=== block 1 ===
Block 1, clock network drawn from the DEF:
Drawn at 3 px/µm.
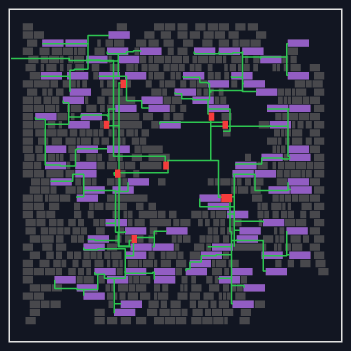
Block 1, M3 wires:
Drawn at 4 px/µm.
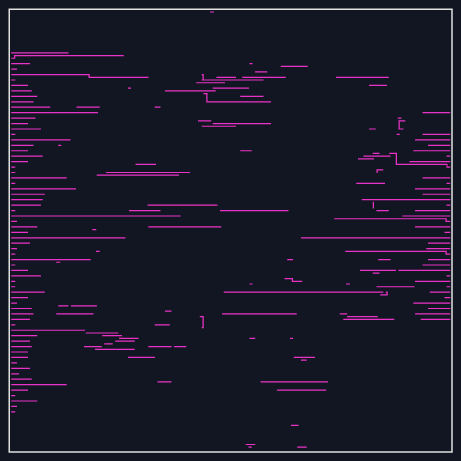
Block 1, drive-strength map:
Drawn at 4 px/µm.
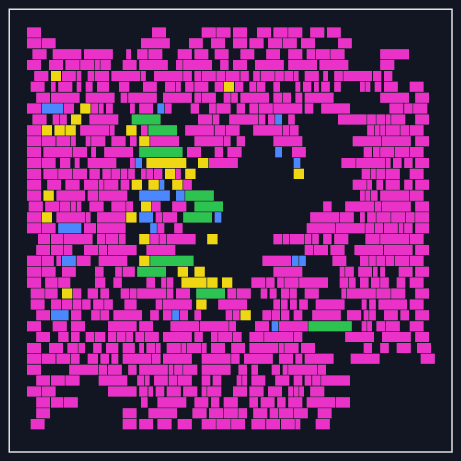
### src/rtl/shift_issue_stage_pkg.sv
// Shared constants for the shift issue stage: shifter op codes, the shift
// opcode, funct values and instruction field positions.
package shift_issue_stage_pkg;

  localparam logic [2:0] OP_NONE = 3'b000;
  localparam logic [2:0] OP_SLL  = 3'b011;
  localparam logic [2:0] OP_SRL  = 3'b100;
  localparam logic [2:0] OP_SRA  = 3'b101;

  localparam logic [5:0] SHIFT_OPCODE = 6'b000001;

  localparam logic [3:0] FN_SHLL  = 4'd0;
  localparam logic [3:0] FN_SHRL  = 4'd1;
  localparam logic [3:0] FN_SHRA  = 4'd2;
  localparam logic [3:0] FN_SHLLV = 4'd4;
  localparam logic [3:0] FN_SHRLV = 4'd5;
  localparam logic [3:0] FN_SHRAV = 4'd6;

  localparam int OPC_MSB   = 31;
  localparam int OPC_LSB   = 26;
  localparam int RS_MSB    = 25;
  localparam int RS_LSB    = 21;
  localparam int RT_MSB    = 20;
  localparam int RT_LSB    = 16;
  localparam int SHAMT_MSB = 15;
  localparam int SHAMT_LSB = 11;
  localparam int FUNCT_MSB = 3;
  localparam int FUNCT_LSB = 0;

  typedef struct packed {
    logic       legal;
    logic [2:0] op;
    logic       use_rt;  // amount comes from rt value instead of shamt
  } funct_dec_t;

  function automatic funct_dec_t decode_funct(input logic [3:0] funct);
    funct_dec_t d;
    d = '{legal: 1'b1, op: OP_NONE, use_rt: 1'b0};
    case (funct)
      FN_SHLL:  d.op = OP_SLL;
      FN_SHRL:  d.op = OP_SRL;
      FN_SHRA:  d.op = OP_SRA;
      FN_SHLLV: begin d.op = OP_SLL; d.use_rt = 1'b1; end
      FN_SHRLV: begin d.op = OP_SRL; d.use_rt = 1'b1; end
      FN_SHRAV: begin d.op = OP_SRA; d.use_rt = 1'b1; end
      default:  d.legal = 1'b0;
    endcase
    return d;
  endfunction

endpackage

### src/rtl/shift_issue_stage_if.sv
// Bus bundle of the shift issue stage: instruction input, register-file read
// ports, writeback bypass inputs and the issued-entry output.
interface shift_issue_stage_if #(
  parameter int DATA_W = 32,
  parameter int REG_AW = 5
);
  // Handshakes: a beat transfers on a rising edge where valid && ready are both
  // high; the sender holds its payload stable while valid && !ready.
  logic              in_valid;
  logic              in_ready;
  logic [31:0]       in_instr;
  logic              flush;

  logic [REG_AW-1:0] rf_raddr_a;
  logic [REG_AW-1:0] rf_raddr_b;
  logic [DATA_W-1:0] rf_rdata_a;
  logic [DATA_W-1:0] rf_rdata_b;

  logic              wb_en;
  logic [REG_AW-1:0] wb_addr;
  logic [DATA_W-1:0] wb_data;

  logic              out_valid;
  logic              out_ready;
  logic [2:0]        out_op;
  logic [DATA_W-1:0] out_a;
  logic [4:0]        out_sh_amt;
  logic [REG_AW-1:0] out_rd;
  logic              illegal;

  modport master (
    output in_valid, in_instr, flush, rf_rdata_a, rf_rdata_b,
           wb_en, wb_addr, wb_data, out_ready,
    input  in_ready, rf_raddr_a, rf_raddr_b, out_valid, out_op,
           out_a, out_sh_amt, out_rd, illegal
  );

  modport slave (
    input  in_valid, in_instr, flush, rf_rdata_a, rf_rdata_b,
           wb_en, wb_addr, wb_data, out_ready,
    output in_ready, rf_raddr_a, rf_raddr_b, out_valid, out_op,
           out_a, out_sh_amt, out_rd, illegal
  );
endinterface

### src/rtl/shift_skid_buffer.sv
// Generic 2-entry valid/ready buffer: an output register backed by a skid
// register. in_ready depends only on registered state.
module shift_skid_buffer #(
  parameter int W = 8
) (
  input  logic         clk,
  input  logic         rst_n,
  input  logic         flush,
  input  logic         in_valid,
  output logic         in_ready,
  input  logic [W-1:0] in_data,
  output logic         out_valid,
  input  logic         out_ready,
  output logic [W-1:0] out_data
);
  logic         out_vld_q;
  logic         skid_vld_q;
  logic [W-1:0] out_q;
  logic [W-1:0] skid_q;
  logic         push;
  logic         pop;

  assign in_ready  = !skid_vld_q;
  assign push      = in_valid && !skid_vld_q;
  assign pop       = out_vld_q && out_ready;
  assign out_valid = out_vld_q;
  assign out_data  = out_q;

  always_ff @(posedge clk) begin
    if (!rst_n) begin
      out_vld_q  <= 1'b0;
      skid_vld_q <= 1'b0;
      out_q      <= '0;
      skid_q     <= '0;
    end else if (flush) begin
      out_vld_q  <= 1'b0;
      skid_vld_q <= 1'b0;
    end else if (!out_vld_q || pop) begin
      // Output slot frees up: the older skid entry always goes first.
      if (skid_vld_q) begin
        out_q      <= skid_q;
        out_vld_q  <= 1'b1;
        skid_vld_q <= push;
        if (push) skid_q <= in_data;
      end else begin
        out_vld_q <= push;
        if (push) out_q <= in_data;
      end
    end else if (push) begin
      skid_vld_q <= 1'b1;
      skid_q     <= in_data;
    end
  end

endmodule

### src/rtl/shift_issue_stage.sv
// Operand-fetch/issue stage ahead of the shifter: decodes shift words, reads and
// bypasses operands, and queues {op, a, sh_amt, rd} in a 2-entry buffer.
module shift_issue_stage #(
  parameter int         DATA_W       = 32,
  parameter int         REG_AW       = 5,
  parameter logic [5:0] SHIFT_OPCODE = shift_issue_stage_pkg::SHIFT_OPCODE
) (
  input logic             clk,
  input logic             rst_n,
  shift_issue_stage_if.slave bus
);
  import shift_issue_stage_pkg::*;

  localparam int SH_W  = 5;
  localparam int PAY_W = 3 + DATA_W + SH_W + REG_AW;

  logic [5:0]        opcode;
  logic [REG_AW-1:0] rs;
  logic [REG_AW-1:0] rt;
  logic [SH_W-1:0]   shamt;
  logic [3:0]        funct;

  assign opcode = bus.in_instr[OPC_MSB:OPC_LSB];
  assign rs     = bus.in_instr[RS_MSB:RS_LSB];
  assign rt     = bus.in_instr[RT_MSB:RT_LSB];
  assign shamt  = bus.in_instr[SHAMT_MSB:SHAMT_LSB];
  assign funct  = bus.in_instr[FUNCT_MSB:FUNCT_LSB];

  assign bus.rf_raddr_a = rs;
  assign bus.rf_raddr_b = rt;

  // Same-cycle writeback wins over the register-file read; r0 is ordinary.
  logic [DATA_W-1:0] opnd_a;
  logic [DATA_W-1:0] opnd_b;
  assign opnd_a = (bus.wb_en && bus.wb_addr == rs) ? bus.wb_data : bus.rf_rdata_a;
  assign opnd_b = (bus.wb_en && bus.wb_addr == rt) ? bus.wb_data : bus.rf_rdata_b;

  funct_dec_t      dec;
  logic            legal;
  logic [SH_W-1:0] amount;
  assign dec    = decode_funct(funct);
  assign legal  = (opcode == SHIFT_OPCODE) && dec.legal;
  assign amount = dec.use_rt ? opnd_b[SH_W-1:0] : shamt;

  logic accept;
  logic push;
  assign accept = bus.in_valid && bus.in_ready;
  assign push   = accept && legal && !bus.flush;

  logic [PAY_W-1:0] in_payload;
  logic [PAY_W-1:0] out_payload;
  assign in_payload = {dec.op, opnd_a, amount, rs};

  shift_skid_buffer #(.W(PAY_W)) u_buf (
    .clk       (clk),
    .rst_n     (rst_n),
    .flush     (bus.flush),
    .in_valid  (push),
    .in_ready  (bus.in_ready),
    .in_data   (in_payload),
    .out_valid (bus.out_valid),
    .out_ready (bus.out_ready),
    .out_data  (out_payload)
  );

  assign {bus.out_op, bus.out_a, bus.out_sh_amt, bus.out_rd} = out_payload;

  logic illegal_q;
  always_ff @(posedge clk) begin
    if (!rst_n) illegal_q <= 1'b0;
    else        illegal_q <= accept && !legal && !bus.flush;
  end
  assign bus.illegal = illegal_q;

  // Instruction bits [10:4] and the upper rt-value bits carry no meaning here.
  logic unused_bits;
  assign unused_bits = ^{bus.in_instr[10:4], opnd_b[DATA_W-1:SH_W]};

endmodule

### src/flat_wrapper.sv
// flat-port wrapper written by rule: the top's interface ports become plain ports
module shift_issue_stage_flat import shift_issue_stage_pkg::*;
#(
  parameter int         DATA_W       = 32,
  parameter int         REG_AW       = 5,
  parameter logic [5:0] SHIFT_OPCODE = shift_issue_stage_pkg::SHIFT_OPCODE
)
  (clk, rst_n, bus_in_valid, bus_in_instr, bus_flush, bus_rf_rdata_a, bus_rf_rdata_b, bus_wb_en, bus_wb_addr, bus_wb_data, bus_out_ready, bus_in_ready, bus_rf_raddr_a, bus_rf_raddr_b, bus_out_valid, bus_out_op, bus_out_a, bus_out_sh_amt, bus_out_rd, bus_illegal);
  shift_issue_stage_if #(.DATA_W(DATA_W), .REG_AW(REG_AW)) bus_i ();
  input logic clk;
  input logic rst_n;
  input wire logic [$bits(bus_i.in_valid)-1:0] bus_in_valid;
  input wire logic [$bits(bus_i.in_instr)-1:0] bus_in_instr;
  input wire logic [$bits(bus_i.flush)-1:0] bus_flush;
  input wire logic [$bits(bus_i.rf_rdata_a)-1:0] bus_rf_rdata_a;
  input wire logic [$bits(bus_i.rf_rdata_b)-1:0] bus_rf_rdata_b;
  input wire logic [$bits(bus_i.wb_en)-1:0] bus_wb_en;
  input wire logic [$bits(bus_i.wb_addr)-1:0] bus_wb_addr;
  input wire logic [$bits(bus_i.wb_data)-1:0] bus_wb_data;
  input wire logic [$bits(bus_i.out_ready)-1:0] bus_out_ready;
  output wire logic [$bits(bus_i.in_ready)-1:0] bus_in_ready;
  output wire logic [$bits(bus_i.rf_raddr_a)-1:0] bus_rf_raddr_a;
  output wire logic [$bits(bus_i.rf_raddr_b)-1:0] bus_rf_raddr_b;
  output wire logic [$bits(bus_i.out_valid)-1:0] bus_out_valid;
  output wire logic [$bits(bus_i.out_op)-1:0] bus_out_op;
  output wire logic [$bits(bus_i.out_a)-1:0] bus_out_a;
  output wire logic [$bits(bus_i.out_sh_amt)-1:0] bus_out_sh_amt;
  output wire logic [$bits(bus_i.out_rd)-1:0] bus_out_rd;
  output wire logic [$bits(bus_i.illegal)-1:0] bus_illegal;
  assign bus_i.in_valid = bus_in_valid;
  assign bus_i.in_instr = bus_in_instr;
  assign bus_i.flush = bus_flush;
  assign bus_i.rf_rdata_a = bus_rf_rdata_a;
  assign bus_i.rf_rdata_b = bus_rf_rdata_b;
  assign bus_i.wb_en = bus_wb_en;
  assign bus_i.wb_addr = bus_wb_addr;
  assign bus_i.wb_data = bus_wb_data;
  assign bus_i.out_ready = bus_out_ready;
  assign bus_in_ready = bus_i.in_ready;
  assign bus_rf_raddr_a = bus_i.rf_raddr_a;
  assign bus_rf_raddr_b = bus_i.rf_raddr_b;
  assign bus_out_valid = bus_i.out_valid;
  assign bus_out_op = bus_i.out_op;
  assign bus_out_a = bus_i.out_a;
  assign bus_out_sh_amt = bus_i.out_sh_amt;
  assign bus_out_rd = bus_i.out_rd;
  assign bus_illegal = bus_i.illegal;
  shift_issue_stage #(.DATA_W(DATA_W), .REG_AW(REG_AW), .SHIFT_OPCODE(SHIFT_OPCODE)) u_core (.clk(clk), .rst_n(rst_n), .bus(bus_i));
endmodule
### config.mk
export PLATFORM = sky130hd
export DESIGN_NAME = shift_issue_stage_flat
export DESIGN_NICKNAME = d
export VERILOG_FILES = /design/src/rtl/shift_issue_stage_pkg.sv /design/src/rtl/shift_issue_stage_if.sv /design/src/rtl/shift_skid_buffer.sv /design/src/rtl/shift_issue_stage.sv /design/src/flat_wrapper.sv
export SDC_FILE = /design/constraint.sdc
export NUM_CORES = 1
export LEC_CHECK = 0
export CAP_MARGIN = 40
export CORE_MARGIN = 4
export CORE_UTILIZATION = 44
export CTS_BUF_LIST = sky130_fd_sc_hd__clkbuf_2
export CTS_CLUSTER_SIZE = 20
export DETAILED_ROUTE_END_ITERATION = 8
export PLACE_DENSITY = 0.95
export SLEW_MARGIN = 5
export SYNTH_ARGS = -nofsm -noshare
export SYNTH_HDL_FRONTEND = slang
export SYNTH_SLANG_ARGS = --single-unit
### constraint.sdc
create_clock -name clk -period 2.75 [get_ports clk]
set_clock_uncertainty 0.05 [all_clocks]
set_input_delay 0.6875 -clock clk [delete_from_list [all_inputs] [get_ports clk]]
set_output_delay 0.6875 -clock clk [all_outputs]
set_load 0.005 [all_outputs]
==> impl_metrics.yaml <==
# implementation run metrics
synthesis:
  netlist_area_mm2: 0.00461
  synth.most_common_cell: "dfxtp_1"
  simple_gate_area_share_pct: 19.2
  ys.flops: 93
  ys_warn_count: 0
floorplan:
  die_h_um: 110
  io_pins: 197
final_timing:
  slew_headroom_pct: 52.3
  grt_setup_unrepaired: "no"
worst_setup_path:
  startpoint_type: "primary input"
  crit_top_cell: "clkdlybuf4s50_1"
  crit_path_end: "bus_rf_raddr_a[0]"
  worstPathArrival_ns: 1.87
drt:
  firstDrtPassIters: 7
  wl_per_cell_um: 18.6
clocking:
  clk_pin_slew_worst_paths_ns: 0.25
placement:
  place.gp.congestion: 0.864
  port_buffers: 162
grt:
  grt_max_degree: 64
  antenna_found_initial: 0
outcome:
  outcome: "complete, no violations"
layout:
  diodes: 0
About 'clock network drawn from the DEF' of block 1:
clock wires -> green  # length 1050 µm
clock-net drivers -> red  # count 9
flip-flops -> purple  # count 93
flops lie = all over the die
routed clock nets = 10
Clock Latency Late Sink: 0.51 ns
Clock group: 841 µW

About 'M3 wires' of block 1:
nets with wire on the layer = 155
main direction = horizontal
wire length on this layer = 1300 µm
met3 GRT Util: 6.06%
Via Count: 4872
total routed wirelength: 15000 µm

About 'drive-strength map' of block 1:
x3 and x4 -> yellow  # cells 32, share 4.7%, most used buf_4
x1 and smaller -> magenta  # cells 613, share 91%, most used clkdlybuf4s50_1
x2 -> blue  # cells 19, share 2.8%, most used clkbuf_2
x6 and larger -> green  # cells 10, share 1.5%, most used buf_12
setup ws final: 0.144 ns
P&R area growth vs syn: 43.1%
Plain + repair buffers: 198
Final Instance Area: 0.00659 mm²

==> power breakdown <==
group	switching (µW)	internal, µW	total, µW
combinational	186	235	421
sequential	0.734	1350	1350
clock	446	394	841
==> area by class of cell <==
cell class | count | area share [%]
clock buffers | 11 | 0.835
clock inverters | 4 | 1.48
inverters | 4 | 0.228
multi-input cells | 364 | 36.6
flip-flops and latches | 93 | 28.3
well taps | 136 | 2.58
repair buffers | 198 | 30.0

=== block 2 ===
--- config.mk ---
export PLATFORM = sky130hd
export DESIGN_NAME = lc3_int_arbiter
export DESIGN_NICKNAME = d
export VERILOG_FILES = /design/src/rtl/lc3_int_arbiter.sv
export SDC_FILE = /design/constraint.sdc
export NUM_CORES = 1
export LEC_CHECK = 0
export ABC_CLOCK_PERIOD_IN_PS = 7700
export CAP_MARGIN = 20
export CORE_UTILIZATION = 45
export DETAILED_ROUTE_END_ITERATION = 10
export GPL_ROUTABILITY_DRIVEN = 0
export HOLD_SLACK_MARGIN = 0.12
export MAX_ROUTING_LAYER = met4
export PLACE_DENSITY_LB_ADDON = 0.12
export REMOVE_ABC_BUFFERS = 1
export SYNTH_ARGS = -nofsm -noshare
export SYNTH_HDL_FRONTEND = slang
export SYNTH_SLANG_ARGS = --single-unit
--- constraint.sdc ---
create_clock -name clk -period 7.7 [get_ports clk]
set_input_delay 0.77 -clock clk [delete_from_list [all_inputs] [get_ports clk]]
set_output_delay 0.77 -clock clk [all_outputs]
set_load 0.01 [all_outputs]
--- src/rtl/lc3_int_arbiter.sv ---
// lc3_int_arbiter: registered interrupt/exception arbiter with req/ack handshake and nesting depth.
// Optional INT_RR_TIE_EN: round-robin tie-break among equal-priority devices.
module lc3_int_arbiter #(
   parameter int         N_DEV    = 3,
   parameter logic [7:0] VEC_BASE = 8'h02,
   parameter int         MAX_NEST = 7
) (
   input  logic               clk,
   input  logic               rst,
   input  logic [N_DEV-1:0]   dev_ready,
   input  logic [N_DEV-1:0]   dev_ie,
   input  logic [3*N_DEV-1:0] dev_pri,
   input  logic [2:0]         cur_pri,
   input  logic               exc_priv,
   input  logic               exc_opc,
   input  logic               int_ack,
   input  logic               rti_done,
   output logic               int_req,
   output logic [7:0]         int_vector,
   output logic [2:0]         int_pri,
   output logic [N_DEV-1:0]   svc_strobe,
   output logic [2:0]         nest_depth,
   output logic               err
);
   localparam int IW = (N_DEV > 1) ? $clog2(N_DEV) : 1;
   typedef enum logic {IDLE, PEND} state_t;
   state_t           state_q;
   logic [IW-1:0]    src_idx_q, win_idx;
   logic             src_exc_q, win_found, exc, ack, withdraw, err_q, err_d;
   logic [2:0]       win_pri, depth_q, depth_d, pri_q;
   logic [7:0]       vec_q;
   logic [N_DEV-1:0] elig, svc_q;
   assign exc = exc_priv | exc_opc;
   assign ack = (state_q == PEND) && int_ack;
   for (genvar i = 0; i < N_DEV; i++) begin : g_elig
      assign elig[i] = dev_ready[i] & dev_ie[i] & (dev_pri[3*i +: 3] > cur_pri) & (depth_q < 3'(MAX_NEST));
   end
   // A pending device request is dropped once its source stops qualifying; exceptions stay.
   assign withdraw = (state_q == PEND) && !int_ack && !src_exc_q && !elig[src_idx_q];
`ifdef INT_RR_TIE_EN
   logic [IW-1:0] rr_q;
   always_ff @(posedge clk) begin
      if (rst) rr_q <= '0;
      else if (ack && !src_exc_q) rr_q <= (int'(src_idx_q) == N_DEV - 1) ? '0 : src_idx_q + 1'b1;
   end
`endif
   always_comb begin
      win_found = 1'b0;
      win_idx   = '0;
      win_pri   = '0;
      for (int k = 0; k < N_DEV; k++) begin
         int j;
`ifdef INT_RR_TIE_EN
         j = (int'(rr_q) + k) % N_DEV;
`else
         j = k;
`endif
         if (elig[j] && (!win_found || dev_pri[3*j +: 3] > win_pri)) begin
            win_found = 1'b1;
            win_idx   = IW'(j);
            win_pri   = dev_pri[3*j +: 3];
         end
      end
   end
   always_comb begin
      depth_d = depth_q;
      err_d   = err_q;
      if (ack && !rti_done) begin
         if (depth_q == 3'(MAX_NEST)) err_d = 1'b1;
         else depth_d = depth_q + 3'd1;
      end else if (rti_done && !ack) begin
         if (depth_q == 3'd0) err_d = 1'b1;
         else depth_d = depth_q - 3'd1;
      end
   end
   always_ff @(posedge clk) begin
      if (rst) begin
         state_q   <= IDLE;
         vec_q     <= 8'h00;
         pri_q     <= 3'b000;
         svc_q     <= '0;
         depth_q   <= 3'd0;
         err_q     <= 1'b0;
         src_exc_q <= 1'b0;
         src_idx_q <= '0;
      end else begin
         depth_q <= depth_d;
         err_q   <= err_d;
         svc_q   <= (ack && !src_exc_q) ? N_DEV'(1) << src_idx_q : '0;
         if (state_q == IDLE) begin
            if (exc || win_found) begin
               state_q   <= PEND;
               src_exc_q <= exc;
               src_idx_q <= win_idx;
               vec_q     <= exc_priv ? 8'h00 : exc_opc ? 8'h01 : VEC_BASE + 8'(win_idx);
               pri_q     <= exc ? cur_pri : win_pri;
            end
         end else if (ack || withdraw) begin
            state_q <= IDLE;
         end
      end
   end
   assign int_req    = (state_q == PEND);
   assign int_vector = vec_q;
   assign int_pri    = pri_q;
   assign svc_strobe = svc_q;
   assign nest_depth = depth_q;
   assign err        = err_q;
endmodule

==> impl_metrics.yaml <==
# implementation run metrics
clocking:
  h-tree-depth: 1
  cts_setup_buffers: 0
  cts_buffers: 3
power_and_ir_drop:
  switching_share_pct: 37.1
  pwr-share-clk_pct: 15.5
floorplan:
  initial_utilization_pct: 49.0
grt:
  overflow: 0
  global_route.usage.met2_pct: 40.0
  grt_max_degree: 21
final_timing:
  whs_ns: 0.482
  fmax_mhz: 192
run:
  cap_violations: 0
outcome:
  violations: "design-rule violations"
  outcome: "finished, violations left"
worst_setup_path:
  crit_buf_inv: 2
  crit_path_end_kind: "flop"
drt:
  drtIter0Drc: 59
  met2_length_um: 1700
  drcViolationCount: 4
layout:
  diodes: 0
  logic_gate_count: 130
  clkbuf_count: 3
## flip-flops by register name, summed over array words and instances, names as in the netlist
| register | count |
|---|---|
| err | 1 |
| int_pri | 3 |
| int_req | 1 |
| int_vector | 3 |
| nest_depth | 3 |
| src_exc_q | 1 |
| src_idx_q | 2 |
| svc_strobe | 3 |
## power groups by stage
stage | Clock, µW | Combinational (µW) | Sequential [µW]
4_1_cts | 48.5 | 142 | 121
6_report | 48.5 | 142 | 121
2_1_floorplan | 0 | 77.5 | 126
3_3_place_gp | 0 | 135 | 122
5_1_grt | 52.5 | 157 | 124
3_5_place_dp | 0 | 139 | 123
Block 2, where the registers sit:
Drawn at 6 px/µm. Other sequential cells in the stronger grey, the rest of the logic in the fainter grey.
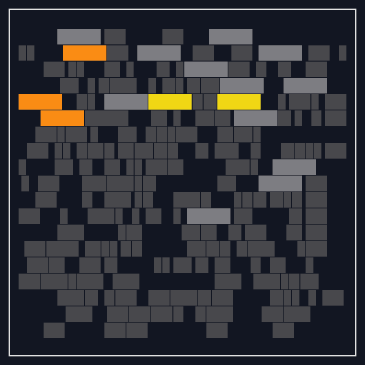
`src_idx_q` -> yellow  # placed flops 2
`nest_depth` -> orange  # placed flops 3
not coloured = 12
post-layout util: 62.8%
sequential share of cell area: 19.2%
Flop area: 340 µm²
seq pwr: 121 µW

Block 2, drive-strength map:
Drawn at 8 px/µm.
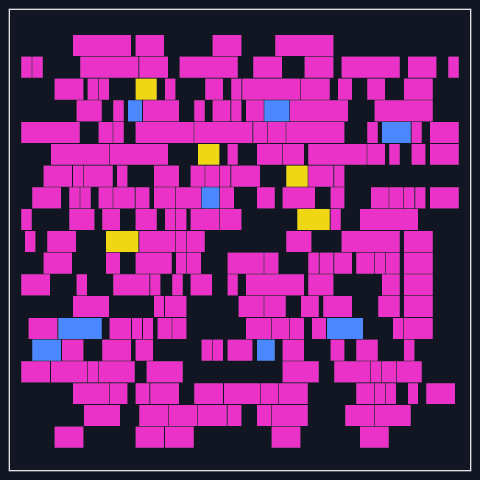
x1 and smaller -> magenta  # cells 194, share 94%, most used clkdlybuf4s50_1
x3 and x4 -> yellow  # cells 5, share 2.4%, most used clkbuf_4
x2 -> blue  # cells 8, share 3.9%, most used or2_2
Final Instance Area: 0.00178 mm²
setup ws final: 2.48 ns
Plain + repair buffers: 37

Block 2, clock wiring as the flow saved it:
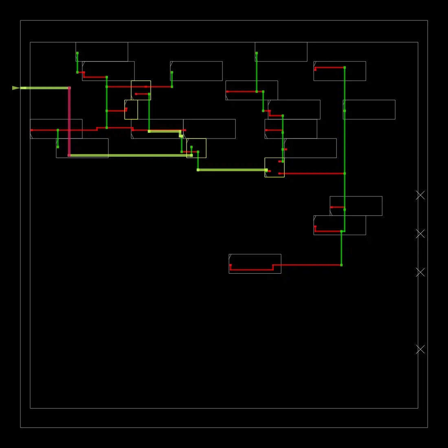
clock skew: 0.0137 ns
Clock Latency Late Sink: 0.30 ns


=== block 3 ===
Block 3, clock wiring as the flow saved it:
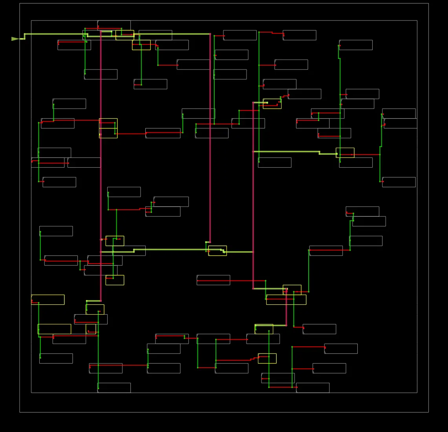
**src/rtl/brc_pkg.sv**
```systemverilog
// Shared encodings and default parameters for the bit-clock recovery core.
package brc_pkg;

    typedef enum logic {
        MODE_HALF = 1'b0,   // clk_rec toggles every period/2
        MODE_FULL = 1'b1    // clk_rec toggles every period
    } brc_mode_e;

    localparam int unsigned BRC_CW           = 16;
    localparam int unsigned BRC_INIT_PERIOD  = 801;
    localparam int unsigned BRC_MIN_PERIOD   = 4;
    localparam int unsigned BRC_STABLE_EDGES = 16;
    localparam int unsigned BRC_LOCK_EDGES   = 32;
    localparam int unsigned BRC_ALIGN_SHIFT  = 3;

endpackage

```
**src/rtl/brc_edge_sync.sv**
```systemverilog
// Two-flop synchroniser for the asynchronous serial input plus transition detect.
module brc_edge_sync
    import brc_pkg::*;
(
    input  logic clk,
    input  logic rst_n,
    input  logic signal_in,
    output logic sync2,
    output logic edge_pulse
);

    logic sync1;
    logic prev;

    // NOTE: sequential state always uses non-blocking (<=) so every flop samples pre-edge values.
    always_ff @(posedge clk or negedge rst_n) begin
        if (!rst_n) begin
            sync1 <= 1'b0;
            sync2 <= 1'b0;
            prev  <= 1'b0;
        end else begin
            sync1 <= signal_in;
            sync2 <= sync1;
            prev  <= sync2;
        end
    end

    assign edge_pulse = sync2 ^ prev;

endmodule

```
**src/rtl/bit_clock_recovery_core.sv**
```systemverilog
// Tracks the shortest edge-to-edge interval as the bit period and regenerates
// a phase-realigned clock, lock flag and mid-bit sample strobe from it.
module bit_clock_recovery_core
    import brc_pkg::*;
#(
    parameter int unsigned CW           = BRC_CW,
    parameter int unsigned INIT_PERIOD  = BRC_INIT_PERIOD,
    parameter int unsigned MIN_PERIOD   = BRC_MIN_PERIOD,
    parameter int unsigned STABLE_EDGES = BRC_STABLE_EDGES,
    parameter int unsigned LOCK_EDGES   = BRC_LOCK_EDGES,
    parameter int unsigned ALIGN_SHIFT  = BRC_ALIGN_SHIFT
) (
    input  logic          clk,
    input  logic          rst_n,
    input  logic          signal_in,
    input  logic          mode,
    input  logic          invert_req,
    output logic          clk_rec,
    output logic [CW-1:0] period_out,
    output logic          locked,
    output logic          sample_valid,
    output logic          sample_data
);

    localparam int unsigned SW = $clog2(STABLE_EDGES + 1);
    localparam int unsigned LW = $clog2(LOCK_EDGES + 1);

    localparam logic [CW-1:0] CNT_MAX    = '1;
    localparam logic [CW-1:0] CNT_ONE    = CW'(1);
    localparam logic [CW-1:0] MIN_P      = CW'(MIN_PERIOD);
    localparam logic [CW-1:0] INIT_P     = CW'(INIT_PERIOD);
    localparam logic [SW-1:0] STABLE_TOP = SW'(STABLE_EDGES - 1);
    localparam logic [LW-1:0] LOCK_TOP   = LW'(LOCK_EDGES);

    logic          sync2;
    logic          data_edge;
    logic [CW-1:0] interval_cnt;
    logic [CW-1:0] period_q;
    logic [CW-1:0] phase_cnt;
    logic [SW-1:0] stable_cnt;
    logic [LW-1:0] lock_cnt;
    logic          clk_rec_d;

    logic          edge_ok;
    logic          shrink;
    logic          interval_sat;
    logic [CW-1:0] thr;
    logic [CW-1:0] align_win;
    logic          toggle;
    logic          realign;
    logic          clk_rec_rise;

    brc_edge_sync u_edge_sync (
        .clk        (clk),
        .rst_n      (rst_n),
        .signal_in  (signal_in),
        .sync2      (sync2),
        .edge_pulse (data_edge)
    );

    // NOTE: every always_comb output is assigned on every path so no latch can be inferred.
    always_comb begin
        edge_ok      = data_edge && (interval_cnt >= MIN_P);
        shrink       = edge_ok && (interval_cnt < period_q);
        interval_sat = (interval_cnt == CNT_MAX);
        thr          = (brc_mode_e'(mode) == MODE_FULL) ? period_q : (period_q >> 1);
        align_win    = period_q >> ALIGN_SHIFT;
        toggle       = (phase_cnt >= thr);
        realign      = !toggle && edge_ok && (phase_cnt < align_win);
        clk_rec_rise = clk_rec && !clk_rec_d;
    end

    // Period tracking: shrink instantly, creep up by one after a run of stable edges.
    always_ff @(posedge clk or negedge rst_n) begin
        if (!rst_n) begin
            interval_cnt <= '0;
            period_q     <= INIT_P;
            stable_cnt   <= '0;
            lock_cnt     <= '0;
            locked       <= 1'b0;
        end else begin
            if (edge_ok) begin
                interval_cnt <= CNT_ONE;
            end else if (!interval_sat) begin
                interval_cnt <= interval_cnt + CNT_ONE;
            end

            if (shrink) begin
                period_q   <= interval_cnt;
                stable_cnt <= '0;
            end else if (edge_ok) begin
                if (stable_cnt == STABLE_TOP) begin
                    if (period_q != CNT_MAX) begin
                        period_q <= period_q + CNT_ONE;
                    end
                    stable_cnt <= '0;
                end else begin
                    stable_cnt <= stable_cnt + SW'(1);
                end
            end

            // A saturated interval means the signal has gone quiet: drop lock.
            if (interval_sat || shrink) begin
                lock_cnt <= '0;
            end else if (edge_ok && (lock_cnt != LOCK_TOP)) begin
                lock_cnt <= lock_cnt + LW'(1);
            end

            locked <= (lock_cnt == LOCK_TOP);
        end
    end

    // Recovered clock: threshold toggle wins over realignment; invert_req XORs in.
    always_ff @(posedge clk or negedge rst_n) begin
        if (!rst_n) begin
            phase_cnt    <= '0;
            clk_rec      <= 1'b0;
            clk_rec_d    <= 1'b0;
            sample_valid <= 1'b0;
            sample_data  <= 1'b0;
        end else begin
            if (toggle || realign) begin
                phase_cnt <= '0;
            end else begin
                phase_cnt <= phase_cnt + CNT_ONE;
            end

            clk_rec      <= clk_rec ^ toggle ^ invert_req;
            clk_rec_d    <= clk_rec;
            sample_valid <= clk_rec_rise;
            if (clk_rec_rise) begin
                sample_data <= sync2;
            end
        end
    end

    assign period_out = period_q;

endmodule

```
**config.mk**
```make
export PLATFORM = sky130hd
export DESIGN_NAME = bit_clock_recovery_core
export DESIGN_NICKNAME = d
export VERILOG_FILES = /design/src/rtl/brc_pkg.sv /design/src/rtl/brc_edge_sync.sv /design/src/rtl/bit_clock_recovery_core.sv
export SDC_FILE = /design/constraint.sdc
export NUM_CORES = 1
export LEC_CHECK = 0
export ABC_CLOCK_PERIOD_IN_PS = 3100
export CORE_MARGIN = 3
export CORE_UTILIZATION = 40
export CTS_BUF_LIST = sky130_fd_sc_hd__clkbuf_4 sky130_fd_sc_hd__clkbuf_8
export CTS_CLUSTER_SIZE = 25
export DETAILED_ROUTE_END_ITERATION = 12
export MAX_ROUTING_LAYER = met4
export PLACE_DENSITY_LB_ADDON = 0.08
export SLEW_MARGIN = 15
export SYNTH_ARGS = -nofsm -noshare
export SYNTH_HDL_FRONTEND = slang
export SYNTH_SLANG_ARGS = --single-unit
export TNS_END_PERCENT = 30
```
**constraint.sdc**
```tcl
create_clock -name clk -period 3.1 [get_ports clk]
set_input_delay 0.465 -clock clk [delete_from_list [all_inputs] [get_ports clk]]
set_output_delay 0.465 -clock clk [all_outputs]
set_load 0.05 [all_outputs]
```
==> impl_metrics.yaml <==
# implementation run metrics
outcome:
  outcome: "complete, no violations"
floorplan:
  io_pins: 25
  rows: 38
final_timing:
  fmax_mhz: 361
  period_used_pct: 89.4
  finalMaxSlewViolations: 0
  slew_headroom_pct: 48.6
  timing.final.ws_setup_ns: 0.330
layout:
  drive_above_1_share_pct: 11.2
worst_setup_path:
  worstPathRequired_ns: 3.35
  crit_path_end: "period_out[3]$_DFFE_PN0P_"
  startpoint_type: "flop"
  crit_path_end_kind: "flop"
synthesis:
  simple_gate_area_share_pct: 20.4
  yosys_cells: 489
  top_cells_by_count: "63 x dfrtp_1, 50 x ha_1, 32 x nor2_1"
  ys.flops: 67
run:
  cap_violations: 0
clocking:
  cts_tree: "yes"
  ctsHoldBuffers: 0
  clockBufferDepth: 2
grt:
  grtUsageTotal_pct: 19.8
  grt_pass1_vias: 3837
drt:
  met1_length_um: 5900
  num_vias: 3832
worst_hold_path:
  hp-class: "primary input to async pin"
power_and_ir_drop:
  ir_worst_vdd_mv: 0.554
  switching_share_pct: 43.7
  pwr-share-clk_pct: 19.9
Notes on 'clock wiring as the flow saved it' of block 3 above:
CTS Sinks: 67
clkbuf count: 14
Seq cells: 67
clock skew: 0.00854 ns
CTS Buf Count: 9

layout make-up:
cell class                 count  share of cell area (%)
clock inverter                 1                   0.561
timing repair buffer          41                    7.25
clock buffer                  14                    3.48
multi-input combinational    379                    52.1
inverter                      27                    1.89
tap                          140                    3.27
sequential                    67                    31.4
power groups by stage:
stage	registers [µW]	logic, µW	clock network [µW]
floorplan	1460	1100	0
global placement	1220	2020	0
detailed placement	1220	2040	0
CTS	1200	2060	827
global route	1230	2260	861
finish	1200	2050	809

=== block 4 ===
## src/rtl/ringdefs.sv

```systemverilog
// Shared ring word layout: field positions derived from WIDTH/ABITS and slot-type
// decoding. Used by both the SPI-attached node and the parallel-client port.
package ringdefs;

   typedef enum logic [1:0] {
      SLOT_FREE    = 2'b00,
      SLOT_ACK     = 2'b01,
      SLOT_PAYLOAD = 2'b10
   } slot_e;

   localparam logic [1:0] ENC_FREE    = 2'b00;
   localparam logic [1:0] ENC_ACK     = 2'b01;
   localparam logic [1:0] ENC_PAYLOAD = 2'b10;

   function automatic int full_pos(input int width);
      return width - 1;
   endfunction

   function automatic int ack_pos(input int width);
      return width - 2;
   endfunction

   function automatic int dst_lsb(input int width, input int abits);
      return width - 2 - abits;
   endfunction

   function automatic int src_lsb(input int width, input int abits);
      return width - 2 - 2 * abits;
   endfunction

   // FULL dominates: any word with FULL set is a payload regardless of ACK.
   function automatic slot_e slot_type(input logic full, input logic ack);
      if (full)
         return SLOT_PAYLOAD;
      else if (ack)
         return SLOT_ACK;
      else
         return SLOT_FREE;
   endfunction

endpackage

```

## src/rtl/ringfifo.sv

```systemverilog
// Synchronous FIFO with registered occupancy count; head word is presented
// combinationally and reads as zero while empty.
module ringfifo #(
   parameter int WIDTH = 16,
   parameter int DEPTH = 4
) (
   input  logic             clk,
   input  logic             rst,
   input  logic             push,
   input  logic [WIDTH-1:0] wdata,
   input  logic             pop,
   output logic [WIDTH-1:0] rdata,
   output logic             full,
   output logic             empty
);

   localparam int AW = $clog2(DEPTH);
   localparam int CW = AW + 1;
   localparam logic [CW-1:0] FULL_CNT = CW'(DEPTH);

   logic [WIDTH-1:0] mem [DEPTH];
   logic [AW-1:0]    wr_ptr;
   logic [AW-1:0]    rd_ptr;
   logic [CW-1:0]    count;
   logic             do_push;
   logic             do_pop;

   assign full    = (count == FULL_CNT);
   assign empty   = (count == '0);
   assign do_push = push && !full;
   assign do_pop  = pop && !empty;
   assign rdata   = empty ? '0 : mem[rd_ptr];

   // Pointers wrap naturally because DEPTH is a power of two.
   always_ff @(posedge clk or posedge rst) begin
      if (rst) begin
         wr_ptr <= '0;
         rd_ptr <= '0;
         count  <= '0;
      end else begin
         if (do_push)
            wr_ptr <= wr_ptr + 1'b1;
         if (do_pop)
            rd_ptr <= rd_ptr + 1'b1;
         case ({do_push, do_pop})
            2'b10:   count <= count + 1'b1;
            2'b01:   count <= count - 1'b1;
            default: count <= count;
         endcase
      end
   end

   always_ff @(posedge clk) begin
      if (do_push)
         mem[wr_ptr] <= wdata;
   end

endmodule

```

## src/rtl/ringport.sv

```systemverilog
// Parallel-client spinet ring node: one-cycle ring pass-through with slot claim,
// receive/ack rewrite and ack release, decoupled from the client by tx/rx FIFOs.
module ringport
   import ringdefs::*;
#(
   parameter int WIDTH   = 16,
   parameter int ABITS   = 3,
   parameter int ADDRESS = 0,
   parameter int DEPTH   = 4
) (
   input  logic             clk,
   input  logic             rst,
   input  logic [WIDTH-1:0] fromring,
   output logic [WIDTH-1:0] toring,
   input  logic [WIDTH-1:0] tx_data,
   input  logic             tx_valid,
   output logic             tx_ready,
   output logic [WIDTH-1:0] rx_data,
   output logic             rx_valid,
   input  logic             rx_ready
);

   localparam int FULL_B = full_pos(WIDTH);
   localparam int ACK_B  = ack_pos(WIDTH);
   localparam int DST_L  = dst_lsb(WIDTH, ABITS);
   localparam int SRC_L  = src_lsb(WIDTH, ABITS);
   localparam logic [ABITS-1:0] MY_ADDR = ABITS'(ADDRESS);

   logic [WIDTH-1:0] tx_head;
   logic             tx_full;
   logic             tx_empty;
   logic             tx_pop;
   logic             rx_full;
   logic             rx_empty;
   logic             rx_push;
   logic             busy;
   logic             claim;
   logic             release_slot;
   logic [WIDTH-1:0] next_word;
   slot_e            slot;

   assign tx_ready = !tx_full;
   assign rx_valid = !rx_empty;

   ringfifo #(.WIDTH(WIDTH), .DEPTH(DEPTH)) tx_fifo (
      .clk   (clk),
      .rst   (rst),
      .push  (tx_valid),
      .wdata (tx_data),
      .pop   (tx_pop),
      .rdata (tx_head),
      .full  (tx_full),
      .empty (tx_empty)
   );

   ringfifo #(.WIDTH(WIDTH), .DEPTH(DEPTH)) rx_fifo (
      .clk   (clk),
      .rst   (rst),
      .push  (rx_push),
      .wdata (fromring),
      .pop   (rx_ready),
      .rdata (rx_data),
      .full  (rx_full),
      .empty (rx_empty)
   );

   assign slot = slot_type(fromring[FULL_B], fromring[ACK_B]);

   // Slot decode/rewrite; rx_full is the registered flag, so a same-cycle
   // client pop never lets a full rx FIFO accept.
   always_comb begin
      next_word    = fromring;
      tx_pop       = 1'b0;
      rx_push      = 1'b0;
      claim        = 1'b0;
      release_slot = 1'b0;
      case (slot)
         SLOT_FREE: begin
            if (!tx_empty && !busy) begin
               next_word                     = tx_head;
               next_word[FULL_B]             = ENC_PAYLOAD[1];
               next_word[ACK_B]              = ENC_PAYLOAD[0];
               next_word[SRC_L +: ABITS]     = MY_ADDR;
               claim                         = 1'b1;
            end
         end
         SLOT_PAYLOAD: begin
            if (fromring[DST_L +: ABITS] == MY_ADDR && !rx_full) begin
               next_word[FULL_B] = ENC_ACK[1];
               next_word[ACK_B]  = ENC_ACK[0];
               rx_push           = 1'b1;
            end
         end
         SLOT_ACK: begin
            if (fromring[SRC_L +: ABITS] == MY_ADDR) begin
               next_word[FULL_B] = ENC_FREE[1];
               next_word[ACK_B]  = ENC_FREE[0];
               tx_pop            = 1'b1;
               release_slot      = 1'b1;
            end
         end
         default: begin
            next_word = fromring;
         end
      endcase
   end

   // Ring output stage: every word is delayed exactly one clock.
   always_ff @(posedge clk or posedge rst) begin
      if (rst) begin
         toring <= '0;
         busy   <= 1'b0;
      end else begin
         toring <= next_word;
         if (claim)
            busy <= 1'b1;
         else if (release_slot)
            busy <= 1'b0;
      end
   end

endmodule
```

## config.mk

```make
export PLATFORM = sky130hd
export DESIGN_NAME = ringport
export DESIGN_NICKNAME = d
export VERILOG_FILES = /design/src/rtl/ringdefs.sv /design/src/rtl/ringfifo.sv /design/src/rtl/ringport.sv
export SDC_FILE = /design/constraint.sdc
export NUM_CORES = 1
export LEC_CHECK = 0
export CORE_ASPECT_RATIO = 1.2
export CORE_MARGIN = 2
export CORE_UTILIZATION = 59
export DETAILED_ROUTE_END_ITERATION = 8
export PLACE_DENSITY = 0.82
export SYNTH_ARGS = -nofsm -noshare
export SYNTH_HDL_FRONTEND = slang
export SYNTH_SLANG_ARGS = --single-unit
```

## constraint.sdc

```tcl
create_clock -name clk -period 3.54 [get_ports clk]
set_input_delay 0.708 -clock clk [delete_from_list [all_inputs] [get_ports clk]]
set_output_delay 0.708 -clock clk [all_outputs]
set_load 0.02 [all_outputs]
```

Block 4, clock wiring as the flow saved it:
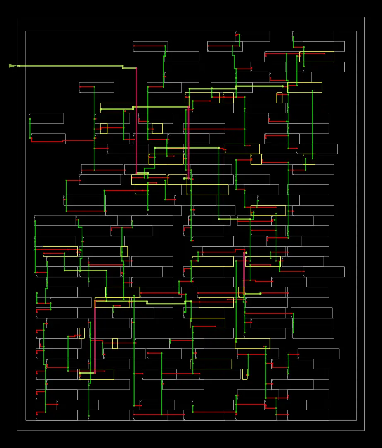
Clock group: 1700 µW
clkbuf count: 19
Clock Latency Late Sink: 0.52 ns
CTS Sinks: 139

Block 4, M3 wires:
Drawn at 4 px/µm.
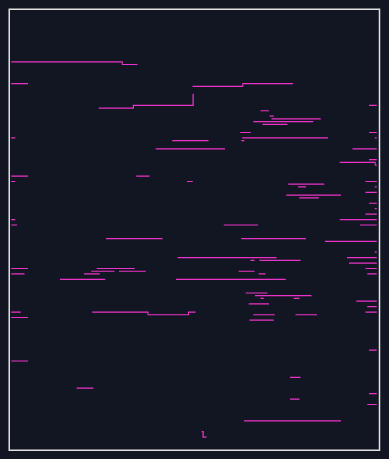
main direction = horizontal
wire length on this layer = 561 µm
total routed wirelength: 10400 µm
Via Count: 2834
met3 GRT Util: 6.65%

[worst max-delay path, stage by stage, from the launching register on]
cell and delay, ns:
dfrtp_1 0.72, buf_12 0.23, mux4_2 0.50, and2_1 0.18, clkdlybuf4s50_1 0.54
[where the power goes]
part	internal, µW	switching, µW	total, µW	leakage [µW]
Clock	1060	635	1700	0.000270
Sequential	2010	246	2260	0.00134
Combinational	838	693	1530	0.000888
Total	3910	1570	5490	0.00250
[cell families after synthesis]
group                      after synthesis
adders and majority gates               12
muxes                                   41
and+or+nand+nor                         43
DFF                                    139
AOI/OAI and AO/OA                        6
buffers and inverters                   25
xor gates and xnor gates                12
==> impl_metrics.yaml <==
# implementation run metrics
layout:
  buf_share_pct: 10.7
  lay_top_count: "edfxtp_1"
  top_regs: "rx_fifo.mem: 64 flops, tx_fifo.mem: 44 flops, toring: 16 flops"
  final_core_util_pct: 76.0
synthesis:
  yosysTopAreaCell: "edfxtp_1"
  ys_chip_area_mm2: 0.00551
  yosysUniqueCellTypes: 34
  ff_type: "edfxtp_1"
grt:
  antenna_found_initial: 0
drt:
  drtIter0Drc: 149
placement:
  port_buffers: 64
power_and_ir_drop:
  ir_worst_vdd_mv: 0.584
worst_setup_path:
  reg2reg_slack_ns: 1.08
clocking:
  cts_setup_buffers: 0
outcome:
  outcome: "complete, no violations"
floorplan:
  initial_utilization_pct: 60.7
  io_pins: 70

=== block 5 ===
**src/rtl/mem_pkg.sv**
```systemverilog
// Shared encodings for the memory access unit: request sizes, FSM states, RAM depth.
// Latency: none (types, constants and a pure function only).
// Backpressure: not applicable.
package mem_pkg;

   localparam logic [1:0] SZ_BYTE = 2'b00;
   localparam logic [1:0] SZ_HALF = 2'b01;
   localparam logic [1:0] SZ_WORD = 2'b10;
   localparam logic [1:0] SZ_ILL  = 2'b11;

   localparam int RAM_WORDS_DEFAULT = 10001;

   typedef enum logic [1:0] {
      IDLE = 2'b00,
      RD   = 2'b01,
      WR   = 2'b10,
      RESP = 2'b11
   } state_t;

   // True when the size code is illegal or the byte offset is not naturally aligned for it.
   function automatic logic size_align_bad(input logic [1:0] size, input logic [1:0] off);
      case (size)
         SZ_BYTE: return 1'b0;
         SZ_HALF: return off[0];
         SZ_WORD: return (off != 2'b00);
         default: return 1'b1;
      endcase
   endfunction

endpackage

```
**src/rtl/mau_lane.sv**
```systemverilog
// Lane steering: merges store data into a word and extracts/extends load data from it.
// Latency: purely combinational, zero cycles.
// Backpressure: none; outputs follow inputs.
module mau_lane
   import mem_pkg::*;
(
   input  logic [31:0] word,
   input  logic [31:0] wdata,
   input  logic [1:0]  addr,
   input  logic [1:0]  size,
   input  logic        sign_ext,
   output logic [31:0] merged,
   output logic [31:0] extracted
);

   logic [7:0]  byte_lane;
   logic [15:0] half_lane;

   // Little-endian lanes: byte n at [8n+7:8n], halfword selected by addr[1].
   assign byte_lane = word[{addr, 3'b000} +: 8];
   assign half_lane = word[{addr[1], 4'b0000} +: 16];

   // Replace only the addressed lanes on stores; extend the addressed lane on loads.
   always_comb begin
      merged    = word;
      extracted = '0;
      case (size)
         SZ_BYTE: begin
            merged[{addr, 3'b000} +: 8] = wdata[7:0];
            extracted = {{24{sign_ext & byte_lane[7]}}, byte_lane};
         end
         SZ_HALF: begin
            merged[{addr[1], 4'b0000} +: 16] = wdata[15:0];
            extracted = {{16{sign_ext & half_lane[15]}}, half_lane};
         end
         SZ_WORD: begin
            merged    = wdata;
            extracted = word;
         end
         default: begin
            merged    = word;
            extracted = '0;
         end
      endcase
   end

endmodule

```
**src/rtl/mem_access_unit.sv**
```systemverilog
// CPU load/store front end to a word RAM with sub-word read-modify-write and error screening.
// Latency accept->rsp_valid: error 1, load 2, word store 2, sub-word store 3 cycles.
// Backpressure: one request in flight; req_ready only in IDLE, response held until rsp_ready.
module mem_access_unit
   import mem_pkg::*;
#(
   parameter int RAM_WORDS = RAM_WORDS_DEFAULT
) (
   input  logic        clk,
   input  logic        rst_n,
   input  logic        req_valid,
   output logic        req_ready,
   input  logic        req_we,
   input  logic [1:0]  req_size,
   input  logic        req_signed,
   input  logic [31:0] req_addr,
   input  logic [31:0] req_wdata,
   output logic        rsp_valid,
   input  logic        rsp_ready,
   output logic [31:0] rsp_rdata,
   output logic        rsp_err,
   output logic        ram_wena,
   output logic        ram_rena,
   output logic [31:0] ram_addr,
   output logic [31:0] ram_wdata,
   input  logic [31:0] ram_rdata
);

   localparam logic [31:0] WORD_LIMIT = 32'(RAM_WORDS);

   state_t      state_q;
   state_t      state_d;
   logic        accept;
   logic        req_err;
   logic [31:0] req_index;

   logic        we_q;
   logic [1:0]  size_q;
   logic        sign_q;
   logic [31:0] addr_q;
   logic [31:0] wdata_q;
   logic        err_q;
   logic [31:0] word_q;

   logic [31:0] merged;
   logic [31:0] extracted;

   assign req_index = {2'b00, req_addr[31:2]};

   // Word 0 is write-protected; everything else is range and alignment screening.
   assign req_err = size_align_bad(req_size, req_addr[1:0])
                  | (req_index >= WORD_LIMIT)
                  | (req_we & (req_index == 32'd0));

   mau_lane u_lane (
      .word      (word_q),
      .wdata     (wdata_q),
      .addr      (addr_q[1:0]),
      .size      (size_q),
      .sign_ext  (sign_q),
      .merged    (merged),
      .extracted (extracted)
   );

   // State register; reset drops any in-flight request and kills a pending RAM write at once.
   always_ff @(posedge clk or negedge rst_n) begin
      if (!rst_n) begin
         state_q <= IDLE;
      end else begin
         state_q <= state_d;
      end
   end

   // Next-state and all outputs; RAM strobes exist only in RD/WR, response only in RESP.
   always_comb begin
      state_d   = state_q;
      accept    = 1'b0;
      req_ready = 1'b0;
      rsp_valid = 1'b0;
      rsp_rdata = '0;
      rsp_err   = 1'b0;
      ram_wena  = 1'b0;
      ram_rena  = 1'b0;
      ram_addr  = '0;
      ram_wdata = '0;
      case (state_q)
         IDLE: begin
            // Gated by rst_n so ready stays low for the whole reset pulse.
            req_ready = rst_n;
            accept    = req_valid & rst_n;
            if (accept) begin
               if (req_err) begin
                  state_d = RESP;
               end else if (!req_we) begin
                  state_d = RD;
               end else if (req_size == SZ_WORD) begin
                  state_d = WR;
               end else begin
                  state_d = RD;
               end
            end
         end
         RD: begin
            ram_rena = 1'b1;
            ram_addr = {2'b00, addr_q[31:2]};
            state_d  = we_q ? WR : RESP;
         end
         WR: begin
            ram_wena  = 1'b1;
            ram_addr  = {2'b00, addr_q[31:2]};
            ram_wdata = merged;
            state_d   = RESP;
         end
         RESP: begin
            rsp_valid = 1'b1;
            rsp_err   = err_q;
            rsp_rdata = (err_q | we_q) ? 32'd0 : extracted;
            if (rsp_ready) begin
               state_d = IDLE;
            end
         end
         default: state_d = IDLE;
      endcase
   end

   // Request capture on accept; RAM word captured only at the end of RD.
   always_ff @(posedge clk or negedge rst_n) begin
      if (!rst_n) begin
         we_q    <= 1'b0;
         size_q  <= SZ_BYTE;
         sign_q  <= 1'b0;
         addr_q  <= '0;
         wdata_q <= '0;
         err_q   <= 1'b0;
         word_q  <= '0;
      end else begin
         if (accept) begin
            we_q    <= req_we;
            size_q  <= req_size;
            sign_q  <= req_signed;
            addr_q  <= req_addr;
            wdata_q <= req_wdata;
            err_q   <= req_err;
         end
         if (state_q == RD) begin
            word_q <= ram_rdata;
         end
      end
   end

endmodule

```
**config.mk**
```make
export PLATFORM = sky130hd
export DESIGN_NAME = mem_access_unit
export DESIGN_NICKNAME = d
export VERILOG_FILES = /design/src/rtl/mem_pkg.sv /design/src/rtl/mau_lane.sv /design/src/rtl/mem_access_unit.sv
export SDC_FILE = /design/constraint.sdc
export NUM_CORES = 1
export LEC_CHECK = 0
export CORE_ASPECT_RATIO = 2
export CORE_UTILIZATION = 35
export DETAILED_ROUTE_END_ITERATION = 8
export PLACE_DENSITY = 0.64
export SYNTH_ARGS = -nofsm -noshare
export SYNTH_HDL_FRONTEND = slang
export SYNTH_SLANG_ARGS = --single-unit
```
**constraint.sdc**
```tcl
create_clock -name clk -period 4 [get_ports clk]
set_input_delay 1.2 -clock clk [delete_from_list [all_inputs] [get_ports clk]]
set_output_delay 1.2 -clock clk [all_outputs]
set_load 0.1 [all_outputs]
```
==> impl_metrics.yaml <==
# implementation run metrics
outcome:
  outcome: "complete, no violations"
synthesis:
  syn_avg_cell_area_um2: 8.29
  ys_warn_count: 0
  logic_family: "simple AND/OR/NAND/NOR gates"
grt:
  grtUsageTotal_pct: 24.9
final_timing:
  grt_setup_unrepaired: "no"
  fin_crit_ns: 3.85
  finalMaxSlewViolations: 0
  timing.final.ws_setup_ns: 0.153
floorplan:
  dieWidth_um: 96.9
  chipArea_mm2: 0.0186
  core_mm2: 0.0177
layout:
  clock_area_share_pct: 2.92
  drive_above_1_share_pct: 26.8
  diodes: 1
  stdcell_area_mm2: 0.00959
  seq_cell_count: 103
  dominant-cell-class: "combinational gates"
  inverters: 17
worst_setup_path:
  startpoint_type: "flop"
  timing.rr.end: "wdata_q[10]$_DFFE_PN0P_"
  worstPathRequired_ns: 2.80
  crit_path_end_kind: "output pin"
  critPathKind: "flop to output pin"
placement:
  dpl.hpwl_um: 17600
drt:
  drcViolationCount: 0
run:
  cap_violations: 0
==> state kept, by name, summed over array words and instances, names as in the netlist <==
| name | flops |
|---|---|
| err_q | 1 |
| size_q | 2 |
| sign_q | 1 |
| addr_q | 32 |
| state_q | 2 |
| word_q | 32 |
| wdata_q | 32 |
| we_q | 1 |
==> metal layers <==
layer,up-vias,part of all wire [%],wire (µm)
met3,58,4.5,1030
met1,2978,35,8010
met5,-,0,0
met4,0,5.7,1300
met2,245,55,12500
li1,2996,-,-
Block 5, where the registers sit:
Drawn at 2 px/µm. Other sequential cells in the stronger grey, the rest of the logic in the fainter grey.
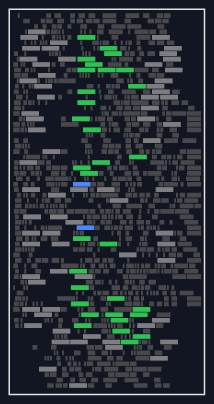
`size_q` -> blue  # placed flops 2
`wdata_q` -> green  # placed flops 32
not coloured = 69
Flop area: 0.00258 mm²
post-layout util: 54.2%

Block 5, clock wiring as the flow saved it:
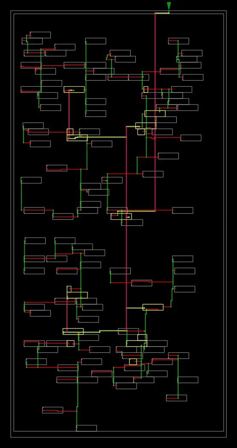
clock skew: 0.00522 ns
Clock Latency Late Sink: 0.35 ns


=== block 6 ===
==> src/rtl/alu_arbiter.sv <==
// alu_arbiter: two-client arbiter/sequencer in front of a single shared 32-bit ALU.
//
// Each client issues an operation over a valid/ready request handshake. One
// client at a time owns the ALU. Its operands and op code are registered and
// drive the ALU. The combinational result is captured one cycle later and
// returned to the owner over a per-client response handshake. Completed
// operations are counted.
//
// Optional build macro:
//   ALU_ARB_FIXED_PRIORITY_EN  client 0 always wins ties (default: round-robin)
//
// Ports:
//   clk, reset               rising-edge clock, synchronous active-high reset
//   req_valid/req_ready[1:0] per-client request handshake (bit i = client i)
//   req_a*/req_b*/req_op*    per-client operands and ALUControl code
//   rsp_valid/rsp_ready[1:0] per-client response handshake
//   rsp_result, rsp_zero     captured ALU result and zero flag (shared)
//   alu_a, alu_b, alu_ctrl   registered operands/control to the ALU
//   alu_result, alu_zero     combinational ALU outputs
//   op_count                 completed operations, wraps at 16 bits
module alu_arbiter (
  input  logic        clk,
  input  logic        reset,
  input  logic [1:0]  req_valid,
  output logic [1:0]  req_ready,
  input  logic [31:0] req_a0,
  input  logic [31:0] req_b0,
  input  logic [2:0]  req_op0,
  input  logic [31:0] req_a1,
  input  logic [31:0] req_b1,
  input  logic [2:0]  req_op1,
  output logic [1:0]  rsp_valid,
  input  logic [1:0]  rsp_ready,
  output logic [31:0] rsp_result,
  output logic        rsp_zero,
  output logic [31:0] alu_a,
  output logic [31:0] alu_b,
  output logic [2:0]  alu_ctrl,
  input  logic [31:0] alu_result,
  input  logic        alu_zero,
  output logic [15:0] op_count
);

  typedef enum logic [1:0] {
    StIdle = 2'd0,
    StExec = 2'd1,
    StResp = 2'd2
  } state_e;

  state_e      state_q, state_d;
  logic        last_grant_q, last_grant_d;
  logic        owner_q, owner_d;
  logic [31:0] op_a_q, op_a_d;
  logic [31:0] op_b_q, op_b_d;
  logic [2:0]  op_ctrl_q, op_ctrl_d;
  logic [31:0] rsp_result_q, rsp_result_d;
  logic        rsp_zero_q, rsp_zero_d;
  logic [15:0] op_count_q, op_count_d;
  logic        grant;

  // Grant selection: a lone requester wins; on a tie the policy decides.
  always_comb begin
    grant = 1'b0;
    case (req_valid)
      2'b01:   grant = 1'b0;
      2'b10:   grant = 1'b1;
`ifdef ALU_ARB_FIXED_PRIORITY_EN
      2'b11:   grant = 1'b0;
`else
      2'b11:   grant = ~last_grant_q;
`endif
      default: grant = 1'b0;
    endcase
  end

`ifdef ALU_ARB_FIXED_PRIORITY_EN
  // last_grant is still tracked in this build but does not steer the grant.
  logic unused_last_grant;
  assign unused_last_grant = last_grant_q;
`endif

  // Ready is gated by reset so nothing is seen as accepted in a reset cycle.
  always_comb begin
    req_ready = 2'b00;
    if (state_q == StIdle && !reset && (req_valid != 2'b00)) begin
      req_ready = grant ? 2'b10 : 2'b01;
    end
  end

  always_comb begin
    state_d      = state_q;
    last_grant_d = last_grant_q;
    owner_d      = owner_q;
    op_a_d       = op_a_q;
    op_b_d       = op_b_q;
    op_ctrl_d    = op_ctrl_q;
    rsp_result_d = rsp_result_q;
    rsp_zero_d   = rsp_zero_q;
    op_count_d   = op_count_q;
    unique case (state_q)
      StIdle: begin
        if (req_ready != 2'b00) begin
          owner_d   = grant;
          op_a_d    = grant ? req_a1 : req_a0;
          op_b_d    = grant ? req_b1 : req_b0;
          op_ctrl_d = grant ? req_op1 : req_op0;
          state_d   = StExec;
        end
      end
      StExec: begin
        rsp_result_d = alu_result;
        rsp_zero_d   = alu_zero;
        state_d      = StResp;
      end
      StResp: begin
        // Only the owner's rsp_ready completes the response.
        if (rsp_ready[owner_q]) begin
          last_grant_d = owner_q;
          op_count_d   = op_count_q + 16'd1;
          state_d      = StIdle;
        end
      end
      default: state_d = StIdle;
    endcase
  end

  always_ff @(posedge clk) begin
    if (reset) begin
      state_q      <= StIdle;
      last_grant_q <= 1'b1;
      owner_q      <= 1'b0;
      op_a_q       <= 32'd0;
      op_b_q       <= 32'd0;
      op_ctrl_q    <= 3'd0;
      rsp_result_q <= 32'd0;
      rsp_zero_q   <= 1'b0;
      op_count_q   <= 16'd0;
    end else begin
      state_q      <= state_d;
      last_grant_q <= last_grant_d;
      owner_q      <= owner_d;
      op_a_q       <= op_a_d;
      op_b_q       <= op_b_d;
      op_ctrl_q    <= op_ctrl_d;
      rsp_result_q <= rsp_result_d;
      rsp_zero_q   <= rsp_zero_d;
      op_count_q   <= op_count_d;
    end
  end

  assign rsp_valid  = (state_q == StResp) ? (owner_q ? 2'b10 : 2'b01) : 2'b00;
  assign rsp_result = rsp_result_q;
  assign rsp_zero   = rsp_zero_q;
  assign alu_a      = op_a_q;
  assign alu_b      = op_b_q;
  assign alu_ctrl   = op_ctrl_q;
  assign op_count   = op_count_q;

endmodule

==> config.mk <==
export PLATFORM = sky130hd
export DESIGN_NAME = alu_arbiter
export DESIGN_NICKNAME = d
export VERILOG_FILES = /design/src/rtl/alu_arbiter.sv
export SDC_FILE = /design/constraint.sdc
export NUM_CORES = 1
export LEC_CHECK = 0
export CORE_MARGIN = 2
export CORE_UTILIZATION = 34
export DETAILED_ROUTE_END_ITERATION = 8
export PLACE_DENSITY = 0.75
export SLEW_MARGIN = 20
export SYNTH_ARGS = -nofsm -noshare
export SYNTH_HDL_FRONTEND = slang
export SYNTH_SLANG_ARGS = --single-unit
==> constraint.sdc <==
create_clock -name clk -period 1.6 [get_ports clk]
set_input_delay 0.24 -clock clk [delete_from_list [all_inputs] [get_ports clk]]
set_output_delay 0.24 -clock clk [all_outputs]
set_load 0.01 [all_outputs]
Block 6, M3 wires:
Drawn at 4 px/µm.
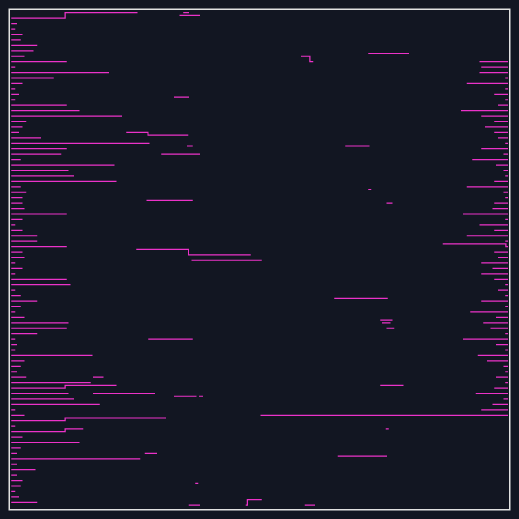
main direction = horizontal
share of all routed wire = 7.7%
longest straight run = 61.6 µm
met3 GRT Util: 8.29%
Via Count: 5100

Block 6, signal metal coverage by tile:
Drawn at 3 px/µm. 25 x 25 tiles, from black (low) to pale yellow (high), scaled to the fullest tile. Values are wire area over tile area, all layers added.
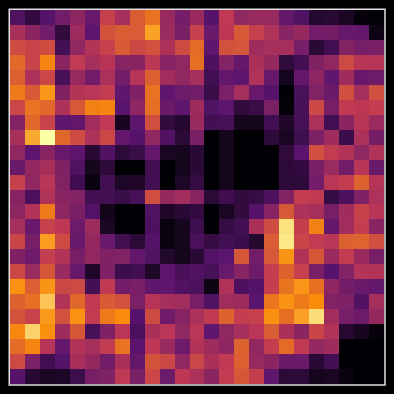
nearly empty tiles = 6.1%
tiles over half the peak = 26%
mean over tiles = 0.17
total routed wirelength: 16500 µm
Avg WL per Cell: 15.5 µm
gr usage total: 21.3%

==> impl_metrics.yaml <==
# implementation run metrics
drt:
  firstDrtPassIters: 4
layout:
  logic_gate_count: 383
  stdcell_area_mm2: 0.00909
  finalNonFillerCells: 1062
  fin_nets: 1040
clocking:
  ctsHoldBuffers: 0
  clockBufferDepth: 2
  h-tree-depth: 4
  cts_resized: 44
synthesis:
  yosysTopAreaCell: "dfxtp_1"
  synthArstFlopShare_pct: 0
  yosys.area.top_type_share_pct: 48.4
  fp_nets: 724
final_timing:
  setup_viol: 3
  setup_tns_ns: -0.0444
  timing.final.ws_setup_ns: -0.0205
outcome:
  outcome: "finished, violations left"
  violations: "negative setup slack"
worst_setup_path:
  crit_family: "simple AND/OR/NAND/NOR gates"
  worstPathCellList: "ha_4 > nand3_2 > or3_4 > or4_4 > a21oi_2"
power_and_ir_drop:
  ir_worst_vdd_mv: 0.673
  pg_clk_uw: 3680
worst_hold_path:
  hp-class: "primary input to flop"
[worst min path at each step]
| stage | from | end | cells past startpoint |
|---|---|---|---|
| final | reset | state_q[0]$_SDFFE_PP0P_ | 3 |
| after global routing | reset | state_q[0]$_SDFFE_PP0P_ | 3 |
| after CTS | reset | state_q[0]$_SDFFE_PP0P_ | 3 |
| after detailed placement | rsp_result[17]$_SDFFE_PP0N_ | rsp_result[17]$_SDFFE_PP0N_ | 2 |
| after global placement | rsp_result[13]$_SDFFE_PP0N_ | rsp_result[13]$_SDFFE_PP0N_ | 2 |
| after floorplan | rsp_ready[1] | last_grant_q$_SDFFE_PP1P_ | 2 |

=== block 7 ===
Block 7, clock wiring as the flow saved it:
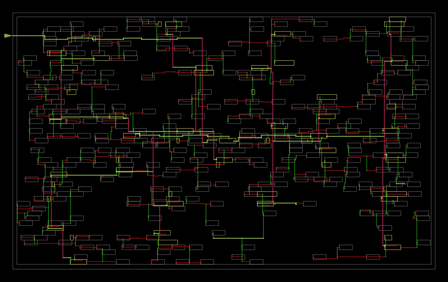
Block 7, clock network drawn from the DEF:
Drawn at 2 px/µm.
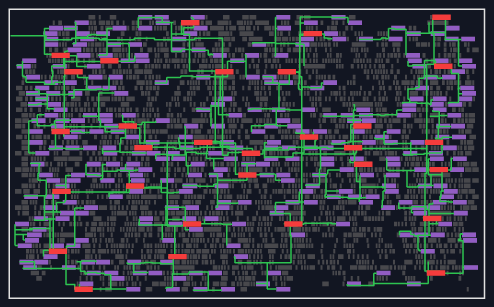
**src/rtl/axi_lite_arith_slave.sv**
```systemverilog
// ---------------------------------------------------------------------------
// axi_lite_arith_slave
//
// AXI-Lite slave window holding two operand registers and exposing their sum
// and product as read-only result registers.
//
// Register map (byte offsets from BASE_ADDR):
//   +0  OP_A    RW
//   +4  OP_B    RW
//   +8  SUM     RO  (OP_A + OP_B, registered one cycle after an operand change)
//   +12 PRODUCT RO  (low DATA_WIDTH bits of OP_A * OP_B, shift-add, 1 bit/cycle)
// Any other offset answers SLVERR. Writes to +8/+12 answer SLVERR and change
// nothing.
//
// Handshake rule used on every channel: a transfer happens on the rising
// clock edge where valid and ready are both 1. A source holds valid and its
// payload stable until that edge. All ready/valid outputs here are registered.
//
// Ports:
//   s0_axi_aclk / s0_axi_areset   clock, synchronous active-high reset
//   s0_axi_aw*                    write address channel
//   s0_axi_w*                     write data channel (wstrb MSB is ignored)
//   s0_axi_b*                     write response channel
//   s0_axi_ar*                    read address channel
//   s0_axi_r*                     read data channel
//   rd_state_dbg_o                current read FSM state (observation only)
// ---------------------------------------------------------------------------
module axi_lite_arith_slave #(
  parameter int          DATA_WIDTH = 32,
  parameter int          ADDR_WIDTH = 8,
  parameter int          RESP_WIDTH = 3,
  parameter int unsigned BASE_ADDR  = 0
) (
  input  logic                    s0_axi_aclk,
  input  logic                    s0_axi_areset,
  input  logic [ADDR_WIDTH-1:0]   s0_axi_awaddr,
  input  logic                    s0_axi_awvalid,
  output logic                    s0_axi_awready,
  input  logic [DATA_WIDTH-1:0]   s0_axi_wdata,
  input  logic [DATA_WIDTH/8:0]   s0_axi_wstrb,
  input  logic                    s0_axi_wvalid,
  output logic                    s0_axi_wready,
  output logic [RESP_WIDTH-1:0]   s0_axi_bresp,
  output logic                    s0_axi_bvalid,
  input  logic                    s0_axi_bready,
  input  logic [ADDR_WIDTH-1:0]   s0_axi_araddr,
  input  logic                    s0_axi_arvalid,
  output logic                    s0_axi_arready,
  output logic [DATA_WIDTH-1:0]   s0_axi_rdata,
  output logic [RESP_WIDTH-1:0]   s0_axi_rresp,
  output logic                    s0_axi_rvalid,
  input  logic                    s0_axi_rready,
  output logic [1:0]              rd_state_dbg_o
);

  localparam int NBYTES = DATA_WIDTH / 8;
  localparam int CNT_W  = $clog2(DATA_WIDTH);

  localparam logic [ADDR_WIDTH-1:0] BASE  = ADDR_WIDTH'(BASE_ADDR);
  localparam logic [ADDR_WIDTH-1:0] OFF_A = ADDR_WIDTH'(0);
  localparam logic [ADDR_WIDTH-1:0] OFF_B = ADDR_WIDTH'(4);
  localparam logic [ADDR_WIDTH-1:0] OFF_S = ADDR_WIDTH'(8);
  localparam logic [ADDR_WIDTH-1:0] OFF_P = ADDR_WIDTH'(12);

  localparam logic [RESP_WIDTH-1:0] RESP_OKAY   = RESP_WIDTH'(0);
  localparam logic [RESP_WIDTH-1:0] RESP_SLVERR = RESP_WIDTH'(2);

  typedef enum logic [1:0] {
    R_IDLE = 2'd0,
    R_WAIT = 2'd1,
    R_RESP = 2'd2
  } rd_state_e;

  // The top strobe bit has no byte lane behind it.
  logic unused_wstrb_msb;
  assign unused_wstrb_msb = s0_axi_wstrb[NBYTES];

  // -------------------------------------------------------------------------
  // Write path state
  // -------------------------------------------------------------------------
  logic                  aw_held_q, w_held_q;
  logic                  aw_held_d, w_held_d;
  logic                  awready_q, wready_q;
  logic [ADDR_WIDTH-1:0] awaddr_q;
  logic [DATA_WIDTH-1:0] wdata_q;
  logic [NBYTES-1:0]     wstrb_q;
  logic                  bvalid_q;
  logic [RESP_WIDTH-1:0] bresp_q;

  logic [DATA_WIDTH-1:0] op_a_q, op_b_q, op_a_d, op_b_d;
  logic [DATA_WIDTH-1:0] sum_q, product_q;

  logic                  aw_fire, w_fire, b_fire, commit, wr_ok, start_mul;
  logic [ADDR_WIDTH-1:0] wr_off;

  assign aw_fire = s0_axi_awvalid & awready_q;
  assign w_fire  = s0_axi_wvalid & wready_q;
  assign b_fire  = bvalid_q & s0_axi_bready;

  // Commit exactly once per transaction: bvalid_q stays high until the B
  // handshake, which is also what releases the held address/data.
  assign commit    = aw_held_q & w_held_q & ~bvalid_q;
  assign wr_off    = awaddr_q - BASE;
  assign wr_ok     = (wr_off == OFF_A) || (wr_off == OFF_B);
  assign start_mul = commit & wr_ok;

  // Ready can never coincide with a held entry, so capture and release are
  // mutually exclusive per channel.
  assign aw_held_d = b_fire ? 1'b0 : (aw_fire ? 1'b1 : aw_held_q);
  assign w_held_d  = b_fire ? 1'b0 : (w_fire  ? 1'b1 : w_held_q);

  always_comb begin
    op_a_d = op_a_q;
    op_b_d = op_b_q;
    if (start_mul) begin
      for (int i = 0; i < NBYTES; i++) begin
        if (wstrb_q[i]) begin
          if (wr_off == OFF_A) op_a_d[8*i +: 8] = wdata_q[8*i +: 8];
          else                 op_b_d[8*i +: 8] = wdata_q[8*i +: 8];
        end
      end
    end
  end

  always_ff @(posedge s0_axi_aclk) begin
    if (s0_axi_areset) begin
      aw_held_q <= 1'b0;
      w_held_q  <= 1'b0;
      awready_q <= 1'b0;
      wready_q  <= 1'b0;
      awaddr_q  <= '0;
      wdata_q   <= '0;
      wstrb_q   <= '0;
      bvalid_q  <= 1'b0;
      bresp_q   <= RESP_OKAY;
      op_a_q    <= '0;
      op_b_q    <= '0;
      sum_q     <= '0;
    end else begin
      aw_held_q <= aw_held_d;
      w_held_q  <= w_held_d;
      awready_q <= ~aw_held_d;
      wready_q  <= ~w_held_d;
      if (aw_fire) awaddr_q <= s0_axi_awaddr;
      if (w_fire) begin
        wdata_q <= s0_axi_wdata;
        wstrb_q <= s0_axi_wstrb[NBYTES-1:0];
      end
      if (commit) begin
        bvalid_q <= 1'b1;
        bresp_q  <= wr_ok ? RESP_OKAY : RESP_SLVERR;
      end else if (b_fire) begin
        bvalid_q <= 1'b0;
      end
      op_a_q <= op_a_d;
      op_b_q <= op_b_d;
      sum_q  <= op_a_q + op_b_q;
    end
  end

  // -------------------------------------------------------------------------
  // Shift-add multiplier: one multiplier bit per cycle, LSB first.
  // -------------------------------------------------------------------------
  logic                  busy_q;
  logic [CNT_W-1:0]      cnt_q;
  logic [DATA_WIDTH-1:0] mcand_q, mplier_q, acc_q, acc_next;

  assign acc_next = acc_q + (mplier_q[0] ? mcand_q : '0);

  always_ff @(posedge s0_axi_aclk) begin
    if (s0_axi_areset) begin
      busy_q    <= 1'b0;
      cnt_q     <= '0;
      mcand_q   <= '0;
      mplier_q  <= '0;
      acc_q     <= '0;
      product_q <= '0;
    end else if (start_mul) begin
      // A new operand write always restarts from bit 0 with fresh operands.
      busy_q   <= 1'b1;
      cnt_q    <= '0;
      mcand_q  <= op_a_d;
      mplier_q <= op_b_d;
      acc_q    <= '0;
    end else if (busy_q) begin
      acc_q    <= acc_next;
      mcand_q  <= mcand_q << 1;
      mplier_q <= mplier_q >> 1;
      if (cnt_q == CNT_W'(DATA_WIDTH - 1)) begin
        product_q <= acc_next;
        busy_q    <= 1'b0;
      end else begin
        cnt_q <= cnt_q + 1'b1;
      end
    end
  end

  // -------------------------------------------------------------------------
  // Read path
  // -------------------------------------------------------------------------
  rd_state_e             rd_state_q;
  logic                  arready_q, rvalid_q;
  logic [DATA_WIDTH-1:0] rdata_q;
  logic [RESP_WIDTH-1:0] rresp_q;

  logic                  ar_fire;
  logic [ADDR_WIDTH-1:0] ar_off;
  logic [DATA_WIDTH-1:0] rd_data_c;
  logic [RESP_WIDTH-1:0] rd_resp_c;

  assign ar_fire = s0_axi_arvalid & arready_q;
  assign ar_off  = s0_axi_araddr - BASE;

  always_comb begin
    rd_data_c = '0;
    rd_resp_c = RESP_OKAY;
    case (ar_off)
      OFF_A:   rd_data_c = op_a_q;
      OFF_B:   rd_data_c = op_b_q;
      OFF_S:   rd_data_c = sum_q;
      OFF_P:   rd_data_c = product_q;
      default: rd_resp_c = RESP_SLVERR;
    endcase
  end

  always_ff @(posedge s0_axi_aclk) begin
    if (s0_axi_areset) begin
      rd_state_q <= R_IDLE;
      arready_q  <= 1'b0;
      rvalid_q   <= 1'b0;
      rdata_q    <= '0;
      rresp_q    <= RESP_OKAY;
    end else begin
      case (rd_state_q)
        R_IDLE: begin
          if (ar_fire) begin
            arready_q <= 1'b0;
            // A product read must not see a value that is about to be
            // replaced, including by a multiply starting on this very edge.
            if ((ar_off == OFF_P) && (busy_q || start_mul)) begin
              rd_state_q <= R_WAIT;
            end else begin
              rd_state_q <= R_RESP;
              rvalid_q   <= 1'b1;
              rdata_q    <= rd_data_c;
              rresp_q    <= rd_resp_c;
            end
          end else begin
            arready_q <= 1'b1;
          end
        end
        R_WAIT: begin
          if (!busy_q) begin
            rd_state_q <= R_RESP;
            rvalid_q   <= 1'b1;
            rdata_q    <= product_q;
            rresp_q    <= RESP_OKAY;
          end
        end
        R_RESP: begin
          if (s0_axi_rready) begin
            rd_state_q <= R_IDLE;
            rvalid_q   <= 1'b0;
            arready_q  <= 1'b1;
          end
        end
        default: begin
          rd_state_q <= R_IDLE;
          rvalid_q   <= 1'b0;
          arready_q  <= 1'b0;
        end
      endcase
    end
  end

  assign s0_axi_awready = awready_q;
  assign s0_axi_wready  = wready_q;
  assign s0_axi_bvalid  = bvalid_q;
  assign s0_axi_bresp   = bresp_q;
  assign s0_axi_arready = arready_q;
  assign s0_axi_rvalid  = rvalid_q;
  assign s0_axi_rdata   = rdata_q;
  assign s0_axi_rresp   = rresp_q;
  assign rd_state_dbg_o = rd_state_q;

endmodule

```
**config.mk**
```make
export PLATFORM = sky130hd
export DESIGN_NAME = axi_lite_arith_slave
export DESIGN_NICKNAME = d
export VERILOG_FILES = /design/src/rtl/axi_lite_arith_slave.sv
export SDC_FILE = /design/constraint.sdc
export NUM_CORES = 1
export LEC_CHECK = 0
export ABC_AREA = 1
export CORE_ASPECT_RATIO = 0.6
export CORE_MARGIN = 2
export CORE_UTILIZATION = 55
export CTS_CLUSTER_SIZE = 24
export DETAILED_ROUTE_END_ITERATION = 12
export PLACE_DENSITY_LB_ADDON = 0.25
export RECOVER_POWER = 50
export SYNTH_ARGS = -nofsm -noshare
export SYNTH_HDL_FRONTEND = slang
export SYNTH_SLANG_ARGS = --single-unit
```
**constraint.sdc**
```tcl
create_clock -name s0_axi_aclk -period 2.4 [get_ports s0_axi_aclk]
set_clock_uncertainty 0.05 [all_clocks]
set_input_delay 0.48 -clock s0_axi_aclk [delete_from_list [all_inputs] [get_ports s0_axi_aclk]]
set_output_delay 0.48 -clock s0_axi_aclk [all_outputs]
set_load 0.005 [all_outputs]
```
==> impl_metrics.yaml <==
# implementation run metrics
outcome:
  outcome: "complete, no violations"
power_and_ir_drop:
  power.density_mw_per_mm2: 659
synthesis:
  synth_seq_share_pct: 35.5
  netlist_area_mm2: 0.0179
  synthXorXnorAreaFrac_pct: 0.979
  yosys_cells: 2799
  synthAoiAreaFrac_pct: 12.4
placement:
  placed_area_mm2: 0.0195
final_timing:
  setup_viol: 0
  hold_viol_final: 0
  slew_headroom_pct: 33.0
worst_setup_path:
  cp_max_fo: 16
  startpoint_type: "flop"
grt:
  grt_pass1_vias: 16000
floorplan:
  initial_utilization_pct: 55.5
layout:
  stdcell_area_mm2: 0.0207
clocking:
  ctsHoldBuffers: 0
  cts_setup_buffers: 0
Notes on 'clock wiring as the flow saved it' of block 7 above:
Clock Latency Late Sink: 0.59 ns
CTS Buf Count: 30
Seq cells: 317
clkbuf count: 38

Notes on 'clock network drawn from the DEF' of block 7 above:
clock-net drivers -> red  # count 30
flip-flops -> purple  # count 317
clock wires -> green  # length 3950 µm
flops lie = all over the die
routed clock nets = 31
Clock Power Share: 39.6%
Clock group: 5420 µW

synth_stat cells, types with 12 or more instances:
library cell  count  area, µm²
nand2_1         770       2890
clkbuf_1         67        251
nor3_1           13       65.1
nor2_1          280       1050
buf_6            12        135
buf_2            23        115
inv_1           462       1730
o21a_1           19        143
dfxtp_1         317       6350
o22ai_1          58        363
ha_1             64        801
nand3_1         242       1210
o21ai_0         155        776
or2_2            62        388
a21oi_1         143        716
xor2_1           12        105
per-layer routing:
layer,share of wire (%),vias to the layer above,routed length [µm]
li1,-,8879,-
met1,46,8042,25000
met2,41,762,22100
met3,9.9,99,5400
met4,3.5,0,1930
met5,0,-,0

=== block 8 ===
`src/rtl/halo_drain_seq.sv`:
```
// Halo-exchange handshake and accumulator-bank drain sequencer for one tile.
// Optional watchdog on the CTS/EXCH waits is compiled in with `define HALO_TIMEOUT_EN.
module halo_drain_seq #(
    parameter int unsigned BANK_COUNT     = 32,
    parameter int unsigned TIMEOUT_CYCLES = 1024,
    localparam int unsigned BankW = (BANK_COUNT > 1) ? $clog2(BANK_COUNT) : 1
) (
    input  logic             clk,
    input  logic             reset_n,
    input  logic             channel_group_done,
    input  logic [7:0]       neighbor_cts,
    input  logic [7:0]       neighbor_exchange_done,
    input  logic             local_send_done,
    input  logic             bank_drained,
    output logic             clear_to_send,
    output logic             exchange_done,
    output logic [BankW-1:0] buffer_bank_read,
    output logic             drain_start,
    output logic             cycle_done,
    output logic             busy,
    output logic             timeout_err
);

    if (BANK_COUNT < 2) begin : g_bad_banks
        $error("BANK_COUNT must be at least 2");
    end
    if (TIMEOUT_CYCLES < 2) begin : g_bad_timeout
        $error("TIMEOUT_CYCLES must be at least 2");
    end

    typedef enum logic [2:0] {
        StIdle,
        StCts,
        StExch,
        StDrain,
        StDone
    } state_e;

    localparam logic [BankW-1:0] LastBank = BankW'(BANK_COUNT - 1);

    state_e           state_q, state_d;
    logic [BankW-1:0] bank_q, bank_d;
    logic [7:0]       done_seen_q, done_seen_d;
    logic             local_seen_q, local_seen_d;
    logic             drain_start_q, drain_start_d;

`ifdef HALO_TIMEOUT_EN
    localparam int unsigned TimeoutW = $clog2(TIMEOUT_CYCLES);
    localparam logic [TimeoutW-1:0] TimeoutLast = TimeoutW'(TIMEOUT_CYCLES - 1);

    logic [TimeoutW-1:0] wd_cnt_q, wd_cnt_d;
    logic                timeout_err_q, timeout_err_d;
    logic                waiting;
`endif

    always_comb begin
        state_d       = state_q;
        bank_d        = bank_q;
        done_seen_d   = done_seen_q;
        local_seen_d  = local_seen_q;
        drain_start_d = 1'b0;
`ifdef HALO_TIMEOUT_EN
        timeout_err_d = timeout_err_q;
`endif

        case (state_q)
            StIdle: begin
                if (channel_group_done) begin
                    state_d = StCts;
`ifdef HALO_TIMEOUT_EN
                    timeout_err_d = 1'b0;
`endif
                end
            end
            StCts: begin
                if (neighbor_cts == 8'hFF) begin
                    state_d = StExch;
                end
            end
            StExch: begin
                // Same-cycle arrivals count toward the exit condition.
                done_seen_d  = done_seen_q | neighbor_exchange_done;
                local_seen_d = local_seen_q | local_send_done;
                if (done_seen_d == 8'hFF && local_seen_d) begin
                    state_d       = StDrain;
                    bank_d        = '0;
                    drain_start_d = 1'b1;
                end
            end
            StDrain: begin
                // bank_drained is not trusted in the cycle the drain is launched.
                if (!drain_start_q && bank_drained) begin
                    if (bank_q == LastBank) begin
                        state_d = StDone;
                    end else begin
                        bank_d        = bank_q + BankW'(1);
                        drain_start_d = 1'b1;
                    end
                end
            end
            StDone: begin
                state_d      = StIdle;
                bank_d       = '0;
                done_seen_d  = '0;
                local_seen_d = 1'b0;
            end
            default: begin
                state_d = StIdle;
            end
        endcase

`ifdef HALO_TIMEOUT_EN
        waiting = (state_q == StCts) || (state_q == StExch);
        if (waiting && wd_cnt_q == TimeoutLast) begin
            state_d       = StDone;
            bank_d        = bank_q;
            drain_start_d = 1'b0;
            timeout_err_d = 1'b1;
        end
        if (state_d != state_q || !waiting) begin
            wd_cnt_d = '0;
        end else begin
            wd_cnt_d = wd_cnt_q + TimeoutW'(1);
        end
`endif
    end

    always_ff @(posedge clk) begin
        if (!reset_n) begin
            state_q       <= StIdle;
            bank_q        <= '0;
            done_seen_q   <= '0;
            local_seen_q  <= 1'b0;
            drain_start_q <= 1'b0;
        end else begin
            state_q       <= state_d;
            bank_q        <= bank_d;
            done_seen_q   <= done_seen_d;
            local_seen_q  <= local_seen_d;
            drain_start_q <= drain_start_d;
        end
    end

`ifdef HALO_TIMEOUT_EN
    always_ff @(posedge clk) begin
        if (!reset_n) begin
            wd_cnt_q      <= '0;
            timeout_err_q <= 1'b0;
        end else begin
            wd_cnt_q      <= wd_cnt_d;
            timeout_err_q <= timeout_err_d;
        end
    end

    assign timeout_err = timeout_err_q;
`else
    assign timeout_err = 1'b0;
`endif

    assign busy             = (state_q != StIdle);
    assign clear_to_send    = (state_q == StCts) || (state_q == StExch);
    assign exchange_done    = local_seen_q;
    assign buffer_bank_read = bank_q;
    assign drain_start      = drain_start_q;
    assign cycle_done       = (state_q == StDone);

endmodule

```
`config.mk`:
```
export PLATFORM = sky130hd
export DESIGN_NAME = halo_drain_seq
export DESIGN_NICKNAME = d
export VERILOG_FILES = /design/src/rtl/halo_drain_seq.sv
export SDC_FILE = /design/constraint.sdc
export NUM_CORES = 1
export LEC_CHECK = 0
export CORE_MARGIN = 2
export CORE_UTILIZATION = 49
export CTS_CLUSTER_DIAMETER = 120
export DETAILED_ROUTE_END_ITERATION = 7
export PLACE_DENSITY = 0.84
export SYNTH_ARGS = -nofsm -noshare
export SYNTH_HDL_FRONTEND = slang
export SYNTH_SLANG_ARGS = --single-unit
export TNS_END_PERCENT = 20
```
`constraint.sdc`:
```
create_clock -name clk -period 3.4 [get_ports clk]
set_input_delay 0.34 -clock clk [delete_from_list [all_inputs] [get_ports clk]]
set_output_delay 0.34 -clock clk [all_outputs]
set_load 0.01 [all_outputs]
```
Block 8, signal metal coverage by tile:
Drawn at 8 px/µm. 10 x 10 tiles, from black (low) to pale yellow (high), scaled to the fullest tile. Values are wire area over tile area, all layers added.
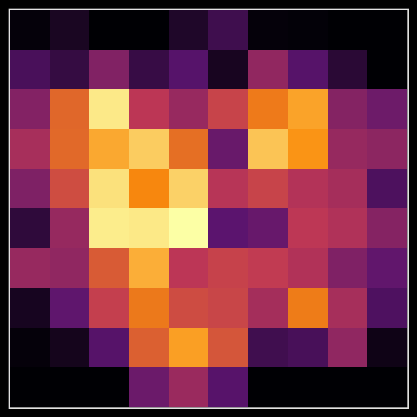
fullest tile = 0.37
nearly empty tiles = 16%
mean over tiles = 0.14
densest ninth of the die = centre
Via Count: 939
gr usage total: 19.9%
total routed wirelength: 2220 µm
Avg WL per Cell: 13.1 µm

==> impl_metrics.yaml <==
# implementation run metrics
outcome:
  outcome: "complete, no violations"
final_timing:
  hold_viol_final: 0
  slew_headroom_pct: 61.7
  tightest_slew_ns: 0.573
grt:
  grt_pass1_vias: 942
  grt_pass1_wl_um: 3850
  antenna_found_initial: 0
floorplan:
  core_mm2: 0.00196
  rows: 16
worst_setup_path:
  worstReg2RegStart: "buffer_bank_read[0]$_SDFFE_PN0P_"
  worstPathArrival_ns: 1.96
drt:
  met1_length_um: 966
layout:
  largest-register: "done_seen_q"
  seq_cell_count: 18
run:
  cap_violations: 0
clocking:
  clockBufferDepth: 2
synthesis:
  ff_type: "dfxtp_1"
Block 8, drive-strength map:
Drawn at 10 px/µm.
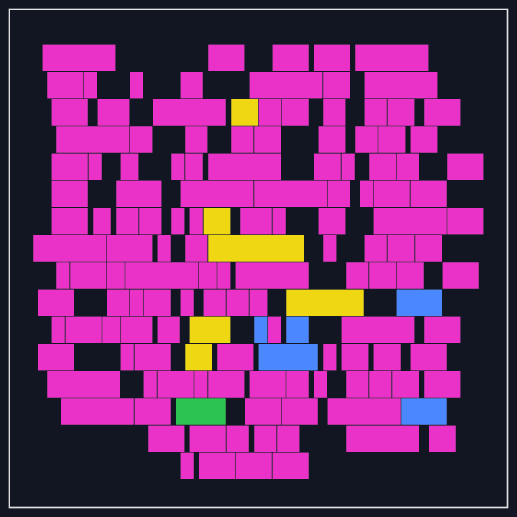
x2 -> blue  # cells 5, share 3.5%, most used o22ai_2
x1 and smaller -> magenta  # cells 131, share 92%, most used clkdlybuf4s50_1
x3 and x4 -> yellow  # cells 6, share 4.2%, most used clkbuf_4
x6 and larger -> green  # cells 1, share 0.70%, most used clkbuf_8
setup ws final: 1.10 ns
P&R area growth vs syn: 32.3%
Plain + repair buffers: 30
Final Instance Area: 0.00135 mm²

==> worst max-delay path, delay by kind of cell, from the launching register on <==
family                 cells  cell delay, ns
buffers and inverters      2            0.61
flip-flops                 1            0.69
AND/OR/NAND/NOR            2            0.36
==> cell families after synthesis <==
kind of cell,count (synthesis),share of synthesized area (%)
flops,18,35.3
buf+inv,10,5.02
mux,3,2.94
compound gates,32,26.3
xor+xnor,2,1.71
simple gates,48,26.0
fa+ha+maj,2,2.45
other cells,1,0.367

=== block 9 ===
File: config.mk
export PLATFORM = sky130hd
export DESIGN_NAME = sevenseg_scan_capture
export DESIGN_NICKNAME = d
export VERILOG_FILES = /design/src/rtl/sevenseg_scan_capture.sv
export SDC_FILE = /design/constraint.sdc
export NUM_CORES = 1
export LEC_CHECK = 0
export ABC_AREA = 1
export CORE_UTILIZATION = 30
export DETAILED_ROUTE_END_ITERATION = 10
export GPL_TIMING_DRIVEN = 0
export PLACE_DENSITY = 0.48
export SLEW_MARGIN = 20
export SYNTH_ARGS = -nofsm -noshare
export SYNTH_HDL_FRONTEND = slang
export SYNTH_SLANG_ARGS = --single-unit
export TNS_END_PERCENT = 10
File: constraint.sdc
create_clock -name clk -period 6.65 [get_ports clk]
set_clock_uncertainty 0.15 [all_clocks]
set_input_delay 0.9975 -clock clk [delete_from_list [all_inputs] [get_ports clk]]
set_output_delay 0.9975 -clock clk [all_outputs]
set_load 0.02 [all_outputs]
File: src/rtl/sevenseg_scan_capture.sv
// sevenseg_scan_capture: rebuilds the hex digits shown on a scanned 8-digit seven-segment bus.
// Optional macro SEVENSEG_CAPTURE_DP_EN: include dp in the stability check and capture it into dp_bits.
module sevenseg_scan_capture #(
    parameter int STABLE_CYCLES = 4,
    parameter int NUM_DIGITS    = 8
) (
    input  logic                    clk,
    input  logic                    reset,
    input  logic [NUM_DIGITS-1:0]   anode,
    input  logic [6:0]              seg,
    input  logic                    dp,
    input  logic [2:0]              rd_sel,
    output logic [3:0]              rd_num,
    output logic                    rd_valid,
    output logic [4*NUM_DIGITS-1:0] digits,
    output logic                    frame_valid,
    output logic                    seg_err,
    output logic                    anode_err,
    output logic [NUM_DIGITS-1:0]   dp_bits
);
    localparam logic [7:0] STABLE = 8'(STABLE_CYCLES);
    typedef enum logic [1:0] {IDLE, SETTLE, HOLD} state_t;
    state_t r_state, w_state_next;
    logic [NUM_DIGITS-1:0] w_low, r_prev_anode, r_valid, r_seen, w_seen_next, w_wr_mask;
    logic [4*NUM_DIGITS-1:0] r_dig, w_dig_next;
    logic [6:0] r_prev_seg;
    logic [7:0] r_cnt, w_cnt_next;
    logic [3:0] w_nib;
    logic [2:0] w_idx;
    logic w_dec_ok, w_onehot, w_multi, r_multi, w_change, w_cap, w_wr, w_frame;
    assign w_low    = ~anode;
    assign w_onehot = (w_low != '0) && ((w_low & (w_low - 1'b1)) == '0);
    assign w_multi  = (w_low != '0) && !w_onehot;
`ifdef SEVENSEG_CAPTURE_DP_EN
    logic r_prev_dp;
    assign w_change = (anode != r_prev_anode) || (seg != r_prev_seg) || (dp != r_prev_dp);
`else
    logic w_unused_dp;
    assign w_unused_dp = dp;
    assign w_change = (anode != r_prev_anode) || (seg != r_prev_seg);
`endif
    always_comb begin
        w_idx = '0;
        for (int k = 0; k < NUM_DIGITS; k++)
            if (w_low[k]) w_idx = 3'(k);
    end
    always_comb begin
        w_dec_ok = 1'b1;
        w_nib = '0;
        case (seg)
            7'b0000001: w_nib = 4'h0;
            7'b1001111: w_nib = 4'h1;
            7'b0010010: w_nib = 4'h2;
            7'b0000110: w_nib = 4'h3;
            7'b1001100: w_nib = 4'h4;
            7'b0100100: w_nib = 4'h5;
            7'b0100000: w_nib = 4'h6;
            7'b0001111: w_nib = 4'h7;
            7'b0000000: w_nib = 4'h8;
            7'b0000100: w_nib = 4'h9;
            7'b0001000: w_nib = 4'hA;
            7'b1100000: w_nib = 4'hB;
            7'b0110001: w_nib = 4'hC;
            7'b1000010: w_nib = 4'hD;
            7'b0110000: w_nib = 4'hE;
            7'b0111000: w_nib = 4'hF;
            default:    w_dec_ok = 1'b0;
        endcase
    end
    // r_cnt counts cycles the current pattern has been seen; a change always wins over the threshold
    always_comb begin
        w_state_next = r_state;
        w_cnt_next = r_cnt;
        w_cap = 1'b0;
        case (r_state)
            IDLE: begin
                if (w_onehot) begin
                    w_state_next = SETTLE;
                    w_cnt_next = 8'd1;
                end
            end
            SETTLE: begin
                if (w_change) begin
                    w_state_next = w_onehot ? SETTLE : IDLE;
                    w_cnt_next = 8'd1;
                end else if (r_cnt >= STABLE) begin
                    w_cap = 1'b1;
                    w_state_next = HOLD;
                end else begin
                    w_cnt_next = r_cnt + 8'd1;
                end
            end
            default: begin
                if (w_change) begin
                    w_state_next = w_onehot ? SETTLE : IDLE;
                    w_cnt_next = 8'd1;
                end
            end
        endcase
    end
    assign w_wr      = w_cap && w_dec_ok;
    assign w_wr_mask = w_wr ? w_low : '0;
    assign w_seen_next = r_seen | w_wr_mask;
    assign w_frame   = (w_seen_next == '1);
    always_comb begin
        w_dig_next = r_dig;
        if (w_wr) w_dig_next[4*w_idx +: 4] = w_nib;
    end
    always_ff @(posedge clk or posedge reset) begin
        if (reset) begin
            r_state <= IDLE;
            r_cnt <= '0;
            r_prev_anode <= '0;
            r_prev_seg <= '0;
        end else begin
            r_state <= w_state_next;
            r_cnt <= w_cnt_next;
            r_prev_anode <= anode;
            r_prev_seg <= seg;
        end
    end
    always_ff @(posedge clk or posedge reset) begin
        if (reset) begin
            r_dig <= '0;
            r_valid <= '0;
            r_seen <= '0;
            r_multi <= 1'b0;
            digits <= '0;
            frame_valid <= 1'b0;
            seg_err <= 1'b0;
            anode_err <= 1'b0;
            rd_num <= '0;
            rd_valid <= 1'b0;
        end else begin
            r_dig <= w_dig_next;
            r_valid <= r_valid | w_wr_mask;
            r_seen <= w_frame ? '0 : w_seen_next;
            r_multi <= w_multi;
            frame_valid <= w_frame;
            seg_err <= w_cap && !w_dec_ok;
            anode_err <= w_multi && !r_multi;
            rd_num <= r_dig[4*rd_sel +: 4];
            rd_valid <= r_valid[rd_sel];
            if (w_frame) digits <= w_dig_next;
        end
    end
`ifdef SEVENSEG_CAPTURE_DP_EN
    always_ff @(posedge clk or posedge reset) begin
        if (reset) begin
            r_prev_dp <= 1'b0;
            dp_bits <= '0;
        end else begin
            r_prev_dp <= dp;
            if (w_wr) dp_bits[w_idx] <= ~dp;
        end
    end
`else
    assign dp_bits = '0;
`endif
endmodule

Block 9, where the registers sit:
Drawn at 3 px/µm. Other sequential cells in the stronger grey, the rest of the logic in the fainter grey.
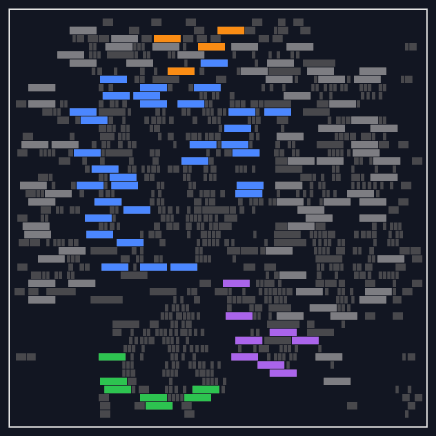
`r_prev_seg` -> green  # placed flops 7
`r_cnt` -> purple  # placed flops 8, where bottom centre
`r_dig` -> blue  # placed flops 32
`rd_num` -> orange  # placed flops 4, where top centre
sequential share of cell area: 39.7%
Flop area: 0.00285 mm²
post-layout util: 39.6%
seq pwr: 722 µW

Block 9, drive-strength map:
Drawn at 3 px/µm.
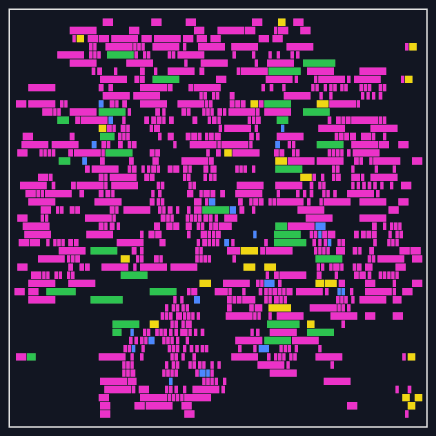
x6 and larger -> green  # cells 30, share 3.7%, most used clkbuf_16
x2 -> blue  # cells 24, share 2.9%, most used inv_2
x3 and x4 -> yellow  # cells 24, share 2.9%, most used buf_4
x1 and smaller -> magenta  # cells 742, share 90%, most used nand2_1
setup ws final: 2.62 ns
Final Instance Area: 0.00719 mm²
Plain + repair buffers: 84
P&R area growth vs syn: 28.1%

Block 9, signal metal coverage by tile:
Drawn at 3 px/µm. 28 x 28 tiles, from black (low) to pale yellow (high), scaled to the fullest tile. Values are wire area over tile area, all layers added.
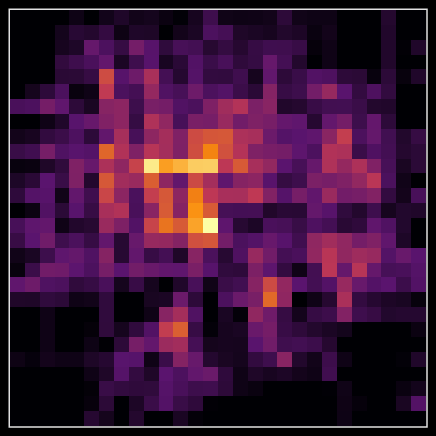
nearly empty tiles = 21%
emptiest ninth of the die = lower left
densest ninth of the die = centre
gr usage total: 16.3%
Avg WL per Cell: 14.0 µm
Via Count: 4843
total routed wirelength: 14700 µm

-- area by class of cell --
class / count / area (µm²)
sequential: 114 / 2850
fill: 1849 / 11000
tap: 229 / 287
multi-input combinational: 499 / 2270
clock inverter: 12 / 205
buffer: 25 / 168
inverter: 91 / 347
timing repair buffer: 59 / 608
clock buffer: 20 / 447
-- critical path: cells and delay by family --
family	cells	cell delay, ns
compound gates	2	0.63
fa+ha+maj	2	0.45
buf+inv	3	0.86
simple gates	9	1.28
-- report_power, final --
part	internal [µW]	total (µW)	switching, µW
sequential	710	722	11.9
combinational	53.0	165	112
clock	676	1020	340
==> impl_metrics.yaml <==
# implementation run metrics
outcome:
  outcome: "finished, violations left"
  violations: "design-rule violations"
clocking:
  ctsHoldBuffers: 0
  ctsRootBufferMaster: "clkbuf_16"
  h-tree-depth: 4
  cts_tree: "yes"
synthesis:
  synthXorXnorAreaFrac_pct: 0.312
  yosysTopAreaCell: "dfrtp_1"
  top_cells_by_count: "243 x nand2_1, 114 x dfrtp_1, 81 x nor2_1"
  synthArstFlopShare_pct: 100
  ff_type: "dfrtp_1"
  synthAoiAreaFrac_pct: 7.16
layout:
  lay_top_count: "nand2_1"
worst_setup_path:
  startpoint_type: "primary input"
  critPathKind: "primary input to flop"
  timing.rr.end: "digits[13]$_DFFE_PP0P_"
  worstPathCellList: "clkdlybuf4s50_1 > inv_1 > o21ai_0 > nand2_1 > nand3_1 > nand2_1 > buf_2 > ha_1 > ha_1 > nor2_1 > nand2_1 > nor2_1 > nand4_1 > o21ai_0 > nand3_1 > nand2_1"
  max_stage_delay_ns: 0.56
grt:
  antenna_found_initial: 0
  grt_max_degree: 73
  use_met1_pct: 21.6
placement:
  place.gp.congestion: 0.893
  port_buffers: 58
floorplan:
  die_h_um: 139
drt:
  drcViolationCount: 3
  wl_met3_um: 738
worst_hold_path:
  whs_path_depth: 1
  hp-class: "flop to flop"
final_timing:
  fmax_mhz: 248

=== block 10 ===
File: config.mk
export PLATFORM = sky130hd
export DESIGN_NAME = sram_arbiter
export DESIGN_NICKNAME = d
export VERILOG_FILES = /design/src/rtl/sram_arbiter.sv
export SDC_FILE = /design/constraint.sdc
export NUM_CORES = 1
export LEC_CHECK = 0
export ABC_AREA = 1
export CAP_MARGIN = 20
export CORE_UTILIZATION = 28
export CTS_CLUSTER_SIZE = 12
export DETAILED_ROUTE_END_ITERATION = 7
export GPL_TIMING_DRIVEN = 1
export PLACE_DENSITY_LB_ADDON = 0.08
export SLEW_MARGIN = 10
export SYNTH_ARGS = -nofsm -noshare
export SYNTH_HDL_FRONTEND = slang
export SYNTH_SLANG_ARGS = --single-unit
File: constraint.sdc
create_clock -name clk_i -period 1.3 [get_ports clk_i]
set_input_delay 0.26 -clock clk_i [delete_from_list [all_inputs] [get_ports clk_i]]
set_output_delay 0.26 -clock clk_i [all_outputs]
set_load 0.03 [all_outputs]
File: src/rtl/sram_arbiter.sv
// Two-master Wishbone arbiter in front of the single SPI SRAM bridge.
// Round-robin grant held for the whole cycle, one idle gap between grants, optional ack timeout.
module sram_arbiter #(
  parameter int TIMEOUT = 1023
) (
  input  logic        clk_i,
  input  logic        rst_i,
  input  logic        m0_cyc_i,
  input  logic        m0_stb_i,
  input  logic        m0_we_i,
  input  logic [22:0] m0_adr_i,
  input  logic [7:0]  m0_dat_i,
  output logic        m0_ack_o,
  output logic        m0_err_o,
  input  logic        m1_cyc_i,
  input  logic        m1_stb_i,
  input  logic        m1_we_i,
  input  logic [22:0] m1_adr_i,
  input  logic [7:0]  m1_dat_i,
  output logic        m1_ack_o,
  output logic        m1_err_o,
  output logic [7:0]  m_dat_o,
  output logic        s_cyc_o,
  output logic        s_stb_o,
  output logic        s_we_o,
  output logic [22:0] s_adr_o,
  output logic [7:0]  s_dat_o,
  input  logic        s_ack_i,
  input  logic [7:0]  s_dat_i
);

  localparam int CW_RAW = $clog2(TIMEOUT + 1);
  localparam int CW     = (CW_RAW < 1) ? 1 : CW_RAW;
  localparam logic [CW-1:0] TMO_LAST = CW'((TIMEOUT > 0) ? TIMEOUT - 1 : 0);

  localparam logic [1:0] IDLE = 2'd0;
  localparam logic [1:0] BUSY = 2'd1;
  localparam logic [1:0] GAP  = 2'd2;

  logic [1:0]    state_reg, state_next;
  logic          grant_reg, grant_next;
  logic          last_reg, last_next;
  logic [CW-1:0] tmo_cnt_reg, tmo_cnt_next;
  logic [1:0]    err_reg, err_next;

  logic [1:0] cyc_v, stb_v, req_v, ack_v;
  logic       busy;
  logic       g_cyc, g_stb, g_we;
  logic [22:0] g_adr;
  logic [7:0]  g_dat;

  assign cyc_v = {m1_cyc_i, m0_cyc_i};
  assign stb_v = {m1_stb_i, m0_stb_i};

  // Bus is only driven in BUSY, and never while reset is held.
  assign busy = (state_reg == BUSY) && !rst_i;

  generate
    for (genvar gi = 0; gi < 2; gi++) begin : g_master
      assign req_v[gi] = cyc_v[gi] & stb_v[gi];
      assign ack_v[gi] = busy && (grant_reg == 1'(gi)) && s_ack_i;
    end
  endgenerate

  assign g_cyc = grant_reg ? m1_cyc_i : m0_cyc_i;
  assign g_stb = grant_reg ? m1_stb_i : m0_stb_i;
  assign g_we  = grant_reg ? m1_we_i  : m0_we_i;
  assign g_adr = grant_reg ? m1_adr_i : m0_adr_i;
  assign g_dat = grant_reg ? m1_dat_i : m0_dat_i;

  assign s_cyc_o = busy & g_cyc;
  assign s_stb_o = busy & g_stb;
  assign s_we_o  = busy & g_we;
  assign s_adr_o = busy ? g_adr : '0;
  assign s_dat_o = busy ? g_dat : '0;
  assign m_dat_o = s_dat_i;

  assign m0_ack_o = ack_v[0];
  assign m1_ack_o = ack_v[1];
  assign m0_err_o = err_reg[0];
  assign m1_err_o = err_reg[1];

  always_comb begin
    state_next   = state_reg;
    grant_next   = grant_reg;
    last_next    = last_reg;
    tmo_cnt_next = tmo_cnt_reg;
    err_next     = '0;
    case (state_reg)
      IDLE: begin
        if (req_v[0] || req_v[1]) begin
          // On a tie the master that did not win last time goes first.
          grant_next   = (req_v[0] && req_v[1]) ? ~last_reg : req_v[1];
          last_next    = grant_next;
          tmo_cnt_next = '0;
          state_next   = BUSY;
        end
      end
      BUSY: begin
        if (!g_cyc) begin
          tmo_cnt_next = '0;
          state_next   = GAP;
        end else if (g_stb && !s_ack_i && (TIMEOUT > 0)) begin
          if (tmo_cnt_reg == TMO_LAST) begin
            err_next[grant_reg] = 1'b1;
            tmo_cnt_next        = '0;
            state_next          = GAP;
          end else begin
            tmo_cnt_next = tmo_cnt_reg + 1'b1;
          end
        end else begin
          tmo_cnt_next = '0;
        end
      end
      GAP:     state_next = IDLE;
      default: state_next = IDLE;
    endcase
  end

  always_ff @(posedge clk_i) begin
    if (rst_i) begin
      state_reg   <= IDLE;
      grant_reg   <= 1'b0;
      last_reg    <= 1'b1;
      tmo_cnt_reg <= '0;
      err_reg     <= '0;
    end else begin
      state_reg   <= state_next;
      grant_reg   <= grant_next;
      last_reg    <= last_next;
      tmo_cnt_reg <= tmo_cnt_next;
      err_reg     <= err_next;
    end
  end

endmodule

Block 10, where the registers sit:
Drawn at 4 px/µm. Other sequential cells in the stronger grey, the rest of the logic in the fainter grey.
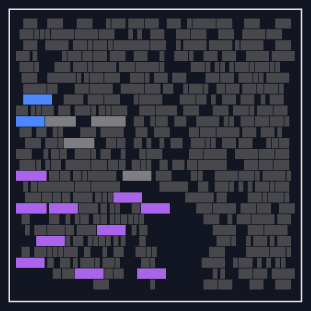
`tmo_cnt_reg` -> purple  # placed flops 10
`err_reg` -> blue  # placed flops 2
not coloured = 4
sequential share of cell area: 9.70%
Flop area: 329 µm²
post-layout util: 71.4%
seq pwr: 531 µW

==> impl_metrics.yaml <==
# implementation run metrics
layout:
  area_delta_synth_final_pct: 142
placement:
  place.gp.congestion: 0.788
  numPlacedInstances: 424
final_timing:
  setup_viol: 46
  timing.final.ws_setup_ns: -0.330
worst_setup_path:
  worstReg2RegStart: "state_reg[1]$_SDFFE_PP0P_"
grt:
  antenna_found_initial: 0
  grt_pass1_wl_um: 8550
synthesis:
  ys.flops: 16
  synthTopCellsByArea: "nand2_1 25%, dfxtp_1 23%, a21oi_1 12%"
  synth.most_common_cell: "nand2_1"
  top_cells_by_count: "92 x nand2_1, 34 x a21oi_1, 20 x inv_1"
outcome:
  violations: "negative setup slack"
  outcome: "finished, violations left"
floorplan:
  core_mm2: 0.00475
power_and_ir_drop:
  combPwrFrac_pct: 50.1
==> final cells by class <==
cell class,instances,area [µm²],area share (%)
well taps,67,83.8,2.47
multi-input cells,184,1340,39.6
repair buffers,144,1490,43.8
flip-flops and latches,16,329,9.70
inverters,22,95.1,2.80
clock buffers,4,55.1,1.62
==> worst min-delay path, stage by stage (launching register included) <==
cell and delay, ns:
dfxtp_1 0.33, nand2_1 0.05, nand3_1 0.06

=== block 11 ===
Block 11, where the registers sit:
Drawn at 4 px/µm. Other sequential cells in the stronger grey, the rest of the logic in the fainter grey.
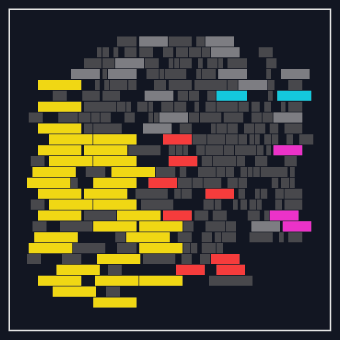
Block 11, drive-strength map:
Drawn at 6 px/µm.
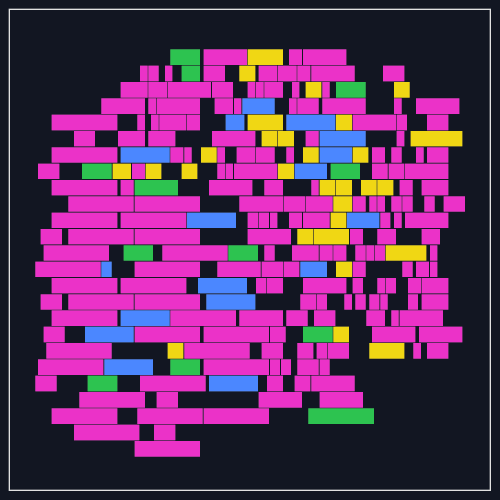
Block 11, clock wiring as the flow saved it:
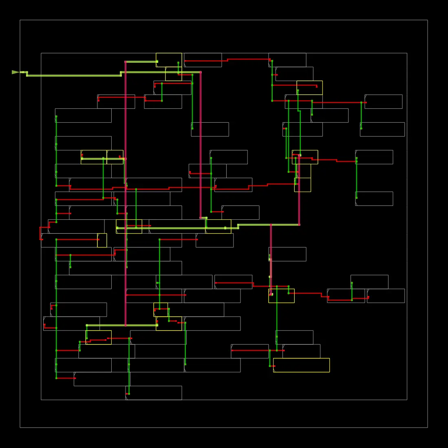
### config.mk
export PLATFORM = sky130hd
export DESIGN_NAME = bt_txd
export DESIGN_NICKNAME = d
export VERILOG_FILES = /design/src/rtl/bt_txd_pkg.sv /design/src/rtl/bt_tx_fifo.sv /design/src/rtl/bt_txd.sv
export SDC_FILE = /design/constraint.sdc
export NUM_CORES = 1
export LEC_CHECK = 0
export CORE_MARGIN = 4
export CORE_UTILIZATION = 50
export DETAILED_ROUTE_END_ITERATION = 8
export PLACE_DENSITY = 0.83
export SLEW_MARGIN = 20
export SYNTH_ARGS = -nofsm -noshare
export SYNTH_HDL_FRONTEND = slang
export SYNTH_SLANG_ARGS = --single-unit
### constraint.sdc
create_clock -name clk -period 2.2 [get_ports clk]
set_input_delay 0.55 -clock clk [delete_from_list [all_inputs] [get_ports clk]]
set_output_delay 0.55 -clock clk [all_outputs]
set_load 0.01 [all_outputs]
### src/rtl/bt_txd_pkg.sv
// Shared definitions for the Bluetooth UART transmit path.
// Holds the transmitter FSM state encoding and the default payload width.
// Later BT command blocks import this package as well.
package bt_txd_pkg;

    localparam int BT_DATA_BITS = 8;

    typedef enum logic [1:0] {
        TX_IDLE  = 2'd0,
        TX_START = 2'd1,
        TX_DATA  = 2'd2,
        TX_STOP  = 2'd3
    } tx_state_t;

endpackage

### src/rtl/bt_tx_fifo.sv
// Synchronous single-clock FIFO used to buffer bytes for the BT transmitter.
// Ports:
//   clk    system clock
//   rst    synchronous reset, active-low (clears pointers, count and full)
//   push   write request; ignored while full
//   wdata  data written on an accepted push
//   pop    read request; ignored while empty
//   rdata  current head of the FIFO (valid while not empty)
//   full   registered, high when count == DEPTH
//   empty  high when count == 0
//   count  number of stored entries, FIFO_AW+1 bits so it never wraps
module bt_tx_fifo
    import bt_txd_pkg::*;
#(
    parameter int WIDTH = BT_DATA_BITS,
    parameter int AW    = 2
) (
    input  logic             clk,
    input  logic             rst,
    input  logic             push,
    input  logic [WIDTH-1:0] wdata,
    input  logic             pop,
    output logic [WIDTH-1:0] rdata,
    output logic             full,
    output logic             empty,
    output logic [AW:0]      count
);

    localparam int DEPTH = 2 ** AW;

    logic [WIDTH-1:0] mem [DEPTH];
    logic [AW-1:0]    wr_ptr;
    logic [AW-1:0]    rd_ptr;
    logic [AW:0]      count_next;
    logic             push_ok;
    logic             pop_ok;

    // A write while full is dropped even if a pop happens in the same cycle,
    // because full reflects the registered count, not the post-pop value.
    assign push_ok = push && !full;
    assign pop_ok  = pop && (count != '0);
    assign empty   = (count == '0);
    assign rdata   = mem[rd_ptr];

    always_comb begin
        count_next = count;
        case ({push_ok, pop_ok})
            2'b10:   count_next = count + 1'b1;
            2'b01:   count_next = count - 1'b1;
            default: count_next = count;
        endcase
    end

    // Pointers wrap naturally modulo DEPTH; full is registered from the
    // next count so it is valid on the same edge the count changes.
    always_ff @(posedge clk) begin
        if (!rst) begin
            wr_ptr <= '0;
            rd_ptr <= '0;
            count  <= '0;
            full   <= 1'b0;
        end else begin
            if (push_ok) begin
                wr_ptr <= wr_ptr + 1'b1;
            end
            if (pop_ok) begin
                rd_ptr <= rd_ptr + 1'b1;
            end
            count <= count_next;
            full  <= (count_next == (AW + 1)'(DEPTH));
        end
    end

    // Storage needs no reset; entries are only read after being written.
    always_ff @(posedge clk) begin
        if (push_ok) begin
            mem[wr_ptr] <= wdata;
        end
    end

endmodule

### src/rtl/bt_txd.sv
// UART transmitter toward the Bluetooth module (TX side of the BT receiver).
// Bytes are queued in a small FIFO and sent LSB first as 8N1 or 8N2.
// Bit timing comes from the shared external baud tick generator, which this
// block enables through baud_en for as long as frames are being sent.
// Ports:
//   clk        system clock
//   rst        synchronous reset, active-low; abandons any frame in flight
//   tx_data    byte to send, sampled when tx_wr=1
//   tx_wr      one-cycle write strobe per byte
//   tx_full    FIFO full; writes made while high are dropped
//   baud_tick  one-cycle pulse per bit period from the baud generator
//   baud_en    enables the baud generator while frames are being sent
//   txd        serial line, idles high
//   tx_busy    high while the FSM is not idle
//   tx_done    one-cycle pulse when the last stop bit of a frame ends
module bt_txd
    import bt_txd_pkg::*;
#(
    parameter int DATA_BITS = BT_DATA_BITS,
    parameter int STOP_BITS = 1,
    parameter int FIFO_AW   = 2
) (
    input  logic                 clk,
    input  logic                 rst,
    input  logic [DATA_BITS-1:0] tx_data,
    input  logic                 tx_wr,
    output logic                 tx_full,
    input  logic                 baud_tick,
    output logic                 baud_en,
    output logic                 txd,
    output logic                 tx_busy,
    output logic                 tx_done
);

    localparam int CW = $clog2(DATA_BITS);
    localparam logic [CW-1:0] LAST_BIT  = CW'(DATA_BITS - 1);
    localparam logic          LAST_STOP = 1'(STOP_BITS - 1);

    tx_state_t            state;
    tx_state_t            state_next;
    logic [DATA_BITS-1:0] shift_reg;
    logic [DATA_BITS-1:0] shift_next;
    logic [CW-1:0]        bit_cnt;
    logic [CW-1:0]        bit_cnt_next;
    logic                 stop_cnt;
    logic                 stop_cnt_next;
    logic                 txd_next;
    logic                 baud_en_next;
    logic                 tx_done_next;

    logic                 fifo_pop;
    logic [DATA_BITS-1:0] fifo_rdata;
    logic                 fifo_empty;
    logic [FIFO_AW:0]     fifo_count;

    bt_tx_fifo #(
        .WIDTH (DATA_BITS),
        .AW    (FIFO_AW)
    ) u_fifo (
        .clk   (clk),
        .rst   (rst),
        .push  (tx_wr),
        .wdata (tx_data),
        .pop   (fifo_pop),
        .rdata (fifo_rdata),
        .full  (tx_full),
        .empty (fifo_empty),
        .count (fifo_count)
    );

    // The FIFO's empty flag and count must always agree; the FSM relies on
    // empty to decide whether a pop is legal.
    a_fifo_empty_consistent : assert property (
        @(posedge clk) disable iff (!rst) fifo_empty == (fifo_count == '0)
    );

    // Next-state logic. Every output is registered, so this block computes
    // the value each output register takes on the coming edge.
    always_comb begin
        state_next    = state;
        shift_next    = shift_reg;
        bit_cnt_next  = bit_cnt;
        stop_cnt_next = stop_cnt;
        txd_next      = txd;
        baud_en_next  = baud_en;
        tx_done_next  = 1'b0;
        fifo_pop      = 1'b0;

        case (state)
            TX_IDLE: begin
                // baud_tick is ignored here; the generator is off anyway.
                if (!fifo_empty) begin
                    fifo_pop     = 1'b1;
                    shift_next   = fifo_rdata;
                    txd_next     = 1'b0;
                    baud_en_next = 1'b1;
                    state_next   = TX_START;
                end
            end
            TX_START: begin
                if (baud_tick) begin
                    txd_next     = shift_reg[0];
                    bit_cnt_next = '0;
                    state_next   = TX_DATA;
                end
            end
            TX_DATA: begin
                if (baud_tick) begin
                    if (bit_cnt == LAST_BIT) begin
                        txd_next      = 1'b1;
                        stop_cnt_next = 1'b0;
                        state_next    = TX_STOP;
                    end else begin
                        shift_next   = shift_reg >> 1;
                        txd_next     = shift_reg[1];
                        bit_cnt_next = bit_cnt + 1'b1;
                    end
                end
            end
            TX_STOP: begin
                if (baud_tick) begin
                    if (stop_cnt == LAST_STOP) begin
                        tx_done_next = 1'b1;
                        // Chaining straight into the next start bit keeps
                        // baud_en high so frames follow with no idle gap.
                        if (!fifo_empty) begin
                            fifo_pop   = 1'b1;
                            shift_next = fifo_rdata;
                            txd_next   = 1'b0;
                            state_next = TX_START;
                        end else begin
                            baud_en_next = 1'b0;
                            state_next   = TX_IDLE;
                        end
                    end else begin
                        stop_cnt_next = stop_cnt + 1'b1;
                    end
                end
            end
            default: begin
                state_next = TX_IDLE;
            end
        endcase
    end

    // State and output registers. tx_busy follows the state being entered
    // so it rises with IDLE->START and falls with STOP->IDLE.
    always_ff @(posedge clk) begin
        if (!rst) begin
            state     <= TX_IDLE;
            shift_reg <= '0;
            bit_cnt   <= '0;
            stop_cnt  <= 1'b0;
            txd       <= 1'b1;
            baud_en   <= 1'b0;
            tx_busy   <= 1'b0;
            tx_done   <= 1'b0;
        end else begin
            state     <= state_next;
            shift_reg <= shift_next;
            bit_cnt   <= bit_cnt_next;
            stop_cnt  <= stop_cnt_next;
            txd       <= txd_next;
            baud_en   <= baud_en_next;
            tx_busy   <= (state_next != TX_IDLE);
            tx_done   <= tx_done_next;
        end
    end

endmodule
==> impl_metrics.yaml <==
# implementation run metrics
floorplan:
  chipArea_mm2: 0.00639
  core_mm2: 0.00488
  rows: 25
worst_setup_path:
  crit_family: "adder cells"
  cp_max_fo: 4
  worstPathArrival_ns: 2.32
synthesis:
  ys_chip_area_mm2: 0.00259
  top_cells_by_count: "32 x edfxtp_1, 27 x dfxtp_1, 17 x nor2_1"
  yosys_cells: 200
run:
  warnings: 33
final_timing:
  fin_crit_ns: 2.08
  setup_viol: 0
  tightest_slew_ns: 0.527
power_and_ir_drop:
  power_uw: 4500
  pwr-share-clk_pct: 21.8
  power.group.top: "combinational cells"
placement:
  placed_area_mm2: 0.00294
  numPlacedInstances: 291
clocking:
  clockBufferDepth: 2
  cts_tree: "yes"
outcome:
  outcome: "complete, no violations"
layout:
  fillers: 370
  area_delta_synth_final_pct: 23.2
drt:
  top_layer: "met4"
  met2_length_um: 2380
Notes on 'where the registers sit' of block 11 above:
`state` -> cyan  # placed flops 2
`bit_cnt` -> magenta  # placed flops 3
`shift_reg` -> red  # placed flops 8
`u_fifo.mem` -> yellow  # placed flops 32
not coloured = 14
post-layout util: 65.3%
sequential share of cell area: 47.3%
seq pwr: 1590 µW
Flop area: 0.00151 mm²

Notes on 'drive-strength map' of block 11 above:
x1 and smaller -> magenta  # cells 183, share 76%, most used edfxtp_1
x3 and x4 -> yellow  # cells 29, share 12%, most used buf_4
x2 -> blue  # cells 17, share 7.1%, most used mux4_2
x6 and larger -> green  # cells 12, share 5.0%, most used clkbuf_8
setup ws final: 0.116 ns
Final Instance Area: 0.00319 mm²

Notes on 'clock wiring as the flow saved it' of block 11 above:
clkbuf count: 9
Clock Latency Late Sink: 0.34 ns
CTS Buf Count: 9
clock skew: 0.00710 ns

worst paths after layout:
check                                                  to  slack, ns  cells past startpoint
worst max-delay path               u_fifo.full$_SDFF_PN0_       0.12                      9
worst min-delay path            shift_reg[7]$_SDFFE_PN0P_       0.45                      2
worst max register to register     u_fifo.full$_SDFF_PN0_       0.12                      9
worst min register to register  shift_reg[7]$_SDFFE_PN0P_       0.45                      2
what timing repair did:
item                                    CTS  global route
pin swaps                                 0             3
gates resized                             2            10
endpoints found under the setup margin    2             2
setup buffers                             0             1
cloned                                    0             0

=== block 12 ===
Block 12, clock wiring as the flow saved it:
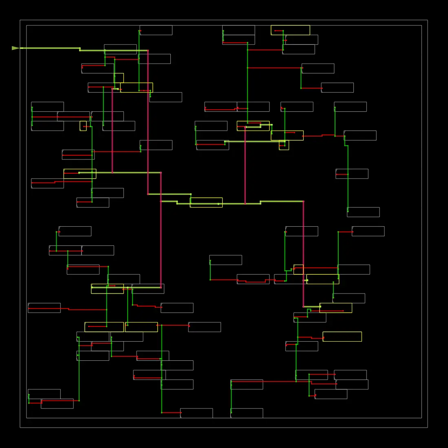
Block 12, M3 wires:
Drawn at 4 px/µm.
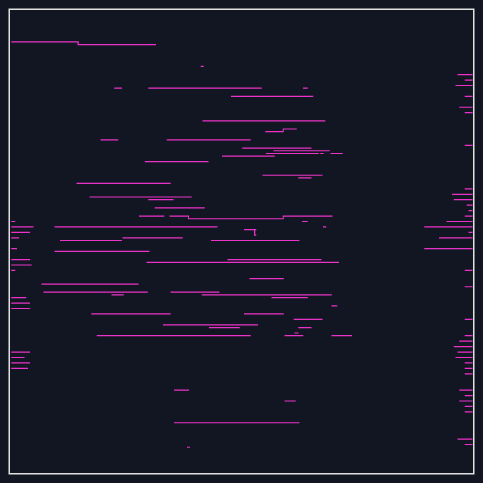
$ cat config.mk
export PLATFORM = sky130hd
export DESIGN_NAME = hazard_scoreboard
export DESIGN_NICKNAME = d
export VERILOG_FILES = /design/src/rtl/hazard_scoreboard.sv
export SDC_FILE = /design/constraint.sdc
export NUM_CORES = 1
export LEC_CHECK = 0
export CORE_MARGIN = 1.5
export CORE_UTILIZATION = 44
export CTS_CLUSTER_DIAMETER = 80
export DETAILED_ROUTE_END_ITERATION = 10
export MAX_ROUTING_LAYER = met4
export PLACE_DENSITY_LB_ADDON = 0.12
export SLEW_MARGIN = 30
export SYNTH_ARGS = -nofsm -noshare
export SYNTH_HDL_FRONTEND = slang
export SYNTH_SLANG_ARGS = --single-unit
$ cat constraint.sdc
create_clock -name clk -period 2.9 [get_ports clk]
set_input_delay 0.435 -clock clk [delete_from_list [all_inputs] [get_ports clk]]
set_output_delay 0.435 -clock clk [all_outputs]
set_load 0.1 [all_outputs]
$ cat src/rtl/hazard_scoreboard.sv
// Tuse/Tnew data-hazard and MDU-busy stall unit beside the D-stage decoder; optional HAZARD_STATS_EN stall counter.
// Latency: stall/stall_src are combinational from scoreboard state and current D inputs; state updates each clock.
// Backpressure: stall freezes F/D, and a stalled instruction is never recorded so it can be re-presented.
module hazard_scoreboard #(
    parameter int NREG       = 32,
    parameter int REG_AW     = 5,
    parameter int NSRC       = 2,
    parameter int TNEW_W     = 2,
    parameter int MUL_CYCLES = 5,
    parameter int DIV_CYCLES = 10
) (
    input  logic                     clk,
    input  logic                     reset_n,
    input  logic [NSRC-1:0]          src_valid,
    input  logic [NSRC*REG_AW-1:0]   src_reg,
    input  logic [NSRC*TNEW_W-1:0]   src_tuse,
    input  logic                     issue_valid,
    input  logic [REG_AW-1:0]        issue_dst,
    input  logic [TNEW_W-1:0]        issue_tnew,
    input  logic                     md_use,
    input  logic                     md_start,
    input  logic                     md_div,
    output logic                     stall,
    output logic [NSRC-1:0]          stall_src,
    output logic                     md_busy,
    output logic [31:0]              stall_cnt
);

    localparam int MD_MAX = (MUL_CYCLES > DIV_CYCLES) ? MUL_CYCLES : DIV_CYCLES;
    localparam int MD_W   = $clog2(MD_MAX + 1);

    logic [TNEW_W-1:0] cnt_q [NREG];
    logic [MD_W-1:0]   md_cnt;
    logic              md_stall;
    logic              record;

    assign record = issue_valid && !stall && (issue_dst != '0);

    // Entry 0 is only ever written by reset, so it stays a constant zero.
    always_ff @(posedge clk or negedge reset_n) begin
        if (!reset_n) begin
            for (int r = 0; r < NREG; r++) begin
                cnt_q[r] <= '0;
            end
        end else begin
            for (int r = 1; r < NREG; r++) begin
                if (record && (issue_dst == REG_AW'(r))) begin
                    cnt_q[r] <= issue_tnew;
                end else if (cnt_q[r] != '0) begin
                    cnt_q[r] <= cnt_q[r] - 1'b1;
                end
            end
        end
    end

    always_comb begin
        stall_src = '0;
        for (int i = 0; i < NSRC; i++) begin
            stall_src[i] = src_valid[i]
                        && (src_reg[i*REG_AW +: REG_AW] != '0)
                        && (cnt_q[src_reg[i*REG_AW +: REG_AW]] > src_tuse[i*TNEW_W +: TNEW_W]);
        end
    end

    // A start while busy cannot happen in a correct pipeline; it is simply ignored.
    always_ff @(posedge clk or negedge reset_n) begin
        if (!reset_n) begin
            md_cnt <= '0;
        end else if (md_start && (md_cnt == '0)) begin
            md_cnt <= md_div ? MD_W'(DIV_CYCLES) : MD_W'(MUL_CYCLES);
        end else if (md_cnt != '0) begin
            md_cnt <= md_cnt - 1'b1;
        end
    end

    assign md_busy  = (md_cnt != '0);
    assign md_stall = md_use && (md_busy || md_start);
    assign stall    = (|stall_src) || md_stall;

`ifdef HAZARD_STATS_EN
    always_ff @(posedge clk or negedge reset_n) begin
        if (!reset_n) begin
            stall_cnt <= '0;
        end else if (stall && (stall_cnt != 32'hFFFF_FFFF)) begin
            stall_cnt <= stall_cnt + 32'd1;
        end
    end
`else
    assign stall_cnt = 32'd0;
`endif

endmodule

==> impl_metrics.yaml <==
# implementation run metrics
final_timing:
  timing.final.ws_setup_ns: -0.607
  setup_viol: 65
  hold_viol_final: 0
clocking:
  ctsRootBufferMaster: "clkbuf_16"
  h-tree-depth: 3
  clk_pin_slew_worst_paths_ns: 0.06
floorplan:
  chipArea_mm2: 0.0134
  rows: 41
  io_pins: 65
  initial_utilization_pct: 44.7
worst_setup_path:
  crit_path_end: "stall"
  worstReg2RegStart: "cnt_q[41]$_DFFE_PN0P_"
  crit_family: "multiplexers"
outcome:
  violations: "negative setup slack"
  outcome: "finished, violations left"
layout:
  inverters: 71
  diodes: 0
grt:
  grt_pass1_wl_um: 24200
  overflow: 0
synthesis:
  yosysTopAreaCell: "dfrtp_1"
  synthAoiAreaFrac_pct: 4.74
  syn_inst: 539
  synthArstFlopShare_pct: 100
  synth.most_common_cell: "inv_1"
power_and_ir_drop:
  power_uw: 7870
  leakage_uw: 0.00332
Notes on 'clock wiring as the flow saved it' of block 12 above:
clock skew: 0.00573 ns
clkbuf count: 9
Seq cells: 66
Clock group: 1270 µW
Clock Latency Late Sink: 0.34 ns

Notes on 'M3 wires' of block 12 above:
longest straight run = 47.8 µm
nets with wire on the layer = 84
main direction = horizontal
Via Count: 4354
met3 GRT Util: 5.54%

## power groups by stage
| stage | combinational [µW] | clock (µW) | sequential [µW] |
|---|---|---|---|
| after detailed placement | 4360 | 0 | 1890 |
| after floorplan | 3200 | 0 | 1790 |
| after global routing | 5160 | 1340 | 1960 |
| after CTS | 4700 | 1300 | 1890 |
| final | 4700 | 1270 | 1900 |
| after global placement | 4120 | 0 | 1870 |
## per-layer routing
metal	GRT usage, %	wire (µm)
met4	8.46	336
met3	5.54	983
met1	32.7	6570
met2	39.2	7230
met5	-	0
## sequential cells by signal, indices dropped and copies added, names as in the netlist
signal and cells:
cnt_q 62, md_cnt 4


==> notes/layouts.md <==
Pictures saved along the way, in no particular order.

M3 wires.
Plate I
Drawn at 10 px/µm.
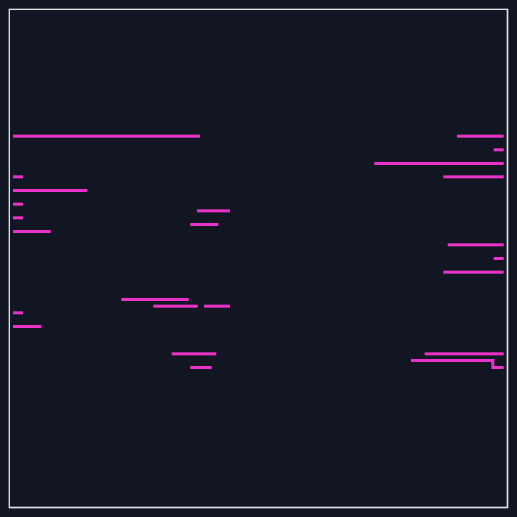
Plate II
Drawn at 8 px/µm.
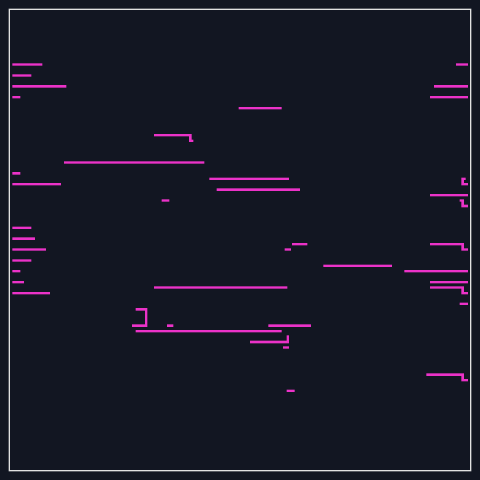
Plate III
Drawn at 6 px/µm.
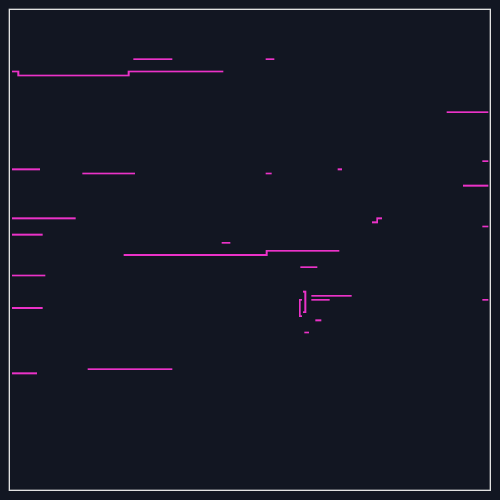
Plate IV
Drawn at 4 px/µm.
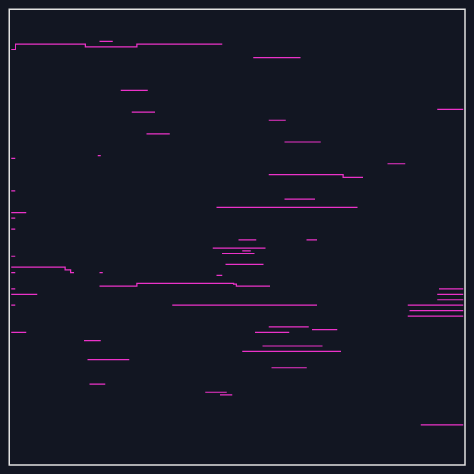
Plate V
Drawn at 6 px/µm.
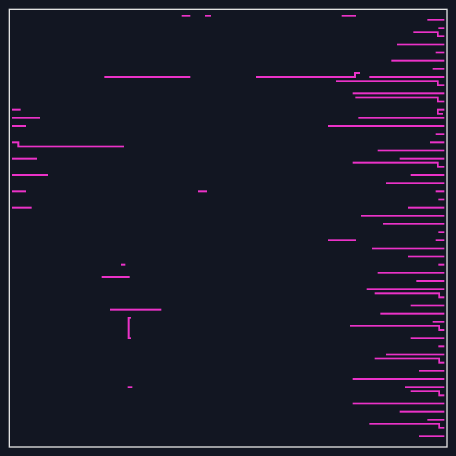
Plate VI
Drawn at 3 px/µm.
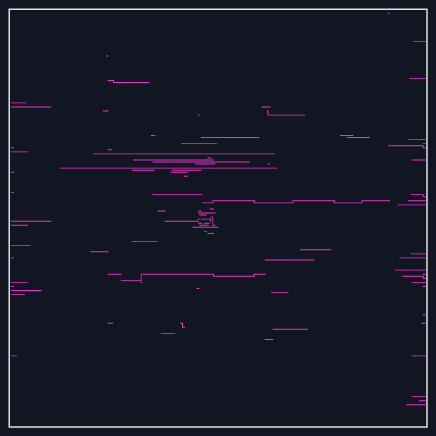
block 3: Plate IV
block 9: Plate VI
block 8: Plate I
block 11: Plate III
block 2: Plate II
block 10: Plate V
The one with the largest die is Plate VI.
The one with the smallest die is Plate I.


## Gallery

Drive-strength map.
panel A
Drawn at 4 px/µm.
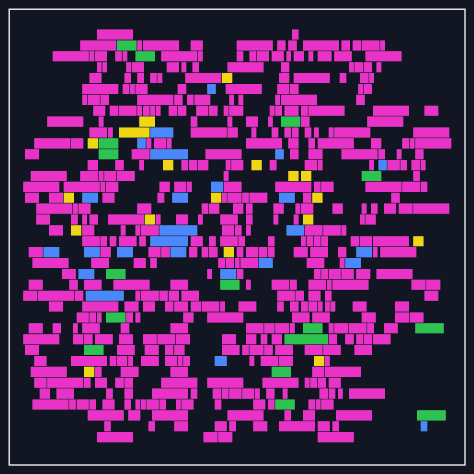
panel B
Drawn at 6 px/µm.
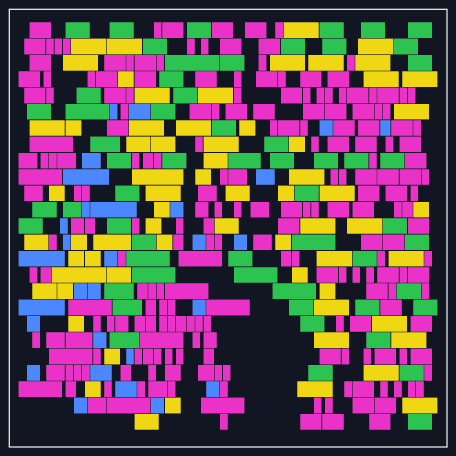
panel C
Drawn at 3 px/µm.
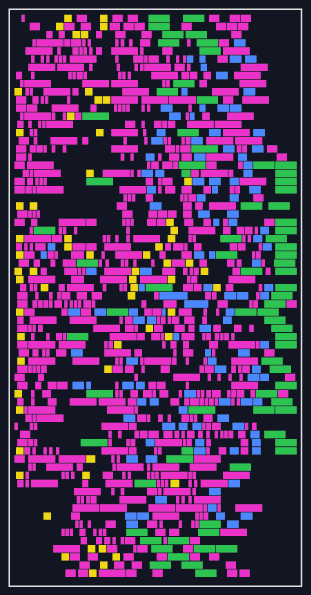
panel D
Drawn at 4 px/µm.
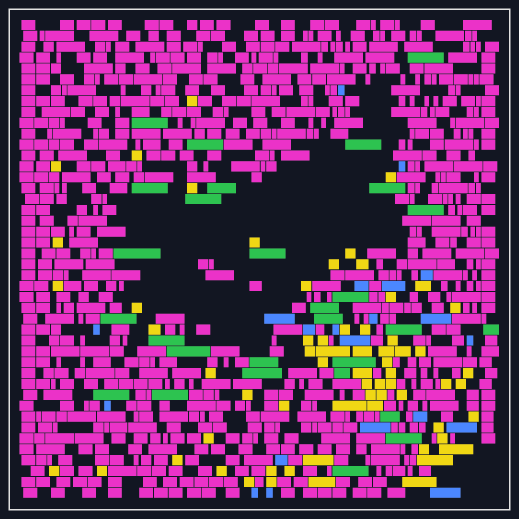
panel E
Drawn at 2 px/µm.
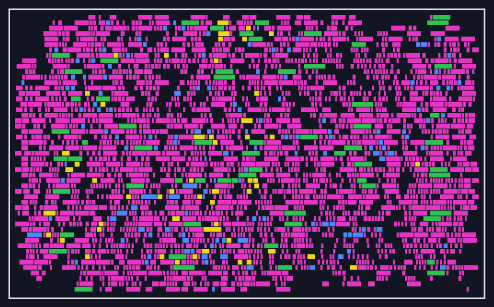
panel F
Drawn at 4 px/µm.
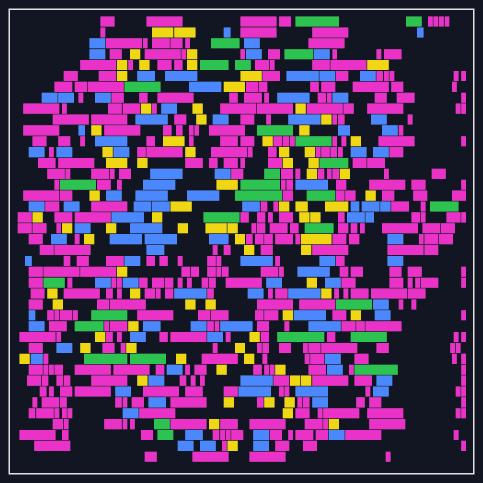
The one with the largest die is panel E.
For block 5, see panel C.
For block 12, see panel F.
For block 10, see panel B.
For block 3, see panel A.
For block 7, see panel E.
For block 6, see panel D.

Key to panel E:
x6 and larger -> green  # cells 62, share 2.1%, most used clkbuf_16
x3 and x4 -> yellow  # cells 53, share 1.8%, most used buf_4
x2 -> blue  # cells 133, share 4.6%, most used or2_2
x1 and smaller -> magenta  # cells 2651, share 91%, most used nand2_1

Power is estimated from default activity; no workload was simulated.
